# ---- block 1 ----
Fig. 1: block 1, I/O nets highlighted
Drawn at 6 px/um.
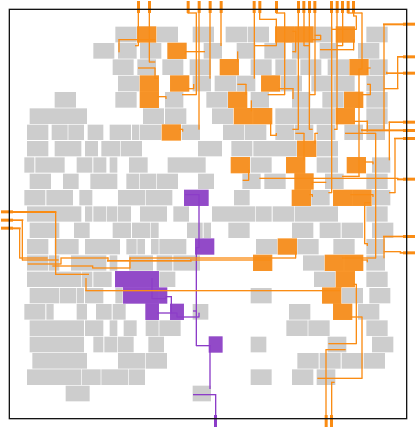

===== src/rtl/fifo_enq_arbiter.sv =====
// Two-requester arbiter in front of one shared FIFO enqueue port. Grants are
// bursts of up to BURST beats. Define FIFO_ENQ_ARB_STATS_EN to add per-requester beat counters.
module fifo_enq_arbiter #(
  parameter int WIDTH = 32,
  parameter int BURST = 4
) (
  input  logic             CLK,
  input  logic             RST,
  input  logic             req0,
  input  logic             req1,
  input  logic             enq0__ENA,
  input  logic             enq1__ENA,
  input  logic [WIDTH-1:0] enq0_v,
  input  logic [WIDTH-1:0] enq1_v,
  output logic             enq0__RDY,
  output logic             enq1__RDY,
  output logic             fifo_enq__ENA,
  output logic [WIDTH-1:0] fifo_enq_v,
  input  logic             fifo_enq__RDY,
  output logic [1:0]       owner
`ifdef FIFO_ENQ_ARB_STATS_EN
  ,
  output logic [31:0]      beats0,
  output logic [31:0]      beats1
`endif
);

  localparam logic [1:0] IDLE = 2'b00;
  localparam logic [1:0] OWN0 = 2'b01;
  localparam logic [1:0] OWN1 = 2'b10;
  localparam logic [3:0] BURST_LIM = 4'(BURST);

  logic [1:0] state_q, state_d;
  logic [3:0] bc_q, bc_d;
  logic       lp_q, lp_d;

  logic       beat0, beat1, beat;
  logic       own_req, other_req;
  logic [3:0] bc_inc;
  logic       release_grant;

  // Ready never looks at any ENA input, so a requester can't create a comb loop.
  assign enq0__RDY     = (state_q == OWN0) && fifo_enq__RDY;
  assign enq1__RDY     = (state_q == OWN1) && fifo_enq__RDY;
  assign beat0         = enq0__ENA && enq0__RDY;
  assign beat1         = enq1__ENA && enq1__RDY;
  assign beat          = beat0 || beat1;
  assign fifo_enq__ENA = beat;
  assign fifo_enq_v    = beat0 ? enq0_v : (beat1 ? enq1_v : '0);
  assign owner         = state_q;

  assign own_req       = (state_q == OWN1) ? req1 : req0;
  assign other_req     = (state_q == OWN1) ? req0 : req1;
  assign bc_inc        = bc_q + 4'd1;
  assign release_grant = (beat && (bc_inc == BURST_LIM)) || (!own_req && !beat);

  always_comb begin
    state_d = state_q;
    bc_d    = bc_q;
    lp_d    = lp_q;
    case (state_q)
      IDLE: begin
        // On a tie, grant the requester that was not served last.
        if (req0 && (!req1 || lp_q)) begin
          state_d = OWN0;
          bc_d    = 4'd0;
          lp_d    = 1'b0;
        end else if (req1) begin
          state_d = OWN1;
          bc_d    = 4'd0;
          lp_d    = 1'b1;
        end
      end
      OWN0, OWN1: begin
        if (beat) bc_d = bc_inc;
        if (release_grant) begin
          bc_d = 4'd0;
          if (other_req) begin
            state_d = (state_q == OWN0) ? OWN1 : OWN0;
            lp_d    = (state_q == OWN0);
          end else begin
            state_d = IDLE;
          end
        end
      end
      default: begin
        state_d = IDLE;
        bc_d    = 4'd0;
      end
    endcase
  end

  always_ff @(posedge CLK or posedge RST) begin
    if (RST) begin
      state_q <= IDLE;
      bc_q    <= 4'd0;
      lp_q    <= 1'b1;
    end else begin
      state_q <= state_d;
      bc_q    <= bc_d;
      lp_q    <= lp_d;
    end
  end

`ifdef FIFO_ENQ_ARB_STATS_EN
  logic [31:0] beats0_q, beats1_q;

  always_ff @(posedge CLK or posedge RST) begin
    if (RST) begin
      beats0_q <= 32'd0;
      beats1_q <= 32'd0;
    end else begin
      if (beat0) beats0_q <= beats0_q + 32'd1;
      if (beat1) beats1_q <= beats1_q + 32'd1;
    end
  end

  assign beats0 = beats0_q;
  assign beats1 = beats1_q;
`endif

endmodule


===== config.mk =====
export PLATFORM = sky130hd
export DESIGN_NAME = fifo_enq_arbiter
export DESIGN_NICKNAME = d
export VERILOG_FILES = /design/src/rtl/fifo_enq_arbiter.sv
export SDC_FILE = /design/constraint.sdc
export NUM_CORES = 1
export LEC_CHECK = 0
export CORE_AREA = 2 2 64 66
export DETAILED_ROUTE_END_ITERATION = 16
export DIE_AREA = 0 0 66 68
export PLACE_DENSITY = 0.79
export SLEW_MARGIN = 20
export SYNTH_ARGS = -nofsm -noshare
export SYNTH_HDL_FRONTEND = slang
export SYNTH_SLANG_ARGS = --single-unit

===== constraint.sdc =====
create_clock -name CLK -period 2.53 [get_ports CLK]
set_input_delay 0.506 -clock CLK [delete_from_list [all_inputs] [get_ports CLK]]
set_output_delay 0.506 -clock CLK [all_outputs]
set_load 0.01 [all_outputs]

# ---- block 2 ----
===== src/rtl/muldiv_unit.sv =====
// Iterative multiply/divide unit with architectural HI/LO registers; one bit per cycle.
// Optional MD_ABORT_EN adds an abort input that cancels an in-flight mul/div.
//
// state  | meaning
// S_IDLE | waiting for start; MTHI/MTLO write here
// S_ITER | one shift-add / restoring shift-subtract step per cycle
// S_FIX  | sign correction and HI/LO write-back
module muldiv_unit #(
    parameter int WIDTH = 32,
    parameter int CNT_W = 6
) (
    input  logic             clock,
    input  logic             reset,
    input  logic             start,
    input  logic [2:0]       op,
    input  logic [WIDTH-1:0] a,
    input  logic [WIDTH-1:0] b,
`ifdef MD_ABORT_EN
    input  logic             abort,
`endif
    output logic             busy,
    output logic             done,
    output logic             div_by_zero,
    output logic [WIDTH-1:0] hi,
    output logic [WIDTH-1:0] lo
);

    typedef enum logic [1:0] {S_IDLE, S_ITER, S_FIX} state_t;

    localparam logic [2:0] OP_MULT  = 3'b000;
    localparam logic [2:0] OP_MULTU = 3'b001;
    localparam logic [2:0] OP_DIV   = 3'b010;
    localparam logic [2:0] OP_DIVU  = 3'b011;
    localparam logic [2:0] OP_MTHI  = 3'b100;
    localparam logic [2:0] OP_MTLO  = 3'b101;

    localparam logic [WIDTH-1:0]   ONE    = WIDTH'(1);
    localparam logic [2*WIDTH-1:0] ONE2   = (2*WIDTH)'(1);
    localparam logic [CNT_W-1:0]   CNT_TC = CNT_W'(WIDTH-1);

    state_t           state_q, state_d;
    logic [CNT_W-1:0] cnt_q, cnt_d;
    logic [WIDTH-1:0] acc_q, acc_d;
    logic [WIDTH-1:0] wrk_q, wrk_d;
    logic [WIDTH-1:0] opb_q, opb_d;
    logic             is_div_q, is_div_d;
    logic             neg_lo_q, neg_lo_d;
    logic             neg_hi_q, neg_hi_d;
    logic             b_zero_q, b_zero_d;
    logic [WIDTH-1:0] hi_q, hi_d;
    logic [WIDTH-1:0] lo_q, lo_d;
    logic             done_q, done_d;
    logic             dbz_q, dbz_d;

    logic             abort_w;
    logic             md_start;
    logic             signed_op;
    logic             a_neg, b_neg;
    logic [WIDTH-1:0] a_abs, b_abs;
    logic [WIDTH:0]   mul_sum;
    logic [WIDTH:0]   div_shift;
    logic [WIDTH-1:0] div_diff;
    logic             div_ge;
    logic [2*WIDTH-1:0] prod, prod_neg;

`ifdef MD_ABORT_EN
    assign abort_w = abort;
`else
    assign abort_w = 1'b0;
`endif

    // Operand conditioning: signed ops iterate on magnitudes, signs restored in S_FIX.
    always_comb begin
        md_start  = start && (op == OP_MULT || op == OP_MULTU || op == OP_DIV || op == OP_DIVU);
        signed_op = (op == OP_MULT) || (op == OP_DIV);
        a_neg     = signed_op & a[WIDTH-1];
        b_neg     = signed_op & b[WIDTH-1];
        a_abs     = a_neg ? (~a + ONE) : a;
        b_abs     = b_neg ? (~b + ONE) : b;
    end

    always_comb begin
        mul_sum   = {1'b0, acc_q} + (wrk_q[0] ? {1'b0, opb_q} : {(WIDTH+1){1'b0}});
        div_shift = {acc_q, wrk_q[WIDTH-1]};
        div_ge    = div_shift >= {1'b0, opb_q};
        div_diff  = div_shift[WIDTH-1:0] - opb_q;
        prod      = {acc_q, wrk_q};
        prod_neg  = ~prod + ONE2;
    end

    always_comb begin
        state_d  = state_q;
        cnt_d    = cnt_q;
        acc_d    = acc_q;
        wrk_d    = wrk_q;
        opb_d    = opb_q;
        is_div_d = is_div_q;
        neg_lo_d = neg_lo_q;
        neg_hi_d = neg_hi_q;
        b_zero_d = b_zero_q;
        hi_d     = hi_q;
        lo_d     = lo_q;
        done_d   = 1'b0;
        dbz_d    = 1'b0;

        case (state_q)
            S_IDLE: begin
                if (md_start) begin
                    state_d  = S_ITER;
                    cnt_d    = '0;
                    acc_d    = '0;
                    wrk_d    = a_abs;
                    opb_d    = b_abs;
                    is_div_d = op[1];
                    neg_lo_d = a_neg ^ b_neg;
                    neg_hi_d = a_neg;
                    b_zero_d = op[1] && (b == '0);
                end else if (start && op == OP_MTHI) begin
                    hi_d = a;
                end else if (start && op == OP_MTLO) begin
                    lo_d = a;
                end
            end
            S_ITER: begin
                if (is_div_q) begin
                    acc_d = div_ge ? div_diff : div_shift[WIDTH-1:0];
                    wrk_d = {wrk_q[WIDTH-2:0], div_ge};
                end else begin
                    acc_d = mul_sum[WIDTH:1];
                    wrk_d = {mul_sum[0], wrk_q[WIDTH-1:1]};
                end
                cnt_d = cnt_q + CNT_W'(1);
                if (cnt_q == CNT_TC) begin
                    state_d = S_FIX;
                end
            end
            S_FIX: begin
                if (is_div_q) begin
                    lo_d = b_zero_q ? {WIDTH{1'b1}} : (neg_lo_q ? (~wrk_q + ONE) : wrk_q);
                    hi_d = neg_hi_q ? (~acc_q + ONE) : acc_q;
                end else begin
                    {hi_d, lo_d} = neg_lo_q ? prod_neg : prod;
                end
                done_d  = 1'b1;
                dbz_d   = is_div_q & b_zero_q;
                state_d = S_IDLE;
            end
            default: state_d = S_IDLE;
        endcase

        // A flush discards the partial result; HI/LO keep their pre-operation values.
        if (abort_w && state_q != S_IDLE) begin
            state_d = S_IDLE;
            hi_d    = hi_q;
            lo_d    = lo_q;
            done_d  = 1'b0;
            dbz_d   = 1'b0;
        end
    end

    always_ff @(posedge clock or posedge reset) begin
        if (reset) begin
            state_q  <= S_IDLE;
            cnt_q    <= '0;
            acc_q    <= '0;
            wrk_q    <= '0;
            opb_q    <= '0;
            is_div_q <= 1'b0;
            neg_lo_q <= 1'b0;
            neg_hi_q <= 1'b0;
            b_zero_q <= 1'b0;
            hi_q     <= '0;
            lo_q     <= '0;
            done_q   <= 1'b0;
            dbz_q    <= 1'b0;
        end else begin
            state_q  <= state_d;
            cnt_q    <= cnt_d;
            acc_q    <= acc_d;
            wrk_q    <= wrk_d;
            opb_q    <= opb_d;
            is_div_q <= is_div_d;
            neg_lo_q <= neg_lo_d;
            neg_hi_q <= neg_hi_d;
            b_zero_q <= b_zero_d;
            hi_q     <= hi_d;
            lo_q     <= lo_d;
            done_q   <= done_d;
            dbz_q    <= dbz_d;
        end
    end

    assign busy        = (state_q != S_IDLE);
    assign done        = done_q;
    assign div_by_zero = dbz_q;
    assign hi          = hi_q;
    assign lo          = lo_q;

endmodule


===== config.mk =====
export PLATFORM = sky130hd
export DESIGN_NAME = muldiv_unit
export DESIGN_NICKNAME = d
export VERILOG_FILES = /design/src/rtl/muldiv_unit.sv
export SDC_FILE = /design/constraint.sdc
export NUM_CORES = 1
export LEC_CHECK = 0
export ABC_AREA = 1
export CORE_MARGIN = 4
export CORE_UTILIZATION = 39
export DETAILED_ROUTE_END_ITERATION = 8
export GPL_ROUTABILITY_DRIVEN = 0
export PLACE_DENSITY_LB_ADDON = 0.3
export SLEW_MARGIN = 5
export SYNTH_ARGS = -nofsm -noshare
export SYNTH_HDL_FRONTEND = slang
export SYNTH_SLANG_ARGS = --single-unit

===== constraint.sdc =====
create_clock -name clock -period 7.95 [get_ports clock]
set_clock_uncertainty 0.2 [all_clocks]
set_input_delay 1.9875 -clock clock [delete_from_list [all_inputs] [get_ports clock]]
set_output_delay 1.9875 -clock clock [all_outputs]
set_load 0.05 [all_outputs]

# ---- block 3 ----
**src/rtl/pwm_duty_ctrl_pkg.sv**
```systemverilog
// Shared types and defaults for the PWM duty controller: FSM encoding,
// default constants and the saturating step helper.
package pwm_ctrl_pkg;

    typedef enum logic {
        IDLE = 1'b0,
        PEND = 1'b1
    } pwm_state_e;

    localparam int PWM_PERIOD       = 50;
    localparam int PWM_STEP         = 5;
    localparam int PWM_DEBOUNCE_CYC = 16;
    localparam int PWM_REPEAT_CYC   = 64;

    // Math is done in int width, so neither direction can wrap before clamping.
    function automatic int sat_step(input int cur, input logic up, input logic dn,
                                    input int step, input int lim);
        int r;
        r = cur;
        if (up && !dn)
            r = (cur + step > lim) ? lim : cur + step;
        else if (dn && !up)
            r = (cur < step) ? 0 : cur - step;
        return r;
    endfunction

endpackage

```
**src/rtl/pwm_duty_ctrl_if.sv**
```systemverilog
// Button/period inputs and duty outputs of the PWM duty controller.
interface pwm_duty_ctrl_if #(
    parameter int DUTY_W = 8
);
    logic              inc_n;
    logic              dec_n;
    logic              period_wrap;
    logic [DUTY_W-1:0] duty;
    logic [DUTY_W-1:0] duty_target;
    logic              update_pending;
    logic              at_max;
    logic              at_min;

    modport master (
        output inc_n, dec_n, period_wrap,
        input  duty, duty_target, update_pending, at_max, at_min
    );

    modport slave (
        input  inc_n, dec_n, period_wrap,
        output duty, duty_target, update_pending, at_max, at_min
    );
endinterface

```
**src/rtl/pwm_duty_ctrl_btn_debounce.sv**
```systemverilog
// Active-low button front end: 2-FF sync, debounce, press pulse.
// PWM_AUTO_REPEAT_EN adds a repeat timer while the button is held.
module btn_debounce #(
    parameter int DEBOUNCE_CYC = 16
`ifdef PWM_AUTO_REPEAT_EN
   ,parameter int REPEAT_CYC   = 64
`endif
) (
    input  logic clk_i,
    input  logic rst_ni,
    input  logic btn_ni,
    output logic press_o
);
    localparam int CNT_W = $clog2(DEBOUNCE_CYC);

    logic             sync1_q, sync2_q;
    logic             db_q, db_d;
    logic [CNT_W-1:0] cnt_q, cnt_d;
    logic             flip;
    logic             press_first;

    assign flip        = (sync2_q != db_q) && (cnt_q == CNT_W'(DEBOUNCE_CYC - 1));
    // The pulse fires in the cycle the debounced level is committed low.
    assign press_first = flip && db_q;

    always_comb begin
        db_d  = db_q;
        cnt_d = cnt_q + CNT_W'(1);
        if (sync2_q == db_q) begin
            cnt_d = '0;
        end else if (flip) begin
            cnt_d = '0;
            db_d  = sync2_q;
        end
    end

    always_ff @(posedge clk_i or negedge rst_ni) begin
        if (!rst_ni) begin
            sync1_q <= 1'b1;
            sync2_q <= 1'b1;
            db_q    <= 1'b1;
            cnt_q   <= '0;
        end else begin
            sync1_q <= btn_ni;
            sync2_q <= sync1_q;
            db_q    <= db_d;
            cnt_q   <= cnt_d;
        end
    end

`ifdef PWM_AUTO_REPEAT_EN
    localparam int RPT_W = $clog2(REPEAT_CYC);

    logic [RPT_W-1:0] rpt_q, rpt_d;
    logic             rpt_fire;

    assign rpt_fire = !db_q && (rpt_q == RPT_W'(REPEAT_CYC - 1));

    always_comb begin
        rpt_d = rpt_q + RPT_W'(1);
        if (db_q || rpt_fire)
            rpt_d = '0;
    end

    always_ff @(posedge clk_i or negedge rst_ni) begin
        if (!rst_ni) rpt_q <= '0;
        else         rpt_q <= rpt_d;
    end

    assign press_o = press_first || rpt_fire;
`else
    assign press_o = press_first;
`endif

endmodule

```
**src/rtl/pwm_duty_ctrl.sv**
```systemverilog
// Saturating PWM duty controller; new duty is committed only on period_wrap.
// Optional auto-repeat of held buttons via PWM_AUTO_REPEAT_EN.
module pwm_duty_ctrl
    import pwm_ctrl_pkg::*;
#(
    parameter int PERIOD       = PWM_PERIOD,
    parameter int STEP         = PWM_STEP,
    parameter int DUTY_W       = 8,
    parameter int DEBOUNCE_CYC = PWM_DEBOUNCE_CYC,
    parameter int REPEAT_CYC   = PWM_REPEAT_CYC
) (
    input  logic            clk,
    input  logic            reset,
    pwm_duty_ctrl_if.slave  bus
);
    if (PERIOD >= 2**DUTY_W || STEP < 1 || DEBOUNCE_CYC < 2 || REPEAT_CYC < 2) begin : g_bad_cfg
        $error("pwm_duty_ctrl: illegal parameter set");
    end

    logic              inc_ev, dec_ev;
    pwm_state_e        state_q, state_d;
    logic [DUTY_W-1:0] duty_q, duty_d;
    logic [DUTY_W-1:0] tgt_q, tgt_d;
    logic              at_max_q, at_min_q;

`ifdef PWM_AUTO_REPEAT_EN
    btn_debounce #(.DEBOUNCE_CYC(DEBOUNCE_CYC), .REPEAT_CYC(REPEAT_CYC)) u_inc (
        .clk_i(clk), .rst_ni(reset), .btn_ni(bus.inc_n), .press_o(inc_ev));
    btn_debounce #(.DEBOUNCE_CYC(DEBOUNCE_CYC), .REPEAT_CYC(REPEAT_CYC)) u_dec (
        .clk_i(clk), .rst_ni(reset), .btn_ni(bus.dec_n), .press_o(dec_ev));
`else
    btn_debounce #(.DEBOUNCE_CYC(DEBOUNCE_CYC)) u_inc (
        .clk_i(clk), .rst_ni(reset), .btn_ni(bus.inc_n), .press_o(inc_ev));
    btn_debounce #(.DEBOUNCE_CYC(DEBOUNCE_CYC)) u_dec (
        .clk_i(clk), .rst_ni(reset), .btn_ni(bus.dec_n), .press_o(dec_ev));
`endif

    always_comb begin
        tgt_d   = DUTY_W'(sat_step(int'(tgt_q), inc_ev, dec_ev, STEP, PERIOD));
        duty_d  = duty_q;
        state_d = state_q;
        unique case (state_q)
            IDLE: begin
                if (tgt_d != duty_q)
                    state_d = PEND;
            end
            PEND: begin
                // After a commit duty_q catches up, so the next cycle drops to IDLE.
                if (bus.period_wrap)
                    duty_d = tgt_d;
                if (tgt_d == duty_q)
                    state_d = IDLE;
            end
            default: state_d = IDLE;
        endcase
    end

    always_ff @(posedge clk or negedge reset) begin
        if (!reset) begin
            state_q  <= IDLE;
            duty_q   <= '0;
            tgt_q    <= '0;
            at_max_q <= 1'b0;
            at_min_q <= 1'b1;
        end else begin
            state_q  <= state_d;
            duty_q   <= duty_d;
            tgt_q    <= tgt_d;
            at_max_q <= (tgt_d == DUTY_W'(PERIOD));
            at_min_q <= (tgt_d == '0);
        end
    end

    assign bus.duty           = duty_q;
    assign bus.duty_target    = tgt_q;
    assign bus.update_pending = (state_q == PEND);
    assign bus.at_max         = at_max_q;
    assign bus.at_min         = at_min_q;

endmodule

```
**src/flat_wrapper.sv**
```systemverilog
// flat-port wrapper written by rule: the top's interface ports become plain ports
module pwm_duty_ctrl_flat import pwm_ctrl_pkg::*;
#(
    parameter int PERIOD       = PWM_PERIOD,
    parameter int STEP         = PWM_STEP,
    parameter int DUTY_W       = 8,
    parameter int DEBOUNCE_CYC = PWM_DEBOUNCE_CYC,
    parameter int REPEAT_CYC   = PWM_REPEAT_CYC
)
  (clk, reset, bus_inc_n, bus_dec_n, bus_period_wrap, bus_duty, bus_duty_target, bus_update_pending, bus_at_max, bus_at_min);
  pwm_duty_ctrl_if #(.DUTY_W(DUTY_W)) bus_i ();
  input  logic clk;
  input  logic reset;
  input wire logic [$bits(bus_i.inc_n)-1:0] bus_inc_n;
  input wire logic [$bits(bus_i.dec_n)-1:0] bus_dec_n;
  input wire logic [$bits(bus_i.period_wrap)-1:0] bus_period_wrap;
  output wire logic [$bits(bus_i.duty)-1:0] bus_duty;
  output wire logic [$bits(bus_i.duty_target)-1:0] bus_duty_target;
  output wire logic [$bits(bus_i.update_pending)-1:0] bus_update_pending;
  output wire logic [$bits(bus_i.at_max)-1:0] bus_at_max;
  output wire logic [$bits(bus_i.at_min)-1:0] bus_at_min;
  assign bus_i.inc_n = bus_inc_n;
  assign bus_i.dec_n = bus_dec_n;
  assign bus_i.period_wrap = bus_period_wrap;
  assign bus_duty = bus_i.duty;
  assign bus_duty_target = bus_i.duty_target;
  assign bus_update_pending = bus_i.update_pending;
  assign bus_at_max = bus_i.at_max;
  assign bus_at_min = bus_i.at_min;
  pwm_duty_ctrl #(.PERIOD(PERIOD), .STEP(STEP), .DUTY_W(DUTY_W), .DEBOUNCE_CYC(DEBOUNCE_CYC), .REPEAT_CYC(REPEAT_CYC)) u_core (.clk(clk), .reset(reset), .bus(bus_i));
endmodule
```
**config.mk**
```make
export PLATFORM = sky130hd
export DESIGN_NAME = pwm_duty_ctrl_flat
export DESIGN_NICKNAME = d
export VERILOG_FILES = /design/src/rtl/pwm_duty_ctrl_pkg.sv /design/src/rtl/pwm_duty_ctrl_if.sv /design/src/rtl/pwm_duty_ctrl_btn_debounce.sv /design/src/rtl/pwm_duty_ctrl.sv /design/src/flat_wrapper.sv
export SDC_FILE = /design/constraint.sdc
export NUM_CORES = 1
export LEC_CHECK = 0
export CORE_MARGIN = 5
export CORE_UTILIZATION = 34
export DETAILED_ROUTE_END_ITERATION = 16
export GPL_TIMING_DRIVEN = 1
export HOLD_SLACK_MARGIN = 0.06
export PLACE_DENSITY_LB_ADDON = 0.25
export SYNTH_ARGS = -nofsm -noshare
export SYNTH_HDL_FRONTEND = slang
export SYNTH_HIERARCHICAL = 1
export SYNTH_SLANG_ARGS = --single-unit
```
**constraint.sdc**
```tcl
create_clock -name clk -period 4.8 [get_ports clk]
set_clock_uncertainty 0.15 [all_clocks]
set_input_delay 0.48 -clock clk [delete_from_list [all_inputs] [get_ports clk]]
set_output_delay 0.48 -clock clk [all_outputs]
set_load 0.005 [all_outputs]
```

## Gallery

Clock distribution.
picture 1
Drawn at 4 px/um.
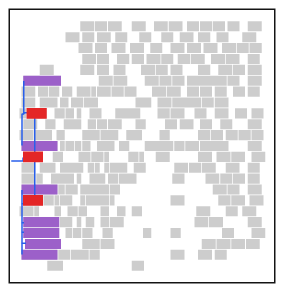
picture 2
Drawn at 3 px/um.
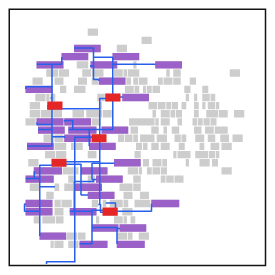
picture 3
Drawn at 1 px/um.
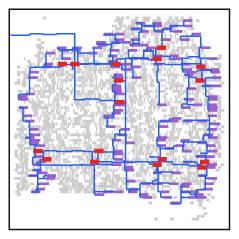
Picture 3 is block 2.
Picture 2 is block 3.
Picture 1 is block 1.
Of these, largest die: picture 3

Fig. 2: block 2, placed standard cells
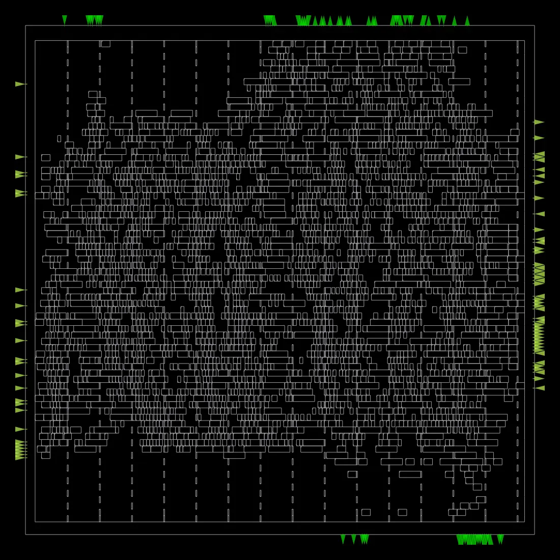
placeable core region: 43500 sq um
number of well taps: 585
num sequential: 174
fill cell total of the finished layout: 4678

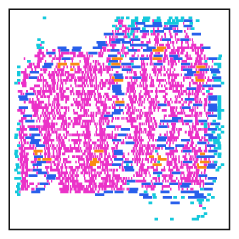
Fig. 3. Placed cells, one colour a class (block 2).
Drawn at 1 px/um.
colour	class	cells
orange	clock drivers and dummy loads	32
magenta	remaining logic cells	2685
blue	sequential cells	174
cyan	remaining buffers and delay cells	151
total non-filler cell area in the finished layout: 19700 sq um
utilization after layout: 45.4%
sequential fraction of total cell area: 22.1%
number of cell rows: 76

==> GITHUB_STEP_SUMMARY, block 2 <==
## Synthesis and layout report

| Metric | Value |
|---|---|
| Top logic cell family in the synthesized netlist | `simple AND/OR/NAND/NOR gates` |
| Worst hold margin | `0.321 ns` |
| Post-CTS Repair Setup Buffers | `0` |
| Critical path depth in cells | `8` |
| Top cells, area | `dfrtp_1 (25%), nand2_1 (18%), nor2_1 (8.7%), inv_1 (8.7%), nand3_1 (7.7%)` |
| Number of standard cells reported by yosys | `2954` |
| Outcome | `finished, final reports clean` |
| Routed length per placed instance | `17.7 um` |
| Count of warnings emitted by yosys | `0` |
| FP Util | `39.8%` |
| Remaining DRCs | `0` |
| Wire length of the first global-routing pass | `100000 um` |
| Areal power density over the cells | `493 nW/um^2` |
| Worst setup EP type | `register` |
| Type of the setup path with the least slack | `input pin to register` |
| XOR Share, Synth | `2.38%` |
| Hold EP | `state_q[1]` |
| Most used flip-flop cell | `dfrtp_1` |
| Number of enable flip-flop cells | `0` |
| Via count of the first global-routing pass | `18902` |
| Number of standard cells in the layout, taps in and fillers out | `3627` |
| Area growth from synthesis to layout | `14.0%` |
| Number of buffers on the longest clock path | `2` |
| Net count of the finished layout | `3170` |
[block 2: where the power goes]
part	leakage [uW]	switching (uW)	total [uW]	internal, uW
sequential	0.00201	622	1960	1340
combinational	0.00730	4630	6870	2230
clock	0.000292	409	897	488
total	0.00960	5660	9720	4060
[block 2: metal layers]
metal | vias to the layer above | wire, um | global-route usage, % | part of all wire [%]
li1 | 9651 | - | - | -
met1 | 9173 | 26100 | 34.0 | 41
met2 | 981 | 29500 | 43.6 | 46
met3 | 183 | 5670 | 4.49 | 8.8
met4 | 0 | 2970 | 11.4 | 4.6
met5 | - | 0 | 0 | 0
[block 2: sequential cells by signal, summed over array words and instances, names as in the netlist]
| name | count |
|---|---|
| wrk_q | 32 |
| lo | 32 |
| is_div_q | 1 |
| acc_q | 32 |
| div_by_zero | 1 |
| state_q | 2 |
| b_zero_q | 1 |
| hi | 32 |
| cnt_q | 6 |
| done | 1 |
| opb_q | 32 |
| neg_hi_q | 1 |
| neg_lo_q | 1 |
[block 2: area by class of cell]
class	count	area, sq um
Clock buffer	20	457
Clock inverter	12	151
Fill cell	4678	23700
Inverter	408	1540
Multi-Input combinational cell	2277	11000
Sequential cell	174	4360
Tap cell	585	732
Timing Repair Buffer	151	1470
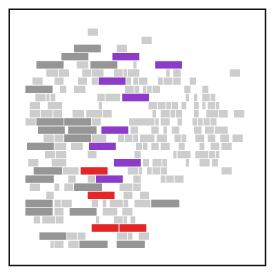
Fig. 4. Sequential cells coloured by netlist name (block 3).
Drawn at 3 px/um. Other sequential cells in the stronger grey, the rest of the logic in the fainter grey.
colour	name in the netlist	placed flops
red	u_core/u_dec/cnt_q	4
purple	u_core/bus.duty_target	8
power of the sequential group: 291 uW
utilization after layout: 42.2%
FF+latch area: 835 sq um

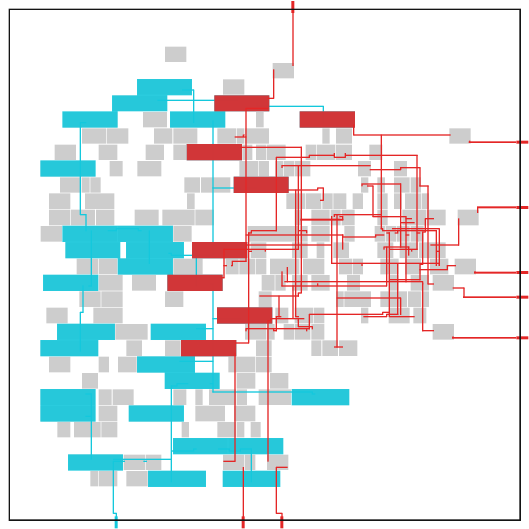
Fig. 5. I/O nets highlighted (block 3).
Drawn at 6 px/um.
colour	port	bits	direction	edge	end cells	wire
red	bus_duty_target	8	output	5 right, 2 bottom, 1 top	8	804 um
cyan	reset	1	input	bottom	33	251 um
count of boundary I/O pins: 24
count of port buffers added during placement: 23

==> GITHUB_STEP_SUMMARY, block 3 <==
## Synthesis and layout report

| Metric | Value |
|---|---|
| Area growth from synthesis to layout | `21.1%` |
| Number of cell rows | `27` |
| Register bit total from synthesis | `33` |
| Share of synthesized area occupied by flip-flops and latches | `43.7%` |
| Worst setup EP type | `register` |
| Peak supply drop | `160 uV` |
| Highest attainable clock frequency | `283 MHz` |
| RSZ-0062 raised after global routing | `false` |
| Clock tree from TritonCTS | `built` |
| Number of well taps | `72` |
| Resize count post-CTS | `0` |
| Clock tree root buffer cell | `clkbuf_8` |
| DRT met1 WL | `2120 um` |
| Maximum number of pins on one net before global-route repair | `34` |
| Hold wc startpoint | `u_core/u_inc/sync1_q` |
| Mapped cell area | `1910 sq um` |
| Met2 Routed Length | `1840 um` |
| Signal arrival time at the worst endpoint | `3.58 ns` |
| Worst-margin pin slew | `0.709 ns` |
| Overall chip area | `7210 sq um` |
| Via count of the first global-routing pass | `1453` |
| Count of distinct cell types in the synthesized netlist | `55` |
| Critical path depth in cells | `11` |
| Drt first pass iters | `4` |
| Cell type of the slowest stage on the worst timing path | `or4b_4` |
| Chip area from the yosys synthesis statistics | `1910 sq um` |
| Total chip power | `510 uW` |
| Combinational share of cell area | `44.0%` |
| Outcome | `finished, final reports clean` |
==> block 3: cell usage in the layout, fill, tap and decap left out, drive strengths merged, types with 2 or more instances in the layout <==
cell type      Yosys  layout
a2111oi            2       2
clkinv             0       2
o211ai             2       2
dfstp              7       7
ha                 5       5
a22o               2       2
a31oi              2       2
xnor2             10      10
nor3b              8       8
nor4               3       3
buf                4       5
nand2b             5       5
o21ai              6       6
or2                2       2
nor2               9       9
nand2              6       6
nor2b              6       6
clkbuf             5       6
mux2              11      11
dfrtp             26      26
or4                2       2
a21oi             10      10
o31ai              2       2
nor4b              3       3
nand4              2       2
nand4b             2       2
inv                5       5
nor3               3       3
nand3              7       7
clkdlybuf4s50      0      23
xor2               5       5
==> block 3: kinds of logic (layout without fill, tap and decap cells) <==
kind of cell / count (synthesis) / after routing / share of synthesized area (%)
simple gates: 63 / 63 / 22.2
compound gates: 38 / 38 / 13.6
flops: 33 / 33 / 43.7
xor+xnor: 15 / 15 / 6.88
buf+inv: 14 / 41 / 2.95
mux: 12 / 12 / 7.41
fa+ha+maj: 5 / 5 / 3.28
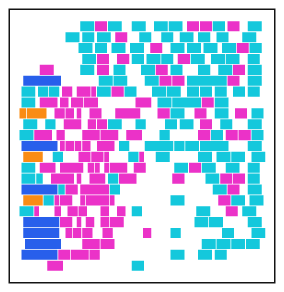
Fig. 6. Placed cells, one colour a class (block 1).
Drawn at 4 px/um.
colour	class	cells
blue	sequential cells	7
magenta	remaining logic cells	103
cyan	remaining buffers and delay cells	125
orange	clock drivers and dummy loads	4
placeable core region: 3860 sq um
total non-filler cell area in the finished layout: 2380 sq um
utilization after layout: 61.7%

## Picture notes: Fig. 1
colour	port	bits	direction	edge	end cells	wire
orange	fifo_enq_v	32	output	18 top, 9 right, 3 left, 2 bottom	32	716 um
purple	fifo_enq__RDY	1	input	bottom	8	63.0 um
count of port buffers added during placement: 107
count of boundary I/O pins: 108

==> GITHUB_STEP_SUMMARY, block 1 <==
## Synthesis and layout report

| Metric | Value |
|---|---|
| Outcome | `finished, final reports clean` |
| Cell type of the slowest stage on the worst timing path | `clkdlybuf4s50_1` |
| Final-layout setup total negative slack | `0 ns` |
| Critical path depth in cells | `6` |
| FP Util | `28.2%` |
| Clk network pwr share | `10.8%` |
| DR vias/cell | `5.19` |
| Internal power summed over all cells | `838 uW` |
| Most used flip-flop cell | `dfrtp_1` |
| Min Tclk post-route | `2.47 ns` |
| GRT Overall Usage | `20.3%` |
| Clock tree from TritonCTS | `built` |
| Cell with the most instances after synthesis | `a22o_1` |
| Highest attainable clock frequency | `404 MHz` |
| Startpoint kind of the worst setup timing path | `input pin` |
| Max stage delay on crit path | `0.44 ns` |
| R2r startpoint | `owner[0]` |
| Maximum number of pins on one net before global-route repair | `17` |
| CTS Hold Bufs | `0` |
| Net count of the finished layout | `317` |
| Drt first pass iters | `4` |
| Type of the setup path with the least slack | `input pin to output pin` |
| Crit-path cells | `clkdlybuf4s50_1 -> and3_4 -> buf_4 -> buf_12 -> a22o_1 -> dlygate4sd2_1` |
| Number of endpoints failing setup at the final stage | `0` |
## block 1: state kept, by name (all words and copies together), names as in the netlist
| register | count |
|---|---|
| lp_q | 1 |
| bc_q | 4 |
| owner | 2 |
## block 1: metal layers
metal | vias up | share of wire, % | GRT usage [%]
li1 | 727 | - | -
met4 | 0 | 0.41 | 3.83
met5 | - | 0 | 0
met3 | 2 | 9.4 | 3.78
met2 | 79 | 52 | 39.5
met1 | 691 | 38 | 23.3
## block 1: final cells by class
class,count,area share [%]
tap,50,2.63
clock inverter,1,0.210
sequential,7,7.41
multi-input combinational,97,36.0
timing repair buffer,125,51.1
clock buffer,3,1.73
inverter,6,0.946
## block 1: what timing repair did
action / CTS / global route
setup buffers: 0 / 1
endpoints found under the hold margin: 0 / 0
cloned: 1 / 0
pin swaps: 0 / 1
resized: 38 / 5
endpoints found under the setup margin: 32 / 4
## block 1: kinds of logic after synthesis
| logic type | Yosys count | share of synthesized area [%] |
|---|---|---|
| AOI/OAI and AO/OA | 52 | 45.2 |
| buffers and inverters | 15 | 6.44 |
| DFF | 7 | 16.2 |
| adders and majority gates | 6 | 6.90 |
| muxes | 3 | 2.99 |
| and+or+nand+nor | 36 | 22.3 |

# ---- block 4 ----
Fig. 7: block 4, placed standard cells
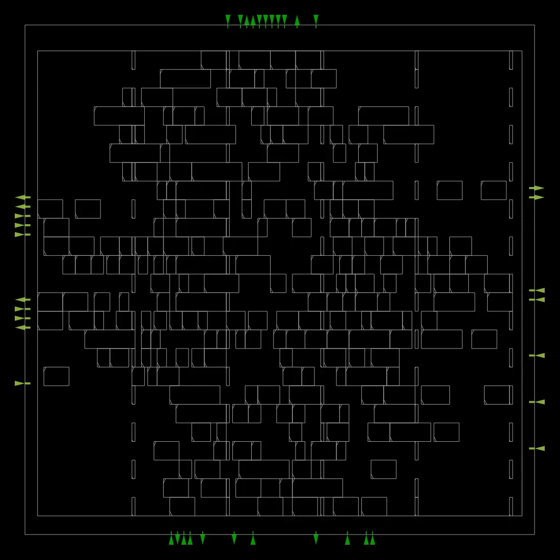

==> src/rtl/count_ctrl.sv <==
// Event counter sequencer: start/stop/clear/load commands over valid/ready,
// prescaled increments, terminal-count done in one-shot or auto-reload mode.
//
//   state  | meaning
//   IDLE   | counter held, prescaler parked at 0, waiting for START
//   RUN    | prescaler advancing, count steps on each tick event
//   DONE   | one-shot terminal count reached, count holds cfg_limit
module count_ctrl #(
  parameter int WIDTH      = 8,
  parameter int PRESCALE_W = 4
) (
  input  logic                  clk,
  input  logic                  reset,
  input  logic                  cmd_valid,
  output logic                  cmd_ready,
  input  logic [1:0]            cmd_op,
  input  logic [WIDTH-1:0]      cmd_data,
  input  logic [WIDTH-1:0]      cfg_limit,
  input  logic [PRESCALE_W-1:0] cfg_prescale,
  input  logic                  cfg_reload,
  output logic [WIDTH-1:0]      count,
  output logic [1:0]            state,
  output logic                  tick,
  output logic                  done
);

  typedef enum logic [1:0] {
    S_IDLE = 2'd0,
    S_RUN  = 2'd1,
    S_DONE = 2'd2
  } state_t;

  localparam logic [1:0] OP_START = 2'd0;
  localparam logic [1:0] OP_STOP  = 2'd1;
  localparam logic [1:0] OP_CLEAR = 2'd2;
  localparam logic [1:0] OP_LOAD  = 2'd3;

  state_t                  state_q, state_d;
  logic [WIDTH-1:0]        count_q, count_d;
  logic [PRESCALE_W-1:0]   presc_q, presc_d;
  logic                    tick_q, tick_d;
  logic                    done_q, done_d;
  logic                    ready_q;
  logic                    accept;
  logic                    tick_ev;
  logic [WIDTH-1:0]        nxt;

  assign accept  = cmd_valid & ready_q;
  // >= rather than == so a lowered cfg_prescale cannot strand the prescaler
  assign tick_ev = (state_q == S_RUN) && (presc_q >= cfg_prescale);
  assign nxt     = (count_q == cfg_limit) ? '0 : count_q + 1'b1;

  always_comb begin
    state_d = state_q;
    count_d = count_q;
    presc_d = (state_q == S_RUN) ? presc_q + 1'b1 : presc_q;
    tick_d  = 1'b0;
    done_d  = 1'b0;

    if (tick_ev) begin
      count_d = nxt;
      presc_d = '0;
      tick_d  = 1'b1;
      done_d  = (nxt == cfg_limit);
      if ((nxt == cfg_limit) && !cfg_reload)
        state_d = S_DONE;
    end

    // STOP/CLEAR/LOAD override a coincident tick; START in RUN leaves it alone
    if (accept) begin
      case (cmd_op)
        OP_START: begin
          if (state_q != S_RUN) begin
            state_d = S_RUN;
            presc_d = '0;
          end
        end
        OP_STOP: begin
          state_d = S_IDLE;
          count_d = count_q;
          presc_d = '0;
          tick_d  = 1'b0;
          done_d  = 1'b0;
        end
        OP_CLEAR: begin
          state_d = (state_q == S_DONE) ? S_IDLE : state_q;
          count_d = '0;
          presc_d = '0;
          tick_d  = 1'b0;
          done_d  = 1'b0;
        end
        default: begin
          state_d = (state_q == S_DONE) ? S_IDLE : state_q;
          count_d = cmd_data;
          presc_d = '0;
          tick_d  = 1'b0;
          done_d  = 1'b0;
        end
      endcase
    end
  end

  always_ff @(posedge clk) begin
    if (reset) begin
      state_q <= S_IDLE;
      count_q <= '0;
      presc_q <= '0;
      tick_q  <= 1'b0;
      done_q  <= 1'b0;
      ready_q <= 1'b0;
    end else begin
      state_q <= state_d;
      count_q <= count_d;
      presc_q <= presc_d;
      tick_q  <= tick_d;
      done_q  <= done_d;
      ready_q <= ~accept;
    end
  end

  assign cmd_ready = ready_q;
  assign count     = count_q;
  assign state     = state_q;
  assign tick      = tick_q;
  assign done      = done_q;

endmodule

==> config.mk <==
export PLATFORM = sky130hd
export DESIGN_NAME = count_ctrl
export DESIGN_NICKNAME = d
export VERILOG_FILES = /design/src/rtl/count_ctrl.sv
export SDC_FILE = /design/constraint.sdc
export NUM_CORES = 1
export LEC_CHECK = 0
export CAP_MARGIN = 10
export CORE_MARGIN = 1.5
export CORE_UTILIZATION = 30
export DETAILED_ROUTE_END_ITERATION = 10
export SLEW_MARGIN = 20
export SYNTH_ARGS = -nofsm -noshare
export SYNTH_HDL_FRONTEND = slang
export SYNTH_SLANG_ARGS = --single-unit
==> constraint.sdc <==
create_clock -name clk -period 4.1 [get_ports clk]
set_clock_uncertainty 0.15 [all_clocks]
set_input_delay 1.23 -clock clk [delete_from_list [all_inputs] [get_ports clk]]
set_output_delay 1.23 -clock clk [all_outputs]
set_load 0.05 [all_outputs]
# ---- block 5 ----
File: config.mk
export PLATFORM = sky130hd
export DESIGN_NAME = wb_gpio_ctrl_flat
export DESIGN_NICKNAME = d
export VERILOG_FILES = /design/src/rtl/wb_gpio_ctrl_pkg.sv /design/src/rtl/wb_gpio_ctrl_if.sv /design/src/rtl/wb_gpio_ctrl_gpio_sync_edge.sv /design/src/rtl/wb_gpio_ctrl.sv /design/src/flat_wrapper.sv
export SDC_FILE = /design/constraint.sdc
export NUM_CORES = 1
export LEC_CHECK = 0
export ABC_AREA = 1
export CORE_MARGIN = 4
export CORE_UTILIZATION = 49
export DETAILED_ROUTE_END_ITERATION = 12
export MAX_ROUTING_LAYER = met4
export PLACE_DENSITY = 0.85
export SETUP_SLACK_MARGIN = 0.15
export SLEW_MARGIN = 30
export SYNTH_ARGS = -nofsm -noshare
export SYNTH_HDL_FRONTEND = slang
export SYNTH_SLANG_ARGS = --single-unit
File: constraint.sdc
create_clock -name wb_clk_i -period 2.5 [get_ports wb_clk_i]
set_input_delay 0.25 -clock wb_clk_i [delete_from_list [all_inputs] [get_ports wb_clk_i]]
set_output_delay 0.25 -clock wb_clk_i [all_outputs]
set_load 0.03 [all_outputs]
File: src/rtl/wb_gpio_ctrl_pkg.sv
// rtl/wb_gpio_ctrl_pkg.sv - register offsets, ack states and byte-lane helper for the GPIO slave
package wb_gpio_ctrl_pkg;

  localparam int REG_SEL_W = 3;

  localparam logic [REG_SEL_W-1:0] REG_OUT   = 3'd0;
  localparam logic [REG_SEL_W-1:0] REG_DIR   = 3'd1;
  localparam logic [REG_SEL_W-1:0] REG_IN    = 3'd2;
  localparam logic [REG_SEL_W-1:0] REG_IEN   = 3'd3;
  localparam logic [REG_SEL_W-1:0] REG_ISTAT = 3'd4;
  localparam logic [REG_SEL_W-1:0] REG_EDGE  = 3'd5;

  typedef enum logic {
    ST_IDLE = 1'b0,
    ST_ACK  = 1'b1
  } ack_state_t;

  function automatic logic [31:0] lane_mask(input logic [3:0] sel);
    return {{8{sel[3]}}, {8{sel[2]}}, {8{sel[1]}}, {8{sel[0]}}};
  endfunction

endpackage

File: src/rtl/wb_gpio_ctrl_if.sv
// rtl/wb_gpio_ctrl_if.sv - Wishbone classic bus bundle between the CPU side and the GPIO slave
interface wb_gpio_ctrl_if;
  import wb_gpio_ctrl_pkg::*;

  logic [4:0]  wb_adr_i;
  logic [31:0] wb_dat_i;
  logic [3:0]  wb_sel_i;
  logic        wb_we_i;
  logic        wb_cyc_i;
  logic        wb_stb_i;
  logic [31:0] wb_dat_o;
  logic        wb_ack_o;

  modport master (
    output wb_adr_i, wb_dat_i, wb_sel_i, wb_we_i, wb_cyc_i, wb_stb_i,
    input  wb_dat_o, wb_ack_o
  );

  modport slave (
    input  wb_adr_i, wb_dat_i, wb_sel_i, wb_we_i, wb_cyc_i, wb_stb_i,
    output wb_dat_o, wb_ack_o
  );

endinterface

File: src/rtl/wb_gpio_ctrl_gpio_sync_edge.sv
// rtl/wb_gpio_ctrl_gpio_sync_edge.sv - pad synchroniser with history flop and rise/fall detect
module gpio_sync_edge
  import wb_gpio_ctrl_pkg::*;
#(
  parameter int WIDTH  = 8,
  parameter int STAGES = 2
) (
  input  logic             clk,
  input  logic             rst,
  input  logic [WIDTH-1:0] pin,
  output logic [WIDTH-1:0] level,
  output logic [WIDTH-1:0] rise,
  output logic [WIDTH-1:0] fall
);

  logic [WIDTH-1:0] stage_q [STAGES];
  logic [WIDTH-1:0] prev_q;

  always_ff @(posedge clk) begin
    if (rst) begin
      for (int i = 0; i < STAGES; i++) stage_q[i] <= '0;
      prev_q <= '0;
    end else begin
      stage_q[0] <= pin;
      for (int i = 1; i < STAGES; i++) stage_q[i] <= stage_q[i-1];
      prev_q <= stage_q[STAGES-1];
    end
  end

  assign level = stage_q[STAGES-1];
  assign rise  = level & ~prev_q;
  assign fall  = ~level & prev_q;

endmodule

File: src/rtl/wb_gpio_ctrl.sv
// rtl/wb_gpio_ctrl.sv - Wishbone classic GPIO slave: direction, output, input, edge status, irq
module wb_gpio_ctrl
  import wb_gpio_ctrl_pkg::*;
#(
  parameter int NGPIO    = 8,
  parameter int SYNC_STG = 2
) (
  input  logic             wb_clk_i,
  input  logic             wb_rst_i,
  wb_gpio_ctrl_if.slave    wb,
  input  logic [NGPIO-1:0] gpio_i,
  output logic [NGPIO-1:0] gpio_o,
  output logic [NGPIO-1:0] gpio_oe_o,
  output logic             irq_o
);

  ack_state_t state, state_next;

  logic                 req, wr;
  logic [REG_SEL_W-1:0] reg_sel;
  logic [31:0]          lane_m, rd_word, dat_q;
  logic [NGPIO-1:0]     m, wdat;
  logic [NGPIO-1:0]     out_r, dir_r, ien_r, istat_r, edge_sel_r;
  logic [NGPIO-1:0]     in_lvl, rise, fall, ev, w1c, istat_next, ien_next;
  logic                 irq_r;
  logic                 unused_bits;

  gpio_sync_edge #(
    .WIDTH  (NGPIO),
    .STAGES (SYNC_STG)
  ) u_sync_edge (
    .clk   (wb_clk_i),
    .rst   (wb_rst_i),
    .pin   (gpio_i),
    .level (in_lvl),
    .rise  (rise),
    .fall  (fall)
  );

  always_comb begin
    state_next = state;
    case (state)
      ST_IDLE: if (wb.wb_cyc_i && wb.wb_stb_i) state_next = ST_ACK;
      ST_ACK:  state_next = ST_IDLE;
      default: state_next = ST_IDLE;
    endcase
  end

  // A request is only taken while idle, which forces one dead cycle between acks.
  assign req     = (state == ST_IDLE) && wb.wb_cyc_i && wb.wb_stb_i;
  assign wr      = req && wb.wb_we_i;
  assign reg_sel = wb.wb_adr_i[4:2];
  assign lane_m  = lane_mask(wb.wb_sel_i);
  assign m       = lane_m[NGPIO-1:0];
  assign wdat    = wb.wb_dat_i[NGPIO-1:0] & m;

  assign ev         = (edge_sel_r & rise) | (~edge_sel_r & fall);
  assign w1c        = (wr && reg_sel == REG_ISTAT) ? wdat : '0;
  assign istat_next = (istat_r & ~w1c) | ev;
  assign ien_next   = (wr && reg_sel == REG_IEN) ? ((ien_r & ~m) | wdat) : ien_r;

  always_comb begin
    rd_word = '0;
    case (reg_sel)
      REG_OUT:   rd_word[NGPIO-1:0] = out_r;
      REG_DIR:   rd_word[NGPIO-1:0] = dir_r;
      REG_IN:    rd_word[NGPIO-1:0] = in_lvl;
      REG_IEN:   rd_word[NGPIO-1:0] = ien_r;
      REG_ISTAT: rd_word[NGPIO-1:0] = istat_r;
      REG_EDGE:  rd_word[NGPIO-1:0] = edge_sel_r;
      default:   rd_word = '0;
    endcase
  end

  always_ff @(posedge wb_clk_i) begin
    if (wb_rst_i) begin
      state      <= ST_IDLE;
      dat_q      <= '0;
      out_r      <= '0;
      dir_r      <= '0;
      ien_r      <= '0;
      istat_r    <= '0;
      edge_sel_r <= '0;
      irq_r      <= 1'b0;
    end else begin
      state   <= state_next;
      dat_q   <= (req && !wb.wb_we_i) ? rd_word : '0;
      ien_r   <= ien_next;
      istat_r <= istat_next;
      irq_r   <= |(istat_next & ien_next);
      if (wr) begin
        case (reg_sel)
          REG_OUT:  out_r      <= (out_r & ~m) | wdat;
          REG_DIR:  dir_r      <= (dir_r & ~m) | wdat;
          REG_EDGE: edge_sel_r <= (edge_sel_r & ~m) | wdat;
          default:  ;
        endcase
      end
    end
  end

  assign wb.wb_ack_o = (state == ST_ACK);
  assign wb.wb_dat_o = dat_q;
  assign gpio_o      = out_r;
  assign gpio_oe_o   = dir_r;
  assign irq_o       = irq_r;

  assign unused_bits = &{1'b0, wb.wb_adr_i[1:0], wb.wb_dat_i, lane_m};

endmodule

File: src/flat_wrapper.sv
// flat-port wrapper written by rule: the top's interface ports become plain ports
module wb_gpio_ctrl_flat import wb_gpio_ctrl_pkg::*;
#(
  parameter int NGPIO    = 8,
  parameter int SYNC_STG = 2
)
  (wb_clk_i, wb_rst_i, gpio_i, gpio_o, gpio_oe_o, irq_o, wb_wb_adr_i, wb_wb_dat_i, wb_wb_sel_i, wb_wb_we_i, wb_wb_cyc_i, wb_wb_stb_i, wb_wb_dat_o, wb_wb_ack_o);
  wb_gpio_ctrl_if wb_i ();
  input  logic wb_clk_i;
  input  logic wb_rst_i;
  input  logic [NGPIO-1:0] gpio_i;
  output logic [NGPIO-1:0] gpio_o;
  output logic [NGPIO-1:0] gpio_oe_o;
  output logic irq_o;
  input wire logic [$bits(wb_i.wb_adr_i)-1:0] wb_wb_adr_i;
  input wire logic [$bits(wb_i.wb_dat_i)-1:0] wb_wb_dat_i;
  input wire logic [$bits(wb_i.wb_sel_i)-1:0] wb_wb_sel_i;
  input wire logic [$bits(wb_i.wb_we_i)-1:0] wb_wb_we_i;
  input wire logic [$bits(wb_i.wb_cyc_i)-1:0] wb_wb_cyc_i;
  input wire logic [$bits(wb_i.wb_stb_i)-1:0] wb_wb_stb_i;
  output wire logic [$bits(wb_i.wb_dat_o)-1:0] wb_wb_dat_o;
  output wire logic [$bits(wb_i.wb_ack_o)-1:0] wb_wb_ack_o;
  assign wb_i.wb_adr_i = wb_wb_adr_i;
  assign wb_i.wb_dat_i = wb_wb_dat_i;
  assign wb_i.wb_sel_i = wb_wb_sel_i;
  assign wb_i.wb_we_i = wb_wb_we_i;
  assign wb_i.wb_cyc_i = wb_wb_cyc_i;
  assign wb_i.wb_stb_i = wb_wb_stb_i;
  assign wb_wb_dat_o = wb_i.wb_dat_o;
  assign wb_wb_ack_o = wb_i.wb_ack_o;
  wb_gpio_ctrl #(.NGPIO(NGPIO), .SYNC_STG(SYNC_STG)) u_core (.wb_clk_i(wb_clk_i), .wb_rst_i(wb_rst_i), .wb(wb_i), .gpio_i(gpio_i), .gpio_o(gpio_o), .gpio_oe_o(gpio_oe_o), .irq_o(irq_o));
endmodule
# ---- block 6 ----
### src/rtl/srg_tx_pkg.sv
`default_nettype none
// ============================================================================
// Module      : srg_tx_pkg
// Description : Shared definitions for the serial frame transmitter.
//               Holds the FSM state encoding, the default parameter values
//               and a helper that sizes the bit counter.
// Revision    : 1.0  initial release
// ============================================================================
package srg_tx_pkg;

    localparam int c_DATA_W_DEFAULT = 8;   // frame width in bits
    localparam int c_GAP_DEFAULT    = 1;   // idle cycles between frames (0..15)
    localparam int c_FCNT_W_DEFAULT = 16;  // width of the frame counter

    typedef enum logic [1:0] {
        IDLE     = 2'd0,
        SHIFT    = 2'd1,
        GAP_WAIT = 2'd2
    } tx_state_e;

    // Width needed to count 0..n-1; never less than one bit.
    function automatic int cnt_width(input int n);
        return (n > 1) ? $clog2(n) : 1;
    endfunction

endpackage
`default_nettype wire

### src/rtl/srg.sv
`default_nettype none
// ============================================================================
// Module      : srg
// Description : Parallel-load, MSB-first shift register. Loads data_in on a
//               load cycle, otherwise shifts left by one with zero fill, so
//               the output drains to 0 once a frame has been sent.
// Ports       : clk      - clock
//               rst      - synchronous active-high reset (clears register)
//               load     - parallel load strobe
//               data_in  - parallel payload, DATA_W bits
//               s_out    - serial output (register MSB, forced 0 in reset)
// Revision    : 1.0  initial release
// ============================================================================
module srg
    import srg_tx_pkg::*;
#(
    parameter int DATA_W = c_DATA_W_DEFAULT
) (
    input  logic              clk,
    input  logic              rst,
    input  logic              load,
    input  logic [DATA_W-1:0] data_in,
    output logic              s_out
);

    logic [DATA_W-1:0] r_shift;

    always_ff @(posedge clk) begin
        if (rst) begin
            r_shift <= '0;
        end else if (load) begin
            r_shift <= data_in;
        end else begin
            r_shift <= r_shift << 1;
        end
    end

    // The register still holds stale data during the reset cycle itself;
    // masking keeps the line quiet for the whole time rst is high.
    assign s_out = r_shift[DATA_W-1] & ~rst;

endmodule
`default_nettype wire

### src/rtl/srg_tx_ctrl.sv
`default_nettype none
// ============================================================================
// Module      : srg_tx_ctrl
// Description : Frame transmit controller. Accepts a DATA_W-bit frame on a
//               valid/ready handshake, serialises it MSB first through the
//               srg datapath, flags each payload bit and the last one, counts
//               completed frames and enforces GAP idle cycles between frames.
// Ports       : clk         - clock
//               rst         - synchronous active-high reset
//               tx_valid    - requester offers a frame
//               tx_data     - frame payload, sampled on handshake
//               tx_ready    - controller can accept a frame (IDLE, not reset)
//               s_out       - serial data, MSB first
//               bit_valid   - s_out carries a payload bit
//               bit_last    - s_out carries the final payload bit
//               frames_sent - completed frame count, wraps
// Revision    : 1.0  initial release
// ============================================================================
module srg_tx_ctrl
    import srg_tx_pkg::*;
#(
    parameter int DATA_W = c_DATA_W_DEFAULT,
    parameter int GAP    = c_GAP_DEFAULT,
    parameter int FCNT_W = c_FCNT_W_DEFAULT
) (
    input  logic              clk,
    input  logic              rst,
    input  logic              tx_valid,
    input  logic [DATA_W-1:0] tx_data,
    output logic              tx_ready,
    output logic              s_out,
    output logic              bit_valid,
    output logic              bit_last,
    output logic [FCNT_W-1:0] frames_sent
);

    localparam int                    c_BCNT_W   = cnt_width(DATA_W);
    localparam logic [c_BCNT_W-1:0]   c_BIT_LAST = c_BCNT_W'(DATA_W - 1);
    // Last gap-counter value; unused when GAP is zero.
    localparam logic [3:0]            c_GAP_LAST = (GAP > 0) ? 4'(GAP - 1) : 4'd0;
    localparam logic                  c_ONE_BIT  = (DATA_W == 1);

    tx_state_e             r_state;
    logic [c_BCNT_W-1:0]   r_bit_cnt;
    logic [3:0]            r_gap_cnt;
    logic [FCNT_W-1:0]     r_frames;
    logic                  r_bit_valid;
    logic                  r_bit_last;

    logic                  w_handshake;
    logic                  w_load;

    assign tx_ready    = (r_state == IDLE) & ~rst;
    assign w_handshake = tx_valid & tx_ready;
    // Load fires in the handshake cycle so the first payload bit is on
    // s_out right after the accepting edge.
    assign w_load      = w_handshake;

    always_ff @(posedge clk) begin
        if (rst) begin
            r_state     <= IDLE;
            r_bit_cnt   <= '0;
            r_gap_cnt   <= '0;
            r_frames    <= '0;
            r_bit_valid <= 1'b0;
            r_bit_last  <= 1'b0;
        end else begin
            case (r_state)
                IDLE: begin
                    if (w_handshake) begin
                        r_state     <= SHIFT;
                        r_bit_cnt   <= '0;
                        r_bit_valid <= 1'b1;
                        r_bit_last  <= c_ONE_BIT;
                    end
                end

                SHIFT: begin
                    if (r_bit_cnt == c_BIT_LAST) begin
                        r_frames    <= r_frames + FCNT_W'(1);
                        r_bit_cnt   <= '0;
                        r_bit_valid <= 1'b0;
                        r_bit_last  <= 1'b0;
                        if (GAP > 0) begin
                            r_state   <= GAP_WAIT;
                            r_gap_cnt <= '0;
                        end else begin
                            r_state <= IDLE;
                        end
                    end else begin
                        r_bit_cnt  <= r_bit_cnt + c_BCNT_W'(1);
                        // Flag the upcoming cycle if it will carry the LSB.
                        r_bit_last <= ((r_bit_cnt + c_BCNT_W'(1)) == c_BIT_LAST);
                    end
                end

                GAP_WAIT: begin
                    if (r_gap_cnt == c_GAP_LAST) begin
                        r_state   <= IDLE;
                        r_gap_cnt <= '0;
                    end else begin
                        r_gap_cnt <= r_gap_cnt + 4'd1;
                    end
                end

                default: begin
                    r_state <= IDLE;
                end
            endcase
        end
    end

    // Registered flags are masked so they drop immediately while rst is high.
    assign bit_valid   = r_bit_valid & ~rst;
    assign bit_last    = r_bit_last & ~rst;
    assign frames_sent = r_frames;

    srg #(
        .DATA_W (DATA_W)
    ) u_srg (
        .clk     (clk),
        .rst     (rst),
        .load    (w_load),
        .data_in (tx_data),
        .s_out   (s_out)
    );

endmodule
`default_nettype wire

### config.mk
export PLATFORM = sky130hd
export DESIGN_NAME = srg_tx_ctrl
export DESIGN_NICKNAME = d
export VERILOG_FILES = /design/src/rtl/srg_tx_pkg.sv /design/src/rtl/srg.sv /design/src/rtl/srg_tx_ctrl.sv
export SDC_FILE = /design/constraint.sdc
export NUM_CORES = 1
export LEC_CHECK = 0
export CAP_MARGIN = 20
export CORE_ASPECT_RATIO = 1.1
export CORE_MARGIN = 10
export CORE_UTILIZATION = 42
export CTS_CLUSTER_DIAMETER = 200
export DETAILED_ROUTE_END_ITERATION = 16
export GPL_TIMING_DRIVEN = 0
export PLACE_DENSITY = 0.75
export SYNTH_ARGS = -nofsm -noshare
export SYNTH_HDL_FRONTEND = slang
export SYNTH_SLANG_ARGS = --single-unit
### constraint.sdc
create_clock -name clk -period 1.5 [get_ports clk]
set_input_delay 0.3 -clock clk [delete_from_list [all_inputs] [get_ports clk]]
set_output_delay 0.3 -clock clk [all_outputs]
set_load 0.005 [all_outputs]
Fig. 8: block 5, sequential cells coloured by netlist name
Drawn at 3 px/um. Other sequential cells in the stronger grey, the rest of the logic in the fainter grey.
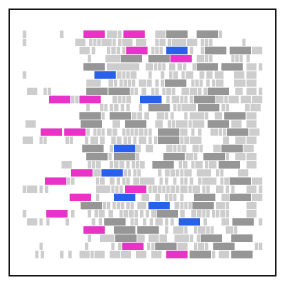
colour	name in the netlist	placed flops
blue	u_core.ien_r	8
magenta	u_core.u_sync_edge.stage_q	16
not coloured	50
sequential fraction of total cell area: 38.8%
power of the sequential group: 1210 uW
utilization after layout: 62.6%

==> GITHUB_STEP_SUMMARY, block 5 <==
## Synthesis and layout report

| Metric | Value |
|---|---|
| Outcome | `finished, final reports clean` |
| Chip area from the yosys synthesis statistics | `3160 sq um` |
| Top area contributor share | `46.9%` |
| Clock tree root buffer cell | `clkbuf_8` |
| Final Skew | `0.00931 ns` |
| GRT Overall Usage | `20.1%` |
| Fraction of area in clock buffers and inverters | `5.18%` |
| Final-layout setup total negative slack | `0 ns` |
| Cells on worst reg2reg path | `10` |
| Post-placement worst setup slack | `0.358 ns` |
| FF+latch area | `1480 sq um` |
| Number of well taps | `75` |
| # clk buffers | `14` |
| Maximum number of pins on one net before global-route repair | `66` |
| DRT met1 WL | `3160 um` |
| Clock latency at the later pin of the worst-skew pair | `0.35 ns` |
| Share of synthesized area occupied by flip-flops and latches | `46.9%` |
| Number of DRC markers in iteration 0 | `191` |
| Die Y | `88.3 um` |
| Global routing's busiest layer | `met2` |
| RSZ-0062 raised after global routing | `false` |
| Slew HR | `55.6%` |
| Routed via count | `2813` |
| Met2 Resource Use GR | `30.9%` |
| Overall chip area | `7800 sq um` |
| Comb area | `1300 sq um` |
| Register bit total from synthesis | `74` |
| CTS Hold Bufs | `0` |
| Number of standard cells in the layout, taps in and fillers out | `556` |
| Period Utilization, post-route | `71.7%` |
| Inverters | `57` |
| Wire length of the first global-routing pass | `11500 um` |
| Most frequent cells in the layout | `nand2_1 (96), dfxtp_1 (74), nor2_1 (65)` |
| Initial antenna violation count | `0` |
| Number of instances on the worst hold path | `2` |
| Placeable core region | `6100 sq um` |
| Hold EP | `u_core.wb.wb_ack_o` |
block 5: cells by family (layout without fill, tap and decap cells):
family / Yosys count / count (layout) / synth area share [%]
flip-flops: 74 / 74 / 46.9
AND-OR/OR-AND: 71 / 71 / 14.3
AND/OR/NAND/NOR: 184 / 184 / 23.9
other: 1 / 24 / 0.119
buffers and inverters: 93 / 128 / 14.8
block 5: Yosys cell counts:
master,n
dfxtp_1,74
a21oi_1,19
o21ai_0,11
buf_6,3
nand2_1,96
buf_4,26
inv_1,54
conb_1,1
a41oi_1,3
a22oi_1,2
inv_2,3
a31oi_1,4
nor2_1,65
nand3_2,1
a211oi_1,27
o22ai_1,4
nand3b_1,1
o211ai_1,1
nand3_1,15
nand2_2,2
clkbuf_1,7
nor2_4,4
block 5: through the flow:
step	hold slack (ns)	cell area, sq um
2_1_floorplan	0.334	3250
3_3_place_gp	0.389	3620
3_5_place_dp	0.392	3620
4_1_cts	0.0782	3820
5_1_grt	0.0943	3820
6_report	0.0905	3820
block 5: power by group:
part           total (uW)  switching (uW)  leakage [uW]  internal, uW
combinational         202             140      0.000862          62.2
clock                 922             406      0.000101           516
sequential           1210            11.4      0.000601          1200
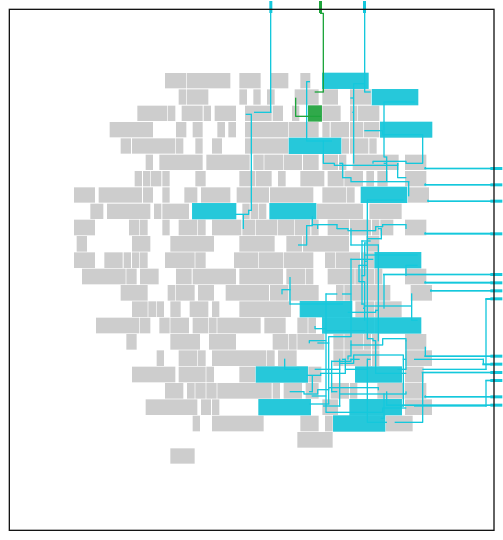
Fig. 9. I/O nets highlighted (block 6).
Drawn at 6 px/um.
colour	port	bits	direction	edge	end cells	wire
green	s_out	1	output	top	1	22.4 um
cyan	frames_sent	16	output	14 right, 2 top	16	772 um
count of boundary I/O pins: 31
count of port buffers added during placement: 30

==> GITHUB_STEP_SUMMARY, block 6 <==
## Synthesis and layout report

| Metric | Value |
|---|---|
| Register bit total from synthesis | `35` |
| Crit-path cells | `ha_4 -> ha_4 -> nand4b_4 -> or3_4 -> a21oi_2` |
| Hold EP | `frames_sent[11]` |
| Number of well taps | `52` |
| Violated checks | `negative setup slack` |
| Cell type of the slowest stage on the worst timing path | `or3_4` |
| Simple-gate area share of the yosys netlist | `32.7%` |
| Number of instances on the worst hold path | `3` |
| Die Y | `86.6 um` |
| Setup ws final | `-0.0158 ns` |
| Proportion of synthesized flip-flops having asynchronous set or reset | `0%` |
| GRT Overall Usage | `11.8%` |
| Mux cell area share after synthesis | `1.33%` |
| Wire length of the first global-routing pass | `6690 um` |
| Number of cell rows | `24` |
| Top area contributor share | `41.4%` |
| Worst setup EP type | `register` |
| Number of endpoints failing setup at the final stage | `1` |
| Outcome | `complete, but fails checks` |
| Top cells, area | `dfxtp_1 (41%), nand2_1 (5.8%), nor2_1 (5.3%), ha_1 (5.2%), a21oi_1 (4.7%)` |
| Routed length per placed instance | `14.0 um` |
| Comb pwr share | `7.4%` |
| Multi-input gates | `139` |
| Top logic cell family in the synthesized netlist | `simple AND/OR/NAND/NOR gates` |
| Internal power summed over all cells | `1320 uW` |
| Critical path capture point | `frames_sent[6]` |
| Comb area | `1030 sq um` |
| Share of synthesized area occupied by flip-flops and latches | `41.4%` |
| Via count of the first global-routing pass | `1413` |
| Number of standard cells reported by yosys | `187` |
| Cells on worst reg2reg path | `5` |
| Cell total after placement | `269` |
| Areal power density over the cells | `723 nW/um^2` |
| Fill cell total of the finished layout | `329` |
| CTS Hold Bufs | `0` |
| Antenna diode instance count | `0` |
| Clock tree from TritonCTS | `built` |
block 6: cells by family (layout without fill, tap and decap cells):
logic type,after synthesis,in the layout
xor+xnor,10,10
compound gates,27,27
flops,35,35
buf+inv,13,61
mux,2,2
simple gates,93,93
fa+ha+maj,7,7
block 6: what timing repair did:
item,CTS,global route
resized,48,24
gates cloned,0,0
setup buffers,5,5
pin swaps,6,7
setup endpoints to repair,49,24
block 6: through the flow:
| stage | TNS, ns | power (uW) | setup slack [ns] | cell area [sq um] |
|---|---|---|---|---|
| CTS | 0 | 1740 | 0.000694 | 2300 |
| finish | -0.0158 | 1730 | -0.0158 | 2390 |
| detailed placement | -16.02 | 1090 | -1.08 | 2070 |
| floorplan | 0 | 1040 | 0.00608 | 1710 |
| global placement | -15.89 | 1090 | -1.07 | 2070 |
| global route | -0.365 | 1810 | -0.0908 | 2390 |
block 6: per-layer routing:
layer  track usage (%)  up-vias  wire [um]
met2              20.1       29       2040
met3              4.04        7        260
met4              4.17        0         60
li1                  -      736          -
met5                 0        -          0
met1              13.4      728       1670
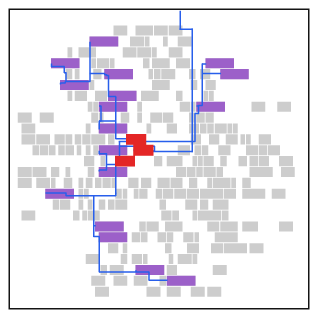
Fig. 10. Clock distribution (block 4).
Drawn at 4 px/um.
[purple] flip-flops | count: 17
[blue] clock wires | length: 259 um
[red] clock-net drivers | count: 3
routed clock nets	4
clock latency at the later pin of the worst-skew pair: 0.25 ns
Clk network pwr share: 29.9%

## Picture notes: Fig. 7
utilization after layout: 41.3%
number of standard cells in the layout, taps in and fillers out: 300
number of cell rows: 25

==> GITHUB_STEP_SUMMARY, block 4 <==
## Synthesis and layout report

| Metric | Value |
|---|---|
| DRT met1 WL | `2020 um` |
| Number of enable flip-flop cells | `0` |
| Required @ worst endpoint | `4.10 ns` |
| Power of the sequential group | `180 uW` |
| Reg2reg end | `state[0]` |
| Worst-margin pin slew | `0.620 ns` |
| Switching Share | `30.9%` |
| Share of synthesized area occupied by flip-flops and latches | `22.2%` |
| FF+latch area | `340 sq um` |
| Antenna diode instance count | `0` |
| Num sequential | `17` |
| Hold EP | `presc_q[1]` |
| Comb pwr share | `27.7%` |
| CTS clock-pin slew for the worst setup and hold paths | `0.07 ns` |
| Net count of the mapped netlist | `229` |
| Proportion of synthesized flip-flops having asynchronous set or reset | `0%` |
| Period Utilization, post-route | `85.5%` |
| Signal arrival time at the worst endpoint | `3.50 ns` |
| Number of endpoints failing setup at the final stage | `0` |
| Non-clock buffering overhead | `20.3%` |
| Top logic cell family in the synthesized netlist | `simple AND/OR/NAND/NOR gates` |
| Chip area from the yosys synthesis statistics | `1530 sq um` |
| Class of the most critical hold timing path | `register to register` |
| Peak supply drop | `93.8 uV` |
| DR vias/cell | `5.18` |
| Register bit total from synthesis | `17` |
| Outcome | `finished, final reports clean` |
| Final max-slew violation count | `0` |
| Resize count post-CTS | `0` |
| Fin. Hold Viols | `0` |
[block 4: Yosys cell counts (2+ instances only)]
master    instances  area [sq um]
nand2b_1          3          18.8
ha_1              6          75.1
xnor2_2           6          97.6
a22oi_1           2          15.0
a21boi_0          2          15.0
o21ai_1           2          10.0
buf_6             6          67.6
nor2_1           22          82.6
nor4_1            3          18.8
o22ai_1           3          18.8
and3_1            3          18.8
o21a_1            2          15.0
nor3_1            4          20.0
nand4_2           2          25.0
and2_1            4          25.0
xnor2_1           9          78.8
inv_1             8          30.0
xor2_1            6          52.6
dfxtp_1          17           340
o31a_1            2          17.5
nand2_1          19          71.3
nand3_1           2          10.0
o31ai_1           2          15.0
clkbuf_1          2          7.51
and4_4            2          22.5
nor4b_1           2          17.5
a211oi_1          7          52.6
a21oi_1           8          40.0
nand4_1           3          18.8
o21ai_0          23           115
[block 4: critical path, stage by stage]
cell and delay (ns):
clkdlybuf4s50_1 0.45, inv_1 0.04, ha_1 0.27, o21ai_1 0.06, a21oi_1 0.18, o31a_1 0.22, o2111ai_1 0.13, or4_4 0.57
o311a_1 0.36

==> screenshots <==
Placed cells, one colour a class.
shot_01.png
Drawn at 3 px/um.
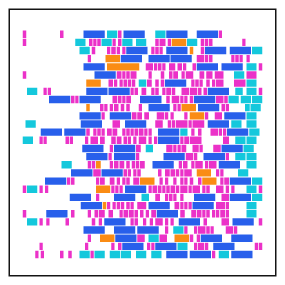
shot_02.png
Drawn at 4 px/um.
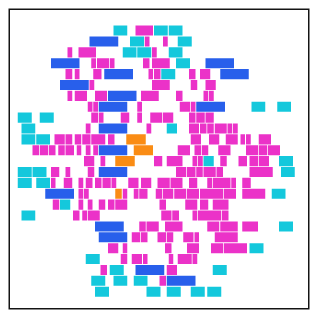
shot_03.png
Drawn at 3 px/um.
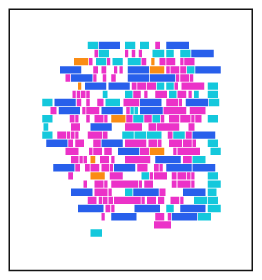
The one with the most cells is shot_01.png.
The one with the lowest utilization is shot_02.png.
For block 5, see shot_01.png.
For block 6, see shot_03.png.
For block 4, see shot_02.png.

Key to shot_03.png:
colour	class	cells
blue	sequential cells	35
orange	clock drivers and dummy loads	8
magenta	remaining logic cells	144
cyan	remaining buffers and delay cells	48


# ---- block 7 ----
Fig. 11: block 7, I/O nets highlighted
Drawn at 4 px/um.
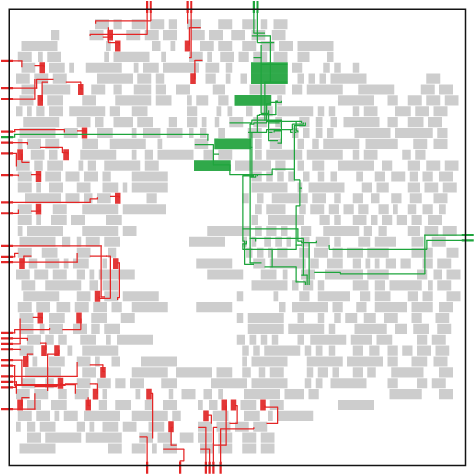

File: src/rtl/regfile_wb_ctrl.sv
// Writeback controller: arbitrates the register file's single write port between
// ALU (A) and load (B) sources, tracks pending writes and flags decode hazards.
module regfile_wb_ctrl #(
  parameter int unsigned STARVE_MAX = 3
) (
  input  logic        Clk,
  input  logic        rst_n,
  input  logic        iss_valid,
  input  logic [4:0]  iss_rd,
  input  logic        a_valid,
  input  logic [4:0]  a_rd,
  input  logic [31:0] a_data,
  output logic        a_ready,
  input  logic        b_valid,
  input  logic [4:0]  b_rd,
  input  logic [31:0] b_data,
  output logic        b_ready,
  input  logic [4:0]  rs1,
  input  logic [4:0]  rs2,
  output logic        hazard,
  output logic [31:0] busy,
  output logic        WEN,
  output logic [4:0]  Write_reg,
  output logic [31:0] Write_data
);

  localparam logic [2:0] STARVE_LIM = 3'(STARVE_MAX);

  logic [2:0]  starve;
  logic [2:0]  starve_nxt;
  logic        a_gnt;
  logic        b_gnt;
  logic        hs;
  logic [4:0]  sel_rd;
  logic [31:0] sel_data;
  logic [31:0] busy_q;
  logic [31:0] busy_nxt;
  logic        rs1_busy;
  logic        rs2_busy;

  // B (loads) has priority; A wins only once it has lost STARVE_MAX contended cycles.
  always_comb begin
    a_gnt = 1'b0;
    b_gnt = 1'b0;
    if (a_valid && b_valid) begin
      if (starve == STARVE_LIM) a_gnt = 1'b1;
      else                      b_gnt = 1'b1;
    end else if (a_valid) begin
      a_gnt = 1'b1;
    end else if (b_valid) begin
      b_gnt = 1'b1;
    end
  end

  assign a_ready = a_gnt;
  assign b_ready = b_gnt;
  assign hs      = a_gnt || b_gnt;

  always_comb begin
    sel_rd   = b_rd;
    sel_data = b_data;
    if (a_gnt) begin
      sel_rd   = a_rd;
      sel_data = a_data;
    end
  end

  always_comb begin
    starve_nxt = starve;
    if (!a_valid || a_gnt)   starve_nxt = '0;
    else if (b_gnt)          starve_nxt = starve + 3'd1;
  end

  always_ff @(posedge Clk or negedge rst_n) begin
    if (!rst_n) starve <= '0;
    else        starve <= starve_nxt;
  end

  // x0 handshakes are accepted but never raise WEN, so they cannot touch the file.
  always_ff @(posedge Clk or negedge rst_n) begin
    if (!rst_n) begin
      WEN        <= 1'b0;
      Write_reg  <= '0;
      Write_data <= '0;
    end else begin
      WEN <= hs && (sel_rd != '0);
      if (hs) begin
        Write_reg  <= sel_rd;
        Write_data <= sel_data;
      end
    end
  end

  // Set is applied after clear so a new producer issued on the commit edge keeps the bit.
  always_comb begin
    busy_nxt = busy_q;
    if (WEN) busy_nxt[Write_reg] = 1'b0;
    if (iss_valid && (iss_rd != '0)) busy_nxt[iss_rd] = 1'b1;
    busy_nxt[0] = 1'b0;
  end

  always_ff @(posedge Clk or negedge rst_n) begin
    if (!rst_n) busy_q <= '0;
    else        busy_q <= busy_nxt;
  end

  assign busy     = busy_q;
  assign rs1_busy = (rs1 != '0) && busy_q[rs1];
  assign rs2_busy = (rs2 != '0) && busy_q[rs2];
  assign hazard   = rs1_busy || rs2_busy;

endmodule

File: config.mk
export PLATFORM = sky130hd
export DESIGN_NAME = regfile_wb_ctrl
export DESIGN_NICKNAME = d
export VERILOG_FILES = /design/src/rtl/regfile_wb_ctrl.sv
export SDC_FILE = /design/constraint.sdc
export NUM_CORES = 1
export LEC_CHECK = 0
export CELL_PAD_IN_SITES_DETAIL_PLACEMENT = 1
export CELL_PAD_IN_SITES_GLOBAL_PLACEMENT = 1
export CORE_UTILIZATION = 32
export DETAILED_ROUTE_END_ITERATION = 12
export PLACE_DENSITY = 0.91
export SLEW_MARGIN = 20
export SYNTH_ARGS = -nofsm -noshare
export SYNTH_HDL_FRONTEND = slang
export SYNTH_SLANG_ARGS = --single-unit
File: constraint.sdc
create_clock -name Clk -period 2.1 [get_ports Clk]
set_input_delay 0.21 -clock Clk [delete_from_list [all_inputs] [get_ports Clk]]
set_output_delay 0.21 -clock Clk [all_outputs]
set_load 0.01 [all_outputs]
# ---- block 8 ----
[config.mk]
export PLATFORM = sky130hd
export DESIGN_NAME = fwd_hazard_unit
export DESIGN_NICKNAME = d
export VERILOG_FILES = /design/src/rtl/fwd_hazard_unit.sv
export SDC_FILE = /design/constraint.sdc
export NUM_CORES = 1
export LEC_CHECK = 0
export CAP_MARGIN = 5
export CORE_AREA = 3 3 65 67
export CTS_BUF_LIST = sky130_fd_sc_hd__clkbuf_4 sky130_fd_sc_hd__clkbuf_8 sky130_fd_sc_hd__clkbuf_16
export DETAILED_ROUTE_END_ITERATION = 10
export DIE_AREA = 0 0 68 70
export GPL_TIMING_DRIVEN = 1
export PLACE_DENSITY_LB_ADDON = 0.15
export SLEW_MARGIN = 0
export SYNTH_ARGS = -nofsm -noshare
export SYNTH_HDL_FRONTEND = slang
export SYNTH_SLANG_ARGS = --single-unit
[constraint.sdc]
create_clock -name i_clk -period 3.9 [get_ports i_clk]
set_clock_uncertainty 0.15 [all_clocks]
set_input_delay 0.585 -clock i_clk [delete_from_list [all_inputs] [get_ports i_clk]]
set_output_delay 0.585 -clock i_clk [all_outputs]
set_load 0.03 [all_outputs]
[src/rtl/fwd_hazard_unit.sv]
// Registered operand-forwarding selects and RAW hazard stall for the EXE stage.
// Latency: sel registered 1 clk after ID; stall is combinational; freeze holds all state.
module fwd_hazard_unit #(
    parameter int NUM_SRC    = 2,
    parameter int REG_W      = 4,
    parameter int DEPTH      = 2,
    parameter int LOAD_READY = 2,
    parameter int CNT_W      = 16,
    parameter int SEL_W      = $clog2(DEPTH + 1)
) (
    input  logic                       i_clk,
    input  logic                       i_rst_n,
    input  logic                       i_fwd_en,
    input  logic                       i_freeze,
    input  logic                       i_flush,
    input  logic                       i_id_valid,
    input  logic [NUM_SRC*REG_W-1:0]   i_id_src,
    input  logic [NUM_SRC-1:0]         i_id_src_used,
    input  logic [REG_W-1:0]           i_id_dst,
    input  logic                       i_id_wb_en,
    input  logic                       i_id_is_load,
    output logic [NUM_SRC*SEL_W-1:0]   o_sel,
    output logic                       o_stall,
    output logic [CNT_W-1:0]           o_stall_cnt
);

    typedef struct packed {
        logic             valid;
        logic             wb_en;
        logic [REG_W-1:0] dst;
        logic             is_load;
    } ent_t;

    ent_t                     r_exe;
    ent_t                     r_stg [1:DEPTH];
    logic [NUM_SRC*SEL_W-1:0] r_sel;
    logic [CNT_W-1:0]         r_cnt;

    ent_t                     w_pos [1:DEPTH];
    ent_t                     w_id_ent;
    logic [SEL_W-1:0]         w_near [NUM_SRC];
    logic                     w_near_ld [NUM_SRC];
    logic [NUM_SRC*SEL_W-1:0] w_sel_nxt;
    logic                     w_hazard;
    logic                     w_stall;
    logic                     w_accept;

    // Producers as seen from the consumer's EXE cycle: position p = distance after advance.
    always_comb begin
        w_pos[1] = r_exe;
        for (int p = 2; p <= DEPTH; p++) begin
            w_pos[p] = r_stg[p-1];
        end
    end

    always_comb begin
        w_hazard  = 1'b0;
        w_sel_nxt = '0;
        for (int i = 0; i < NUM_SRC; i++) begin
            w_near[i]    = '0;
            w_near_ld[i] = 1'b0;
            // Scan oldest to youngest so the nearest producer overwrites older ones.
            for (int p = DEPTH; p >= 1; p--) begin
                if (i_id_src_used[i] && w_pos[p].valid && w_pos[p].wb_en &&
                    (w_pos[p].dst == i_id_src[i*REG_W +: REG_W])) begin
                    w_near[i]    = SEL_W'(p);
                    w_near_ld[i] = w_pos[p].is_load;
                end
            end
            if (i_fwd_en) begin
                w_sel_nxt[i*SEL_W +: SEL_W] = w_near[i];
                if ((w_near[i] != '0) && w_near_ld[i] && (int'(w_near[i]) < LOAD_READY)) begin
                    w_hazard = 1'b1;
                end
            end else if (w_near[i] != '0) begin
                w_hazard = 1'b1;
            end
        end
    end

    always_comb begin
        w_id_ent         = '0;
        w_id_ent.valid   = 1'b1;
        w_id_ent.wb_en   = i_id_wb_en;
        w_id_ent.dst     = i_id_dst;
        w_id_ent.is_load = i_id_is_load;
    end

    assign w_stall  = i_id_valid & w_hazard & ~i_freeze & ~i_flush;
    assign w_accept = i_id_valid & ~w_stall & ~i_flush;

    always_ff @(posedge i_clk or negedge i_rst_n) begin
        if (!i_rst_n) begin
            r_exe <= '0;
            for (int k = 1; k <= DEPTH; k++) begin
                r_stg[k] <= '0;
            end
            r_sel <= '0;
            r_cnt <= '0;
        end else if (!i_freeze) begin
            r_stg[1] <= r_exe;
            for (int k = 2; k <= DEPTH; k++) begin
                r_stg[k] <= r_stg[k-1];
            end
            r_exe <= w_accept ? w_id_ent : '0;
            r_sel <= w_accept ? w_sel_nxt : '0;
            if (w_stall && (r_cnt != '1)) begin
                r_cnt <= r_cnt + 1'b1;
            end
        end
    end

    assign o_sel       = r_sel;
    assign o_stall     = w_stall;
    assign o_stall_cnt = r_cnt;

endmodule
# ---- block 9 ----
`config.mk`:
```
export PLATFORM = sky130hd
export DESIGN_NAME = lfsr_10_descrambler
export DESIGN_NICKNAME = d
export VERILOG_FILES = /design/src/rtl/lfsr_10_pkg.sv /design/src/rtl/lfsr_10_desc_step.sv /design/src/rtl/lfsr_10_descrambler.sv
export SDC_FILE = /design/constraint.sdc
export NUM_CORES = 1
export LEC_CHECK = 0
export ABC_AREA = 1
export CAP_MARGIN = 40
export CORE_UTILIZATION = 52
export CTS_BUF_LIST = sky130_fd_sc_hd__clkbuf_2 sky130_fd_sc_hd__clkbuf_4 sky130_fd_sc_hd__clkbuf_8
export DETAILED_ROUTE_END_ITERATION = 12
export PLACE_DENSITY_LB_ADDON = 0.25
export SLEW_MARGIN = 10
export SYNTH_ARGS = -nofsm -noshare
export SYNTH_HDL_FRONTEND = slang
export SYNTH_HIERARCHICAL = 1
export SYNTH_SLANG_ARGS = --single-unit
```
`constraint.sdc`:
```
create_clock -name clk -period 3.2 [get_ports clk]
set_input_delay 0.96 -clock clk [delete_from_list [all_inputs] [get_ports clk]]
set_output_delay 0.96 -clock clk [all_outputs]
set_load 0.005 [all_outputs]
```
`src/rtl/lfsr_10_pkg.sv`:
```
// Shared definitions for the 43-bit, 12-bit-per-beat lfsr_10 scrambler and descrambler.
package lfsr_10_pkg;

  localparam int LFSR_W = 43;
  localparam int BEAT_W = 12;

  // Galois feedback taps: bit 42 is folded into bits 0, TAP_A, TAP_B and TAP_C.
  localparam int TAP_A  = 5;
  localparam int TAP_B  = 22;
  localparam int TAP_C  = 27;

  typedef logic [LFSR_W-1:0] lfsr_t;
  typedef logic [BEAT_W-1:0] beat_t;

  typedef enum logic {
    ST_IDLE = 1'b0,
    ST_RUN  = 1'b1
  } fsm_t;

  // One LFSR step: the next state, plus the line bit with the keystream removed.
  typedef struct packed {
    lfsr_t s;
    logic  d;
  } step_t;

  // 'b' is the line (scrambled) bit. The line bit is what enters bit 0 on both
  // ends, so the scrambler computes b = p ^ s[42] and calls this with b, while
  // the descrambler calls it with the received bit and uses .d as plain data.
  function automatic step_t lfsr_step(input lfsr_t s, input logic b);
    step_t r;
    logic  m;
    m          = s[LFSR_W-1];
    r.d        = b ^ m;
    r.s        = {s[LFSR_W-2:0], b};
    r.s[TAP_A] = m ^ s[TAP_A-1];
    r.s[TAP_B] = m ^ s[TAP_B-1];
    r.s[TAP_C] = m ^ s[TAP_C-1];
    return r;
  endfunction

endpackage

```
`src/rtl/lfsr_10_desc_step.sv`:
```
// Combinational 12-bit unroll of the descrambler LFSR: bit 0 is processed first.
module lfsr_10_desc_step
  import lfsr_10_pkg::*;
(
  input  lfsr_t s_cur,
  input  beat_t bits,
  output lfsr_t s_nxt,
  output beat_t d
);

  lfsr_t [BEAT_W:0]   chain;
  step_t [BEAT_W-1:0] st;

  assign chain[0] = s_cur;

  // One lfsr_step per serial bit, chained through the state.
  for (genvar g = 0; g < BEAT_W; g++) begin : g_bit
    assign st[g]       = lfsr_step(chain[g], bits[g]);
    assign chain[g+1]  = st[g].s;
    assign d[g]        = st[g].d;
  end

  assign s_nxt = chain[BEAT_W];

endmodule

```
`src/rtl/lfsr_10_descrambler.sv`:
```
// Frame-based 12-bit-per-beat descrambler with valid/ready on both sides.
module lfsr_10_descrambler
  import lfsr_10_pkg::*;
#(
  parameter int WORDS = 64
) (
  input  logic              clk,
  input  logic              rst,
  input  logic [LFSR_W-1:0] seed_load,
  input  logic              start,
  input  logic              in_valid,
  input  logic [BEAT_W-1:0] in_data,
  output logic              in_ready,
  output logic              out_valid,
  output logic [BEAT_W-1:0] out_data,
  input  logic              out_ready,
  output logic [LFSR_W-1:0] state_out,
  output logic              busy,
  output logic              done
);

  localparam int CNT_W = $clog2(WORDS + 1);

  fsm_t             state_q, state_d;
  logic [CNT_W-1:0] cnt_q;
  lfsr_t            lfsr_q, lfsr_nxt;
  beat_t            dout_q, d_nxt;
  logic             vld_q, done_q;
  logic             fire, take, last;

  lfsr_10_desc_step u_step (
    .s_cur (lfsr_q),
    .bits  (in_data),
    .s_nxt (lfsr_nxt),
    .d     (d_nxt)
  );

  // The single output register acts as a skid slot: accept when empty or draining.
  assign in_ready = (state_q == ST_RUN) && (!vld_q || out_ready);
  assign fire     = in_valid && in_ready;
  // start overrides a coincident handshake; that beat is dropped.
  assign take     = fire && !start;
  assign last     = (cnt_q == CNT_W'(WORDS - 1));

  // Next-state logic: start always (re)enters RUN, last accepted beat ends the frame.
  always_comb begin
    state_d = state_q;
    if (start)
      state_d = ST_RUN;
    else if (take && last)
      state_d = ST_IDLE;
  end

  // FSM, beat counter and LFSR state.
  always_ff @(posedge clk) begin
    if (rst) begin
      state_q <= ST_IDLE;
      cnt_q   <= '0;
      lfsr_q  <= '0;
    end else begin
      state_q <= state_d;
      if (start) begin
        cnt_q  <= '0;
        lfsr_q <= seed_load;
      end else if (take) begin
        cnt_q  <= cnt_q + CNT_W'(1);
        lfsr_q <= lfsr_nxt;
      end
    end
  end

  // Output register and done pulse; a pending beat survives start until taken.
  always_ff @(posedge clk) begin
    if (rst) begin
      vld_q  <= 1'b0;
      dout_q <= '0;
      done_q <= 1'b0;
    end else begin
      done_q <= take && last;
      if (take) begin
        vld_q  <= 1'b1;
        dout_q <= d_nxt;
      end else if (out_ready) begin
        vld_q  <= 1'b0;
      end
    end
  end

  assign out_valid = vld_q;
  assign out_data  = dout_q;
  assign state_out = lfsr_q;
  assign busy      = (state_q == ST_RUN);
  assign done      = done_q;

endmodule

```
# ---- block 10 ----
[src/rtl/sc_ota_readout_ctrl.sv]
// Read-side controller for the SC filter: bias enable and settle, non-overlapping
// phi1/phi2 generation, comparator strobing, per-frame ones count with valid/ready handoff.
module sc_ota_readout_ctrl #(
    parameter int SETTLE_CYC = 16,
    parameter int PHI_CYC    = 4,
    parameter int DEAD_CYC   = 1,
    parameter int NSAMP      = 8,
    parameter int CNT_W      = $clog2(NSAMP + 1)
) (
    input  logic             clk,
    input  logic             rst_n,
    input  logic             en,
    output logic             bias_en,
    output logic             phi1,
    output logic             phi2,
    output logic             comp_latch,
    input  logic             comp_out,
    output logic [CNT_W-1:0] data_out,
    output logic             data_valid,
    input  logic             data_ready,
    output logic             busy
);

    localparam int MAX_SP  = (SETTLE_CYC > PHI_CYC) ? SETTLE_CYC : PHI_CYC;
    localparam int MAX_CYC = (MAX_SP > DEAD_CYC) ? MAX_SP : DEAD_CYC;
    localparam int PH_W    = $clog2(MAX_CYC + 1);

    localparam logic [PH_W-1:0]  SETTLE_LAST = PH_W'(SETTLE_CYC - 1);
    localparam logic [PH_W-1:0]  PHI_LAST    = PH_W'(PHI_CYC - 1);
    localparam logic [PH_W-1:0]  DEAD_LAST   = PH_W'(DEAD_CYC - 1);
    localparam logic [PH_W-1:0]  PH_ONE      = PH_W'(1);
    localparam logic [CNT_W-1:0] NSAMP_C     = CNT_W'(NSAMP);
    localparam logic [CNT_W-1:0] CNT_ONE     = CNT_W'(1);

    typedef enum logic [2:0] {
        S_IDLE,
        S_SETTLE,
        S_PHI1,
        S_DEAD1,
        S_PHI2,
        S_DEAD2,
        S_OUT
    } state_t;

    state_t           state, state_nxt;
    logic [PH_W-1:0]  phase_cnt, phase_nxt;
    logic [CNT_W-1:0] samp_cnt, samp_nxt;
    logic [CNT_W-1:0] ones_cnt, ones_nxt;
    logic [CNT_W-1:0] dout_nxt;
    logic             dv_nxt;
    logic             abort;

    always_comb begin
        state_nxt = state;
        phase_nxt = phase_cnt;
        samp_nxt  = samp_cnt;
        ones_nxt  = ones_cnt;
        dout_nxt  = data_out;
        dv_nxt    = data_valid;
        abort     = !en && (state != S_IDLE) && (state != S_OUT);

        case (state)
            S_IDLE: begin
                if (en) begin
                    state_nxt = S_SETTLE;
                    phase_nxt = '0;
                end
            end
            S_SETTLE: begin
                if (phase_cnt == SETTLE_LAST) begin
                    state_nxt = S_PHI1;
                    phase_nxt = '0;
                end else begin
                    phase_nxt = phase_cnt + PH_ONE;
                end
            end
            S_PHI1: begin
                if (phase_cnt == PHI_LAST) begin
                    state_nxt = S_DEAD1;
                    phase_nxt = '0;
                end else begin
                    phase_nxt = phase_cnt + PH_ONE;
                end
            end
            S_DEAD1: begin
                if (phase_cnt == DEAD_LAST) begin
                    state_nxt = S_PHI2;
                    phase_nxt = '0;
                end else begin
                    phase_nxt = phase_cnt + PH_ONE;
                end
            end
            S_PHI2: begin
                if (phase_cnt == PHI_LAST) begin
                    state_nxt = S_DEAD2;
                    phase_nxt = '0;
                end else begin
                    phase_nxt = phase_cnt + PH_ONE;
                end
            end
            S_DEAD2: begin
                // The decision latched at the end of PHI2 is taken in the first dead cycle
                if (phase_cnt == '0) begin
                    samp_nxt = samp_cnt + CNT_ONE;
                    if (comp_out && (ones_cnt < NSAMP_C))
                        ones_nxt = ones_cnt + CNT_ONE;
                end
                if (phase_cnt == DEAD_LAST) begin
                    phase_nxt = '0;
                    if (samp_nxt < NSAMP_C) begin
                        state_nxt = S_PHI1;
                    end else begin
                        state_nxt = S_OUT;
                        dout_nxt  = ones_nxt;
                        dv_nxt    = 1'b1;
                        samp_nxt  = '0;
                        ones_nxt  = '0;
                    end
                end else begin
                    phase_nxt = phase_cnt + PH_ONE;
                end
            end
            S_OUT: begin
                // Filter is held (both phases low) until the consumer takes the count
                if (data_ready) begin
                    dv_nxt    = 1'b0;
                    phase_nxt = '0;
                    state_nxt = en ? S_PHI1 : S_IDLE;
                end
            end
            default: begin
                state_nxt = S_IDLE;
                phase_nxt = '0;
                samp_nxt  = '0;
                ones_nxt  = '0;
                dv_nxt    = 1'b0;
            end
        endcase

        if (abort) begin
            state_nxt = S_IDLE;
            phase_nxt = '0;
            samp_nxt  = '0;
            ones_nxt  = '0;
            dout_nxt  = '0;
            dv_nxt    = 1'b0;
        end
    end

    always_ff @(posedge clk or negedge rst_n) begin
        if (!rst_n) begin
            state      <= S_IDLE;
            phase_cnt  <= '0;
            samp_cnt   <= '0;
            ones_cnt   <= '0;
            data_out   <= '0;
            data_valid <= 1'b0;
            bias_en    <= 1'b0;
            busy       <= 1'b0;
            phi1       <= 1'b0;
            phi2       <= 1'b0;
            comp_latch <= 1'b0;
        end else begin
            state      <= state_nxt;
            phase_cnt  <= phase_nxt;
            samp_cnt   <= samp_nxt;
            ones_cnt   <= ones_nxt;
            data_out   <= dout_nxt;
            data_valid <= dv_nxt;
            // Outputs are registered decodes of the next state so they mirror the state flop
            bias_en    <= (state_nxt != S_IDLE);
            busy       <= (state_nxt != S_IDLE);
            phi1       <= (state_nxt == S_PHI1);
            phi2       <= (state_nxt == S_PHI2);
            comp_latch <= (state_nxt == S_PHI2) && (phase_nxt == PHI_LAST);
        end
    end

endmodule

[config.mk]
export PLATFORM = sky130hd
export DESIGN_NAME = sc_ota_readout_ctrl
export DESIGN_NICKNAME = d
export VERILOG_FILES = /design/src/rtl/sc_ota_readout_ctrl.sv
export SDC_FILE = /design/constraint.sdc
export NUM_CORES = 1
export LEC_CHECK = 0
export CAP_MARGIN = 20
export CORE_MARGIN = 2
export CORE_UTILIZATION = 40
export DETAILED_ROUTE_END_ITERATION = 10
export SLEW_MARGIN = 40
export SYNTH_ARGS = -nofsm -noshare
export SYNTH_HDL_FRONTEND = slang
export SYNTH_SLANG_ARGS = --single-unit
[constraint.sdc]
create_clock -name clk -period 6.2 [get_ports clk]
set_input_delay 0.62 -clock clk [delete_from_list [all_inputs] [get_ports clk]]
set_output_delay 0.62 -clock clk [all_outputs]
set_load 0.05 [all_outputs]
# ---- block 11 ----
`config.mk`:
```
export PLATFORM = sky130hd
export DESIGN_NAME = output_drain_buffer
export DESIGN_NICKNAME = d
export VERILOG_FILES = /design/src/rtl/output_drain_buffer.sv
export SDC_FILE = /design/constraint.sdc
export NUM_CORES = 2
export LEC_CHECK = 0
export ABC_CLOCK_PERIOD_IN_PS = 7550
export CORE_ASPECT_RATIO = 0.9
export CORE_MARGIN = 1.5
export CORE_UTILIZATION = 40
export DETAILED_ROUTE_END_ITERATION = 10
export PLACE_DENSITY = 0.61
export SYNTH_ARGS = -nofsm -noshare
export SYNTH_HDL_FRONTEND = slang
export SYNTH_SLANG_ARGS = --single-unit
export TNS_END_PERCENT = 5
```
`constraint.sdc`:
```
create_clock -name clk -period 7.55 [get_ports clk]
set_clock_uncertainty 0.1 [all_clocks]
set_input_delay 1.51 -clock clk [delete_from_list [all_inputs] [get_ports clk]]
set_output_delay 1.51 -clock clk [all_outputs]
set_load 0.05 [all_outputs]
```
`src/rtl/output_drain_buffer.sv`:
```
// ============================================================================
// output_drain_buffer: circular FIFO absorbing accelerator beats, drained over valid/ready.
// Optional macro OUTPUT_BEAT_COUNT_EN adds beat_count. Revision 1.0
// ============================================================================
`default_nettype none

module output_drain_buffer #(
  parameter int MEM_BW = 128,
  parameter int DEPTH  = 16
) (
  input  logic                     clk,
  input  logic                     rst,
  input  logic [MEM_BW-1:0]        acc_data,
  input  logic                     acc_valid,
  input  logic                     acc_running,
  output logic [MEM_BW-1:0]        mem_data,
  output logic                     mem_valid,
  input  logic                     mem_ready,
  output logic [$clog2(DEPTH):0]   fill_level,
  output logic                     overflow,
`ifdef OUTPUT_BEAT_COUNT_EN
  output logic [31:0]              beat_count,
`endif
  output logic                     layer_done
);

  localparam int c_PTR_W = $clog2(DEPTH);
  localparam int c_CNT_W = $clog2(DEPTH) + 1;
  localparam logic [c_CNT_W-1:0] c_FULL = c_CNT_W'(DEPTH);

  typedef enum logic [1:0] {
    IDLE  = 2'd0,
    RUN   = 2'd1,
    DRAIN = 2'd2,
    DONE  = 2'd3
  } state_t;

  state_t               state_q, state_d;
  logic [MEM_BW-1:0]    mem_q [DEPTH];
  logic [c_PTR_W-1:0]   rd_ptr_q, rd_ptr_d;
  logic [c_PTR_W-1:0]   wr_ptr_q, wr_ptr_d;
  logic [c_CNT_W-1:0]   count_q, count_d;
  logic                 overflow_q, overflow_d;
  logic                 w_full, w_pop, w_push;

  assign w_full = (count_q == c_FULL);
  assign w_pop  = (count_q != '0) && mem_ready;
  // A full FIFO still takes a beat when the head leaves in the same cycle.
  assign w_push = acc_valid && (!w_full || w_pop);

  always_comb begin
    rd_ptr_d   = rd_ptr_q;
    wr_ptr_d   = wr_ptr_q;
    count_d    = count_q;
    overflow_d = overflow_q | (acc_valid & w_full & ~w_pop);
    if (w_pop)  rd_ptr_d = rd_ptr_q + c_PTR_W'(1);
    if (w_push) wr_ptr_d = wr_ptr_q + c_PTR_W'(1);
    case ({w_push, w_pop})
      2'b10:   count_d = count_q + c_CNT_W'(1);
      2'b01:   count_d = count_q - c_CNT_W'(1);
      default: count_d = count_q;
    endcase
  end

  always_comb begin
    state_d = state_q;
    case (state_q)
      IDLE:    if (acc_running) state_d = RUN;
      RUN:     if (!acc_running) state_d = DRAIN;
      DRAIN: begin
        if (acc_running)                        state_d = RUN;
        else if ((count_q == '0) && !w_push)    state_d = DONE;
      end
      DONE:    state_d = IDLE;
      default: state_d = IDLE;
    endcase
  end

  always_ff @(posedge clk) begin
    if (rst) begin
      state_q    <= IDLE;
      rd_ptr_q   <= '0;
      wr_ptr_q   <= '0;
      count_q    <= '0;
      overflow_q <= 1'b0;
    end else begin
      state_q    <= state_d;
      rd_ptr_q   <= rd_ptr_d;
      wr_ptr_q   <= wr_ptr_d;
      count_q    <= count_d;
      overflow_q <= overflow_d;
    end
  end

  // Storage needs no reset: mem_data is masked whenever the FIFO is empty.
  always_ff @(posedge clk) begin
    if (!rst && w_push) mem_q[wr_ptr_q] <= acc_data;
  end

`ifdef OUTPUT_BEAT_COUNT_EN
  logic [31:0] beat_count_q, beat_count_d;

  always_comb begin
    beat_count_d = beat_count_q;
    if ((state_q == IDLE) && (state_d == RUN)) beat_count_d = w_pop ? 32'd1 : 32'd0;
    else if (w_pop)                            beat_count_d = beat_count_q + 32'd1;
  end

  always_ff @(posedge clk) begin
    if (rst) beat_count_q <= '0;
    else     beat_count_q <= beat_count_d;
  end

  assign beat_count = beat_count_q;
`endif

  assign mem_valid  = (count_q != '0);
  assign mem_data   = (count_q != '0) ? mem_q[rd_ptr_q] : '0;
  assign fill_level = count_q;
  assign overflow   = overflow_q;
  assign layer_done = (state_q == DONE);

endmodule

`default_nettype wire

```

## Gallery

Sequential cells coloured by netlist name.
panel A
Drawn at 4 px/um. Other cells in grey.
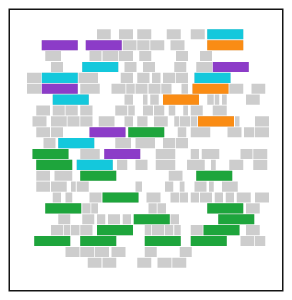
panel B
Drawn at 4 px/um. Other sequential cells in the stronger grey, the rest of the logic in the fainter grey.
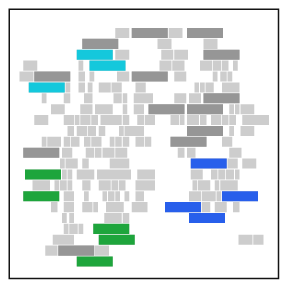
panel C
Drawn at 3 px/um. Other sequential cells in the stronger grey, the rest of the logic in the fainter grey.
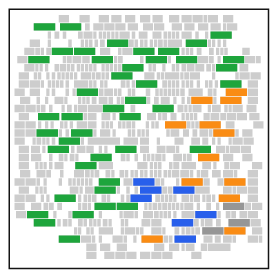
panel D
Drawn at 1 px/um. Other sequential cells in the stronger grey, the rest of the logic in the fainter grey.
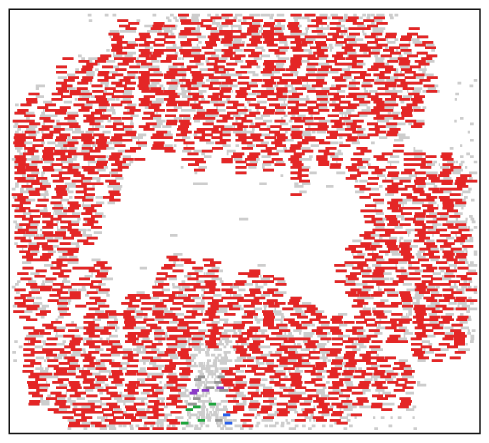
panel E
Drawn at 2 px/um. Other sequential cells in the stronger grey, the rest of the logic in the fainter grey.
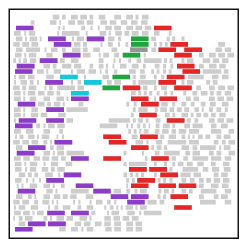
- block 10 = panel B
- block 9 = panel C
- block 11 = panel D
- block 7 = panel E
- block 8 = panel A
- fewest sequential cells: panel B
- most sequential cells: panel D

Key to panel C:
colour	name in the netlist	placed flops
orange	out_data	12
blue	cnt_q	7
green	state_out	43
not coloured	3

Fig. 12: block 9, clock distribution
Drawn at 3 px/um.
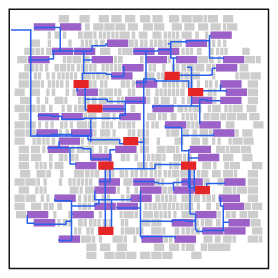
[purple] flip-flops | count: 65
[red] clock-net drivers | count: 9
[blue] clock wires | length: 849 um
routed clock nets	10
flops lie	spread over the die
clock latency at the later pin of the worst-skew pair: 0.35 ns
clock network power: 716 uW
Final Skew: 0.0119 ns

==> GITHUB_STEP_SUMMARY, block 9 <==
## Synthesis and layout report

| Metric | Value |
|---|---|
| Outcome | `finished, final reports clean` |
| Register bit total from synthesis | `65` |
| GRT Overall Usage | `29.2%` |
| Highest attainable clock frequency | `322 MHz` |
| Power of the sequential group | `947 uW` |
| Type of the setup path with the least slack | `input pin to output pin` |
| Number of endpoints failing setup at the final stage | `0` |
| Remaining antenna violation count after routing | `0` |
| Peak supply drop | `272 uV` |
| Area growth from synthesis to layout | `33.6%` |
| Synthesized instance count | `560` |
| Final max-slew violation count | `0` |
| Commonest cells in the netlist | `nand2_1 (189), nor2_1 (98), dfxtp_1 (65), o21ai_0 (37), xor2_1 (35)` |
| Final wirelength | `10500 um` |
| Resize count post-CTS | `0` |
| Fill cell total of the finished layout | `536` |
| Final weighted congestion in routability-driven placement | `0.817` |
| Internal power summed over all cells | `1510 uW` |
| Number of max-capacitance violations reported | `0` |
| Non-clock buffering overhead | `24.7%` |
| Number of cell rows | `30` |
| Worst-path maximum fanout | `2` |
| Count of boundary I/O pins | `119` |
| Post-CTS Repair Setup Buffers | `0` |
| Inverters | `28` |
| Proportion of layout cells with a drive suffix above 1 | `8.94%` |
| Routed via count | `3832` |
| Dominant kind of cell by area | `logic gates` |
| Via count of the first global-routing pass | `3465` |
| Met1 layer usage reported by global route | `39.4%` |
| Critical path depth in cells | `4` |
| Met2 Resource Use GR | `44.2%` |
| Chip area from the yosys synthesis statistics | `3660 sq um` |
| FP Util | `53.8%` |
==> block 9: flip-flops by register name (all words and copies together) (netlist names) <==
signal / count
busy: 1
cnt_q: 7
done: 1
out_data: 12
out_valid: 1
state_out: 43
==> block 9: per-stage QoR <==
step	hold WS, ns	power (uW)	setup WS, ns	util (%)
2_1_floorplan	0.457	1220	1.08	-
4_1_cts	0.470	2160	0.0832	72.0
3_5_place_dp	0.459	1450	0.0847	69.0
5_1_grt	0.488	2260	0.0558	72.0
3_3_place_gp	0.456	1440	0.116	69.0
6_report	0.467	2160	0.0981	72.0
==> block 9: metal layers <==
metal	wire [um]	part of all wire (%)
met5	0	0
met4	291	2.8
met3	838	8.0
met2	4670	44
met1	4740	45
==> block 9: logic make-up (layout without fill, tap and decap cells) <==
| logic type | count (synthesis) | count (layout) | share of synthesized area [%] |
|---|---|---|---|
| and+or+nand+nor | 316 | 316 | 34.4 |
| buffers and inverters | 77 | 166 | 11.1 |
| AOI/OAI and AO/OA | 66 | 66 | 10.2 |
| DFF | 65 | 65 | 35.6 |
| xor gates and xnor gates | 35 | 35 | 8.38 |
| adders and majority gates | 1 | 1 | 0.342 |
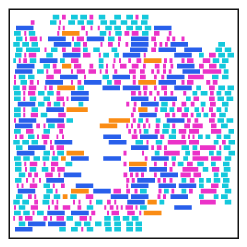
Fig. 13. Placed cells, one colour a class (block 7).
Drawn at 2 px/um.
colour	class	cells
orange	clock drivers and dummy loads	16
cyan	remaining buffers and delay cells	216
blue	sequential cells	72
magenta	remaining logic cells	305
placeable core region: 12100 sq um
sequential fraction of total cell area: 27.7%
number of cell rows: 40
total non-filler cell area in the finished layout: 6500 sq um
utilization after layout: 53.6%

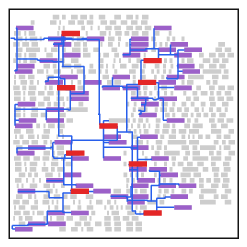
Fig. 14. Clock distribution (block 7).
Drawn at 2 px/um.
[blue] clock wires | length: 1030 um
[purple] flip-flops | count: 72
[red] clock-net drivers | count: 9
routed clock nets	10
flops lie	spread over the die
clock network power: 1730 uW
Final Skew: 0.00716 ns
Clk network pwr share: 27.3%
clock latency at the later pin of the worst-skew pair: 0.34 ns

About Fig. 11:
colour	port	bits	direction	edge	end cells	wire
green	Write_reg	5	output	2 top, 2 right, 1 left	5	553 um
red	a_data	32	input	22 left, 6 bottom, 4 top	32	555 um
count of boundary I/O pins: 167
count of port buffers added during placement: 165

==> GITHUB_STEP_SUMMARY, block 7 <==
## Synthesis and layout report

| Metric | Value |
|---|---|
| Depth of the CTS H-tree | `3` |
| Share of synthesized area occupied by flip-flops and latches | `45.1%` |
| Most used flip-flop cell | `dfrtp_1` |
| Number of endpoints failing setup at the final stage | `1` |
| Post-placement worst setup slack | `-0.813 ns` |
| Power of the sequential group | `2080 uW` |
| Highest attainable clock frequency | `426 MHz` |
| Outcome | `complete, but fails checks` |
| Net switching power figure | `1990 uW` |
| Violated checks | `negative setup slack` |
| Number of buffers added by the clock tree synthesis step | `9` |
| Top routing layer in use | `met4` |
| R2r startpoint | `starve[0]` |
| Clock sink count | `72` |
| Setup ws final | `-0.246 ns` |
| Total length of routed met3 wires | `1140 um` |
| Proportion of power drawn by flip-flops and latches | `32.8%` |
==> block 7: cells in the mapped netlist (3+ instances only) <==
cell	instances
a2111oi_0	6
nand3_1	5
mux2i_1	8
mux4_2	6
a21oi_1	5
or3b_2	4
nor2b_1	6
nor3b_1	4
clkbuf_1	13
dfrtp_1	72
o21ai_0	64
mux2_2	39
inv_1	5
nor2_1	77
nand2_1	6
o22ai_1	32
nand3b_1	12
mux4_1	3
buf_1	6
buf_6	3
==> block 7: per-stage QoR <==
step | cells | area [sq um] | utilization [%] | hold WS (ns)
2_1_floorplan | 402 | 3990 | - | -0.0856
3_3_place_gp | 756 | 6080 | 50.2 | 0.268
3_5_place_dp | 756 | 6080 | 50.2 | 0.278
4_1_cts | 776 | 6480 | 53.5 | 0.440
5_1_grt | 777 | 6500 | 53.6 | 0.455
6_report | 777 | 6500 | 53.6 | 0.427
==> block 7: cells by family after synthesis <==
family | after synthesis | synth area share, %
and+or+nand+nor | 127 | 15.6
AOI/OAI and AO/OA | 114 | 16.5
DFF | 72 | 45.1
muxes | 56 | 18.4
buffers and inverters | 30 | 3.67
adders and majority gates | 2 | 0.626
other | 1 | 0.0939
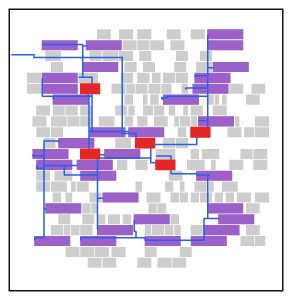
Fig. 15. Clock distribution (block 8).
Drawn at 4 px/um.
[purple] flip-flops | count: 33
[red] clock-net drivers | count: 5
[blue] clock wires | length: 381 um
routed clock nets	6
clock latency at the later pin of the worst-skew pair: 0.27 ns
Clk network pwr share: 38.9%
clock network power: 274 uW

==> GITHUB_STEP_SUMMARY, block 8 <==
## Synthesis and layout report

| Metric | Value |
|---|---|
| Total tool warning count | `26` |
| Most area-hungry cell type in the Yosys netlist | `dfrtp_1` |
| Via count of the first global-routing pass | `1258` |
| Crit-path cells | `clkdlybuf4s50_1 -> xnor2_1 -> nand4_1 -> or4_1 -> a41o_1 -> and2_4 -> nor2_1 -> clkdlybuf4s50_1` |
| Cell with the most instances after synthesis | `dfrtp_1` |
| Commonest cells in the netlist | `dfrtp_1 (33), xnor2_1 (18), xor2_1 (12), nand4_1 (9), nand2_1 (8)` |
| GRT Overall Usage | `15.7%` |
| Area growth from synthesis to layout | `35.0%` |
| Highest attainable clock frequency | `266 MHz` |
| Clock tree root buffer cell | `clkbuf_8` |
| Crit path buf inv count | `2` |
| Share of synthesized area occupied by flip-flops and latches | `50.7%` |
| Fin. Hold Viols | `0` |
| FP Util | `44.2%` |
| Group drawing the most power | `sequential cells` |
| Mux cell area share after synthesis | `5.53%` |
| Number of max-capacitance violations reported | `0` |
| Congestion Overflow GR | `0` |
| Comb pwr share | `9.6%` |
| Simple-gate area share of the yosys netlist | `18.0%` |
| Max stage delay on crit path | `0.67 ns` |
| Critical Path Start | `i_id_src[0]` |
| Outcome | `finished, final reports clean` |
| Number of buffers added by the clock tree synthesis step | `5` |
| Switching Share | `21.9%` |
| Depth of the CTS H-tree | `2` |
| Top area contributor share | `50.7%` |
| Maximum number of pins on one net before global-route repair | `34` |
| Number of cell rows | `22` |
| Share of synthesized cell area in full adder, half adder and majority cells | `0.768%` |
| Drt first pass iters | `4` |
| Net switching power figure | `154 uW` |
| Dominant cell type by count on the critical path | `clkdlybuf4s50_1` |
| Proportion of layout cells with a drive suffix above 1 | `11.2%` |
| Routing usage on met3 | `4.98%` |
==> block 8: through the flow <==
step	std cells	area [sq um]	hold slack (ns)
after CTS	235	2200	0.347
after global routing	235	2200	0.360
after floorplan	140	1630	0.139
after detailed placement	227	2100	0.332
after global placement	227	2100	0.329
final	235	2200	0.341
==> block 8: cells in the final DEF (no fill, tap or decap), drive strengths merged, types with 2 or more instances in the layout <==
cell type / count
a22o: 6
a41o: 2
and2: 4
and3: 6
and4: 2
buf: 2
clkbuf: 7
clkdlybuf4s50: 42
dfrtp: 33
mux2: 8
nand2: 8
nand3: 7
nand4: 9
nor2: 2
nor4: 3
o21ai: 3
o31ai: 2
or4: 3
xnor2: 18
xor2: 12
==> block 8: area by class of cell <==
class | instances | area, sq um
fill | 338 | 1490
timing repair buffer | 44 | 435
multi-input combinational | 102 | 777
tap | 48 | 60.1
sequential | 33 | 826
clock inverter | 1 | 5.00
clock buffer | 7 | 96.3
==> block 8: flip-flops by register name (all words and copies together), names as in the netlist <==
name and flops:
o_stall_cnt 16, o_sel 4, r_stg 6, r_exe 7
==> block 8: routing by layer <==
layer	wire (um)	part of all wire, %
met1	1490	45
met2	1600	48
met3	220	6.6
met4	35	1.0
met5	0	0
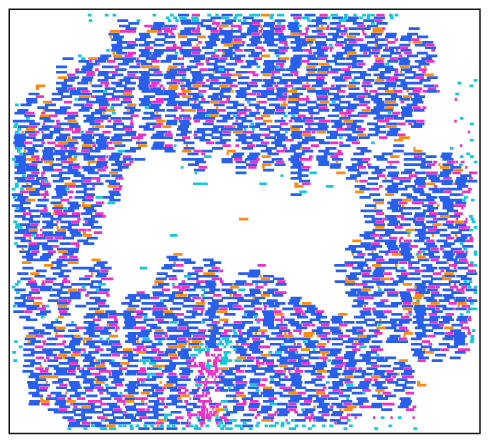
Fig. 16. Placed cells, one colour a class (block 11).
Drawn at 1 px/um.
colour	class	cells
blue	sequential cells	2068
magenta	remaining logic cells	1004
cyan	remaining buffers and delay cells	350
orange	clock drivers and dummy loads	362
total non-filler cell area in the finished layout: 90800 sq um
placeable core region: 194000 sq um
number of cell rows: 153
utilization after layout: 46.9%

==> GITHUB_STEP_SUMMARY, block 11 <==
## Synthesis and layout report

| Metric | Value |
|---|---|
| Overall chip area | `198000 sq um` |
| Top cells, area | `edfxtp_1 (79%), mux4_2 (15%), mux2i_1 (3.3%), o22ai_1 (1.0%), buf_2 (0.52%)` |
| Worst-margin pin slew | `1.06 ns` |
| Die Y | `423 um` |
| Net count of the mapped netlist | `3387` |
| Outcome | `finished, final reports clean` |
| Setup slack of the worst register-to-register path | `4.10 ns` |
| Compound-gate portion of the synthesized area | `1.22%` |
| DR vias/cell | `5.52` |
| RSZ-0062 raised after global routing | `false` |
| Number of standard cells in the layout, taps in and fillers out | `6350` |
| Number of max-capacitance violations reported | `0` |
| Post-CTS Repair Setup Buffers | `0` |
| Number of standard cells reported by yosys | `3247` |
| Highest-count logic cell in the final layout | `edfxtp_1` |
| Chip area from the yosys synthesis statistics | `78300 sq um` |
| Clock tree from TritonCTS | `built` |
| Number of buffers on the longest clock path | `3` |
| Period Utilization, post-route | `87.2%` |
| Worst-path maximum fanout | `44` |
| Worst hold margin | `0.382 ns` |
| Number of instances on the worst hold path | `2` |
| Remaining antenna violation count after routing | `0` |
| Via count of the first global-routing pass | `37028` |
[block 11: worst max path at each step]
stage	slack, ns	end	depth (start not counted)
2_1_floorplan	-0.53	mem_q[12][0]	4
3_3_place_gp	1.84	mem_data[71]	6
3_5_place_dp	1.83	mem_data[96]	6
4_1_cts	0.88	mem_data[96]	6
5_1_grt	0.81	mem_data[96]	6
6_report	0.97	mem_data[93]	6
[block 11: layer usage]
layer  global-route usage [%]  vias up  part of all wire [%]
li1                         -    14755                     -
met1                     24.7    19121                    43
met2                     29.5      916                    50
met3                     3.06      242                   4.7
met4                     5.15       12                   2.2
met5                        0        -                 0.042
[block 11: power by group]
group | internal [uW] | switching (uW) | total (uW)
clock | 5170 | 4290 | 9460
sequential | 12800 | 96.0 | 12900
combinational | 2380 | 4270 | 6650
total | 20300 | 8660 | 29000
[block 11: final cells by class]
class	instances	area [sq um]
antenna	9	22.5
fill	15762	103000
tap	2557	3200
clock buffer	260	5360
multi-input combinational	999	15700
timing repair buffer	350	3770
sequential	2068	61900
clock inverter	102	823
inverter	5	18.8
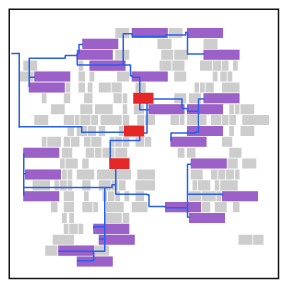
Fig. 17. Clock distribution (block 10).
Drawn at 4 px/um.
[purple] flip-flops | count: 25
[blue] clock wires | length: 336 um
[red] clock-net drivers | count: 3
flops lie	spread over the die
Clk network pwr share: 29.7%
clock network power: 97.5 uW
Final Skew: 0.00126 ns

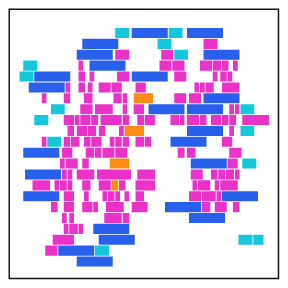
Fig. 18. Placed cells, one colour a class (block 10).
Drawn at 4 px/um.
colour	class	cells
magenta	remaining logic cells	135
orange	clock drivers and dummy loads	4
blue	sequential cells	25
cyan	remaining buffers and delay cells	15
number of cell rows: 22
placeable core region: 3740 sq um
total non-filler cell area in the finished layout: 1790 sq um
utilization after layout: 47.7%
sequential fraction of total cell area: 35.0%

==> GITHUB_STEP_SUMMARY, block 10 <==
## Synthesis and layout report

| Metric | Value |
|---|---|
| Register bit total from synthesis | `25` |
| Number of DRC markers in iteration 0 | `84` |
| Met2 Routed Length | `1580 um` |
| Highest attainable clock frequency | `384 MHz` |
| XOR Share, Synth | `4.42%` |
| Post-placement worst setup slack | `3.29 ns` |
| Cell area reported after detailed placement | `1740 sq um` |
| Cell total after placement | `223` |
| Clock tree from TritonCTS | `built` |
| Worst-margin pin slew | `0.617 ns` |
| Comb area | `853 sq um` |
| Number of endpoints failing setup at the final stage | `0` |
| Mux cell area share after synthesis | `1.97%` |
| Worst path top cell family by delay | `simple AND/OR/NAND/NOR gates` |
| Final-layout setup total negative slack | `0 ns` |
| Type of the setup path with the least slack | `input pin to register` |
| FP Util | `42.3%` |
| Clock sink count | `25` |
| Pleak | `0.000782 uW` |
| Final wirelength | `3320 um` |
| Switching Share | `28.3%` |
| Outcome | `finished, final reports clean` |
| Top logic cell family in the synthesized netlist | `AND-OR/OR-AND gates` |
| Avg Cell Area, Syn | `9.38 sq um` |
| Most used flip-flop cell | `dfrtp_1` |
| Net switching power figure | `93.0 uW` |
| Period Utilization, post-route | `42.1%` |
| Fill cell total of the finished layout | `366` |
| DR vias/cell | `5.67` |
| Clock tree root buffer cell | `clkbuf_8` |
| Mapped cell area | `1590 sq um` |
| RSZ-0062 raised after global routing | `false` |
| Cell with the most instances after synthesis | `dfrtp_1` |
==> block 10: layout by cell type (no fill, tap or decap), types with 4 or more instances in the layout <==
| master | instances |
|---|---|
| xnor2_1 | 5 |
| o2bb2ai_1 | 4 |
| nand2_1 | 8 |
| dfrtp_1 | 25 |
| inv_1 | 14 |
| nor2_1 | 16 |
| a21oi_1 | 15 |
| ha_1 | 6 |
| nand3_1 | 6 |
| clkdlybuf4s50_1 | 14 |
| o21ai_0 | 6 |
==> block 10: flip-flops by register name, indices dropped and copies added (netlist names) <==
signal      flops
samp_cnt        4
data_out        4
ones_cnt        4
state           3
phi1            1
comp_latch      1
phase_cnt       5
busy            1
phi2            1
data_valid      1
==> block 10: layout make-up <==
type | count | share of cell area [%]
Tap cell | 48 | 3.36
Multi-Input combinational cell | 121 | 47.8
Clock buffer | 3 | 2.31
Clock inverter | 1 | 0.280
Timing Repair Buffer | 15 | 8.27
Sequential cell | 25 | 35.0
Inverter | 14 | 2.94
==> block 10: cells by family after synthesis <==
group	Yosys count
buffers and inverters	23
XOR/XNOR	8
adder cells (fa/ha/maj)	6
AND-OR/OR-AND	49
flip-flops	25
AND/OR/NAND/NOR	55
multiplexers	3

# ---- block 12 ----
--- config.mk ---
export PLATFORM = sky130hd
export DESIGN_NAME = moore_sequencer
export DESIGN_NICKNAME = d
export VERILOG_FILES = /design/src/rtl/moore_sequencer.sv
export SDC_FILE = /design/constraint.sdc
export NUM_CORES = 1
export LEC_CHECK = 0
export ABC_AREA = 1
export CAP_MARGIN = 5
export CELL_PAD_IN_SITES_DETAIL_PLACEMENT = 0
export CELL_PAD_IN_SITES_GLOBAL_PLACEMENT = 2
export CORE_MARGIN = 8
export CORE_UTILIZATION = 35
export DETAILED_ROUTE_END_ITERATION = 10
export GPL_ROUTABILITY_DRIVEN = 0
export PLACE_DENSITY_LB_ADDON = 0.2
export SKIP_LAST_GASP = 1
export SYNTH_ARGS = -nofsm -noshare
export SYNTH_HDL_FRONTEND = slang
export SYNTH_SLANG_ARGS = --single-unit
export TNS_END_PERCENT = 10
--- constraint.sdc ---
create_clock -name clk -period 1.7 [get_ports clk]
set_input_delay 0.34 -clock clk [delete_from_list [all_inputs] [get_ports clk]]
set_output_delay 0.34 -clock clk [all_outputs]
set_load 0.05 [all_outputs]
--- src/rtl/moore_sequencer.sv ---
// moore_sequencer: tick-paced Moore sequencer.
// A prescaler produces a one-clk tick enable. A debounced start request
// launches a run of PROC_STEPS ticks that advances a persistent led counter.
// A synchronised abort request cuts a run short. Going back to IDLE from
// DONE or ABORT needs the start request to be released first.
module moore_sequencer #(
    parameter int TICK_WIDTH = 20,
    parameter int TICK_MAX   = 599999,
    parameter int DEB_COUNT  = 4,
    parameter int PROC_STEPS = 3,
    parameter int LED_WIDTH  = 4
) (
    input  logic                 clk,
    input  logic                 rstInput,
    input  logic                 goInput,
    input  logic                 abortInput,
    output logic [LED_WIDTH-1:0] led,
    output logic                 doneSig,
    output logic                 busySig,
    output logic [1:0]           stateOut,
    output logic                 tickOut
);

    typedef enum logic [1:0] {
        IDLE  = 2'd0,
        PROC  = 2'd1,
        DONE  = 2'd2,
        ABORT = 2'd3
    } state_t;

    // Terminal values cast once to the width of the registers they compare against.
    localparam logic [TICK_WIDTH-1:0] TICK_LAST = TICK_WIDTH'(TICK_MAX);
    localparam logic [7:0]            DEB_LAST  = 8'(DEB_COUNT - 1);
    localparam logic [7:0]            STEP_LAST = 8'(PROC_STEPS - 1);

    localparam int SYNC_CHANNELS = 2;

    logic [TICK_WIDTH-1:0]    presc_reg;
    logic                     tick;

    logic [SYNC_CHANNELS-1:0] async_in;
    logic [SYNC_CHANNELS-1:0] sync_meta_reg;
    logic [SYNC_CHANNELS-1:0] sync_reg;
    logic                     go_sync;
    logic                     abort_sync;

    logic [7:0]               deb_cnt_reg;
    logic                     go_deb_reg;

    state_t                   state_reg;
    logic [7:0]               step_reg;
    logic [LED_WIDTH-1:0]     led_reg;

    // ------------------------------------------------------------------
    // Prescaler
    // ------------------------------------------------------------------

    // The tick is a clock enable, high for the single cycle spent at the
    // terminal count.
    assign tick = (presc_reg == TICK_LAST);

    // Free-running prescaler counting 0..TICK_MAX and wrapping on the tick.
    always_ff @(posedge clk or posedge rstInput) begin
        if (rstInput) begin
            presc_reg <= '0;
        end else if (tick) begin
            presc_reg <= '0;
        end else begin
            presc_reg <= presc_reg + TICK_WIDTH'(1);
        end
    end

    // ------------------------------------------------------------------
    // Input synchronisers (bit 0 = go, bit 1 = abort)
    // ------------------------------------------------------------------

    assign async_in = {abortInput, goInput};

    generate
        for (genvar gi = 0; gi < SYNC_CHANNELS; gi++) begin : g_sync
            // Two-flop synchroniser; nothing downstream sees the raw pin.
            always_ff @(posedge clk or posedge rstInput) begin
                if (rstInput) begin
                    sync_meta_reg[gi] <= 1'b0;
                    sync_reg[gi]      <= 1'b0;
                end else begin
                    sync_meta_reg[gi] <= async_in[gi];
                    sync_reg[gi]      <= sync_meta_reg[gi];
                end
            end
        end
    endgenerate

    assign go_sync    = sync_reg[0];
    assign abort_sync = sync_reg[1];

    // ------------------------------------------------------------------
    // Debounce of the start request
    // ------------------------------------------------------------------

    // A new level is accepted only after it has been seen on DEB_COUNT
    // consecutive ticks. Any tick where it matches the accepted level
    // restarts the count.
    always_ff @(posedge clk or posedge rstInput) begin
        if (rstInput) begin
            deb_cnt_reg <= '0;
            go_deb_reg  <= 1'b0;
        end else if (tick) begin
            if (go_sync != go_deb_reg) begin
                if (deb_cnt_reg == DEB_LAST) begin
                    go_deb_reg  <= go_sync;
                    deb_cnt_reg <= '0;
                end else begin
                    deb_cnt_reg <= deb_cnt_reg + 8'd1;
                end
            end else begin
                deb_cnt_reg <= '0;
            end
        end
    end

    // ------------------------------------------------------------------
    // Sequencer FSM
    // ------------------------------------------------------------------

    // State, step counter and led advance together on ticks. Decisions use
    // go_deb_reg/abort_sync as they were before this tick's debounce update.
    always_ff @(posedge clk or posedge rstInput) begin
        if (rstInput) begin
            state_reg <= IDLE;
            step_reg  <= '0;
            led_reg   <= '0;
        end else if (tick) begin
            case (state_reg)
                IDLE: begin
                    if (go_deb_reg) begin
                        state_reg <= PROC;
                        step_reg  <= '0;
                    end
                end
                PROC: begin
                    // Abort wins over the step: led is left untouched.
                    if (abort_sync) begin
                        state_reg <= ABORT;
                    end else begin
                        led_reg <= led_reg + LED_WIDTH'(1);
                        if (step_reg == STEP_LAST) begin
                            state_reg <= DONE;
                            step_reg  <= '0;
                        end else begin
                            step_reg <= step_reg + 8'd1;
                        end
                    end
                end
                DONE: begin
                    // Holding go keeps us here so a run is not retriggered.
                    if (!go_deb_reg) begin
                        state_reg <= IDLE;
                    end
                end
                ABORT: begin
                    if (!go_deb_reg) begin
                        state_reg <= IDLE;
                    end
                end
                default: begin
                    state_reg <= IDLE;
                end
            endcase
        end
    end

    // ------------------------------------------------------------------
    // Moore outputs, decoded from registers only
    // ------------------------------------------------------------------

    assign led      = led_reg;
    assign stateOut = state_reg;
    assign doneSig  = (state_reg == DONE);
    assign busySig  = (state_reg == PROC);
    assign tickOut  = tick;

endmodule

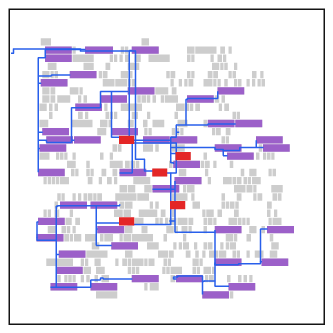
Fig. 19. Clock distribution (block 12).
Drawn at 3 px/um.
[blue] clock wires | length: 703 um
[purple] flip-flops | count: 47
[red] clock-net drivers | count: 5
flops lie	spread over the die
routed clock nets	6
Final Skew: 0.00931 ns
clock network power: 683 uW
Clk network pwr share: 37.0%

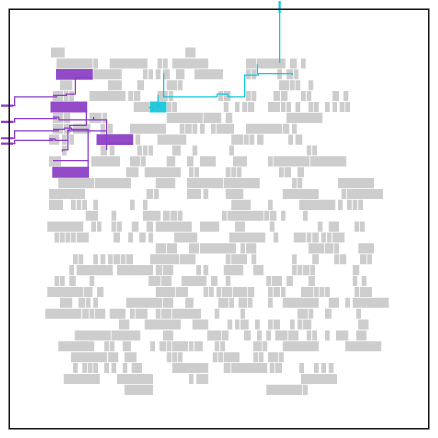
Fig. 20. I/O nets highlighted (block 12).
Drawn at 4 px/um.
colour	port	bits	direction	edge	end cells	wire
cyan	busySig	1	output	top	1	65.8 um
purple	led	4	output	left	4	152 um
count of boundary I/O pins: 13
count of port buffers added during placement: 12

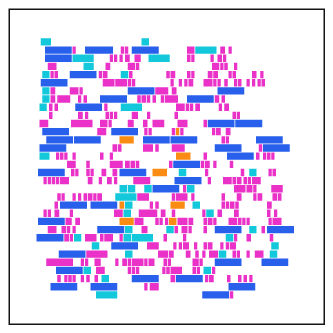
Fig. 21. Placed cells, one colour a class (block 12).
Drawn at 3 px/um.
colour	class	cells
blue	sequential cells	47
orange	clock drivers and dummy loads	8
magenta	remaining logic cells	312
cyan	remaining buffers and delay cells	40
total non-filler cell area in the finished layout: 3400 sq um
sequential fraction of total cell area: 34.6%
utilization after layout: 44.5%
number of cell rows: 32
placeable core region: 7650 sq um

==> GITHUB_STEP_SUMMARY <==
## Synthesis and layout report

| Metric | Value |
|---|---|
| Number of DRC markers in iteration 0 | `76` |
| Reg2reg end | `step_reg[7]` |
| Post-placement worst setup slack | `0.0149 ns` |
| Total chip power | `1850 uW` |
| Net count of the finished layout | `415` |
| FP Util | `35.8%` |
| Setup ws final | `-0.0585 ns` |
| Setup slack of the worst register-to-register path | `0.05 ns` |
| Outcome | `complete, but fails checks` |
| Number of endpoints failing setup at the final stage | `1` |
| Violated checks | `negative setup slack` |
| Worst hold margin | `0.355 ns` |
| Highest-count logic cell in the final layout | `nand2_1` |
| Count of warnings emitted by yosys | `0` |
| Total tool warning count | `30` |
| Most frequent cells in the layout | `nand2_1 (97), nor2_1 (57), dfrtp_1 (46)` |
| Final wirelength | `6420 um` |
| Flip-flop count of the largest register after layout | `20` |
| Top area contributor share | `42.9%` |
| Count of distinct cell types in the synthesized netlist | `29` |
| Top cells, area | `dfrtp_1 (43%), nand2_1 (13%), nor2_1 (8.4%), inv_1 (5.5%), nand3_1 (5.1%)` |
| Signal arrival time at the worst endpoint | `1.42 ns` |
| Type of the setup path with the least slack | `register to output pin` |
| GRT Overall Usage | `12.5%` |
| Die Y | `104 um` |
| Period Utilization, post-route | `103%` |
| Highest attainable clock frequency | `569 MHz` |
| Share of synthesized area occupied by flip-flops and latches | `42.9%` |
| Routed via count | `2315` |
| Mux cell area share after synthesis | `0%` |
| Final-layout setup total negative slack | `-0.0585 ns` |
| Synthesized instance count | `361` |
==> worst min-delay path by stage <==
stage / to / start / slack (ns) / depth (start not counted)
global placement: go_sync / sync_meta_reg[0] / 0.34 / 0
CTS: go_sync / sync_meta_reg[0] / 0.36 / 0
finish: go_sync / sync_meta_reg[0] / 0.35 / 0
detailed placement: go_sync / sync_meta_reg[0] / 0.33 / 0
global route: go_sync / sync_meta_reg[0] / 0.37 / 0
floorplan: abort_sync / sync_meta_reg[1] / 0.33 / 0
==> critical path: stages, from the launching register on <==
cell     delay [ns]
dfrtp_1        0.40
ha_4           0.16
nand2_4        0.07
nor2_8         0.10
nand3_4        0.09
nor2_4         0.14
buf_12         0.15
==> cell type report <==
class                   instances  area [sq um]  share of cell area, %
clock buffers                   6          72.6                   2.13
inverters                      46           180                   5.30
flip-flops and latches         47          1180                   34.6
well taps                     102           128                   3.75
multi-input cells             266          1430                   42.2
repair buffers                 40           395                   11.6
clock inverters                 2          12.5                  0.368
==> what timing repair did <==
item	in CTS	in global routing
buffers inserted	8	10
endpoints found under the hold margin	0	0
hold buffers	0	0
endpoints found under the setup margin	4	24
pin swaps	4	9
resized	5	15


==> screenshots <==
Placed standard cells.
image #1
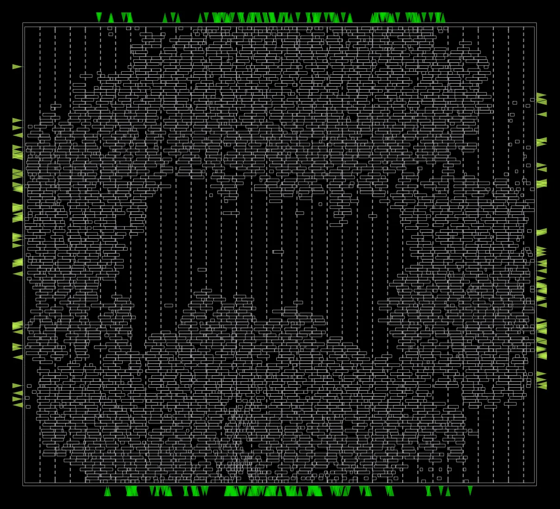
image #2
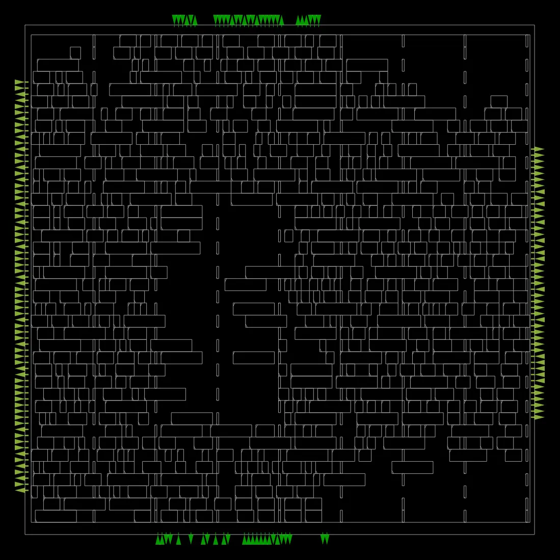
image #3
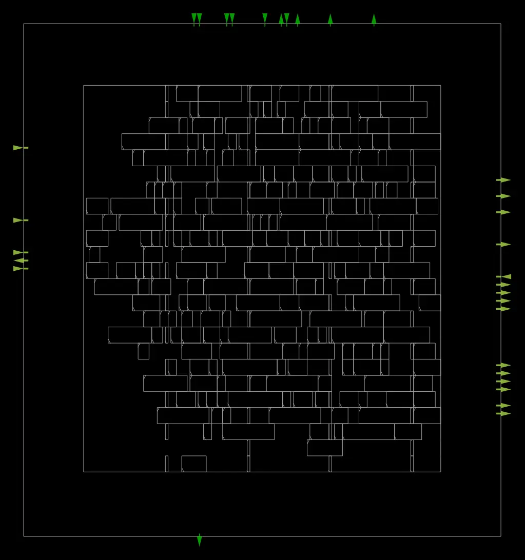
image #4
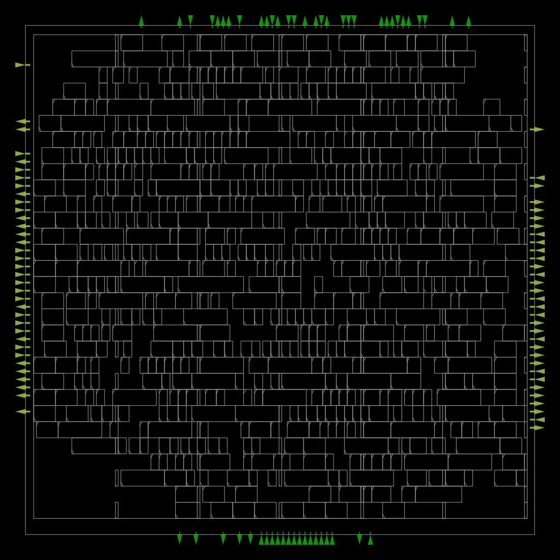
image #5
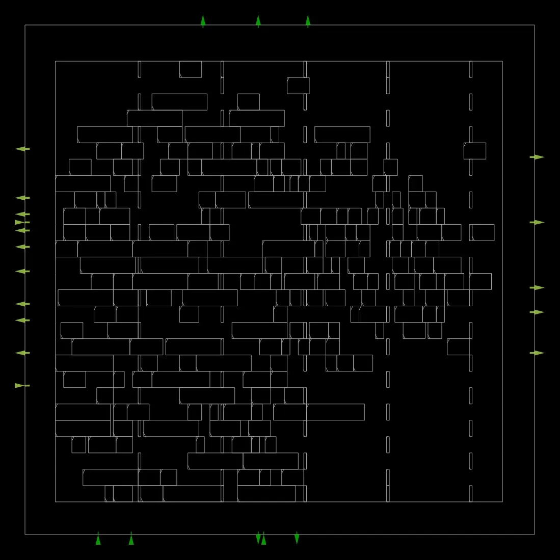
image #6
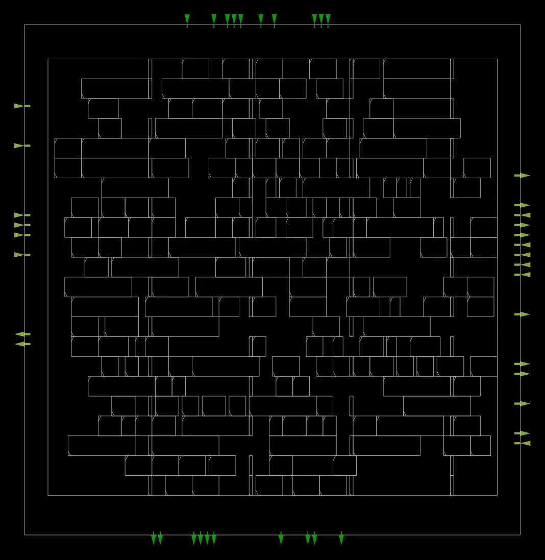
- highest utilization: image #4
| from | picture |
|---|---|
| block 7 | image #2 |
| block 11 | image #1 |
| block 9 | image #4 |
| block 6 | image #3 |
| block 8 | image #6 |
| block 3 | image #5 |


==> layout pictures side by side <==
Clock distribution.
(a)
Drawn at 3 px/um.
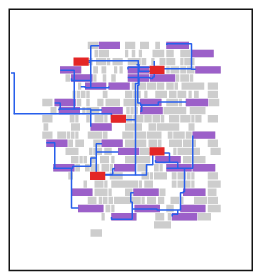
(b)
Drawn at 3 px/um.
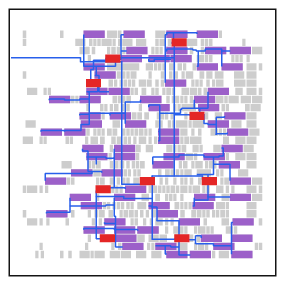
(c)
Drawn at 1 px/um.
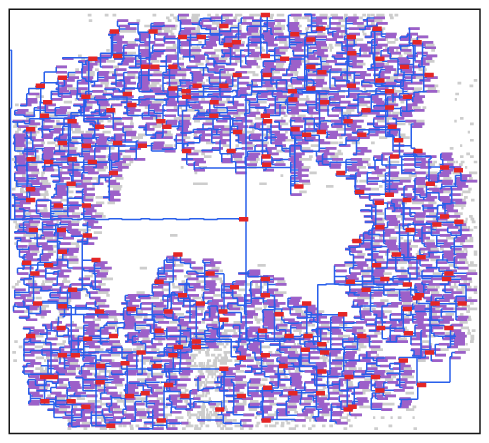
- largest die: (c)
- fewest sequential cells: (a)
- block 5 = (b)
- block 6 = (a)
- block 11 = (c)

Key to (c):
[purple] flip-flops | count: 2068
[blue] clock wires | length: 23.5 mm
[red] clock-net drivers | count: 202
routed clock nets	203

Power figures rest on the tool's default switching activity, not on a simulated workload.
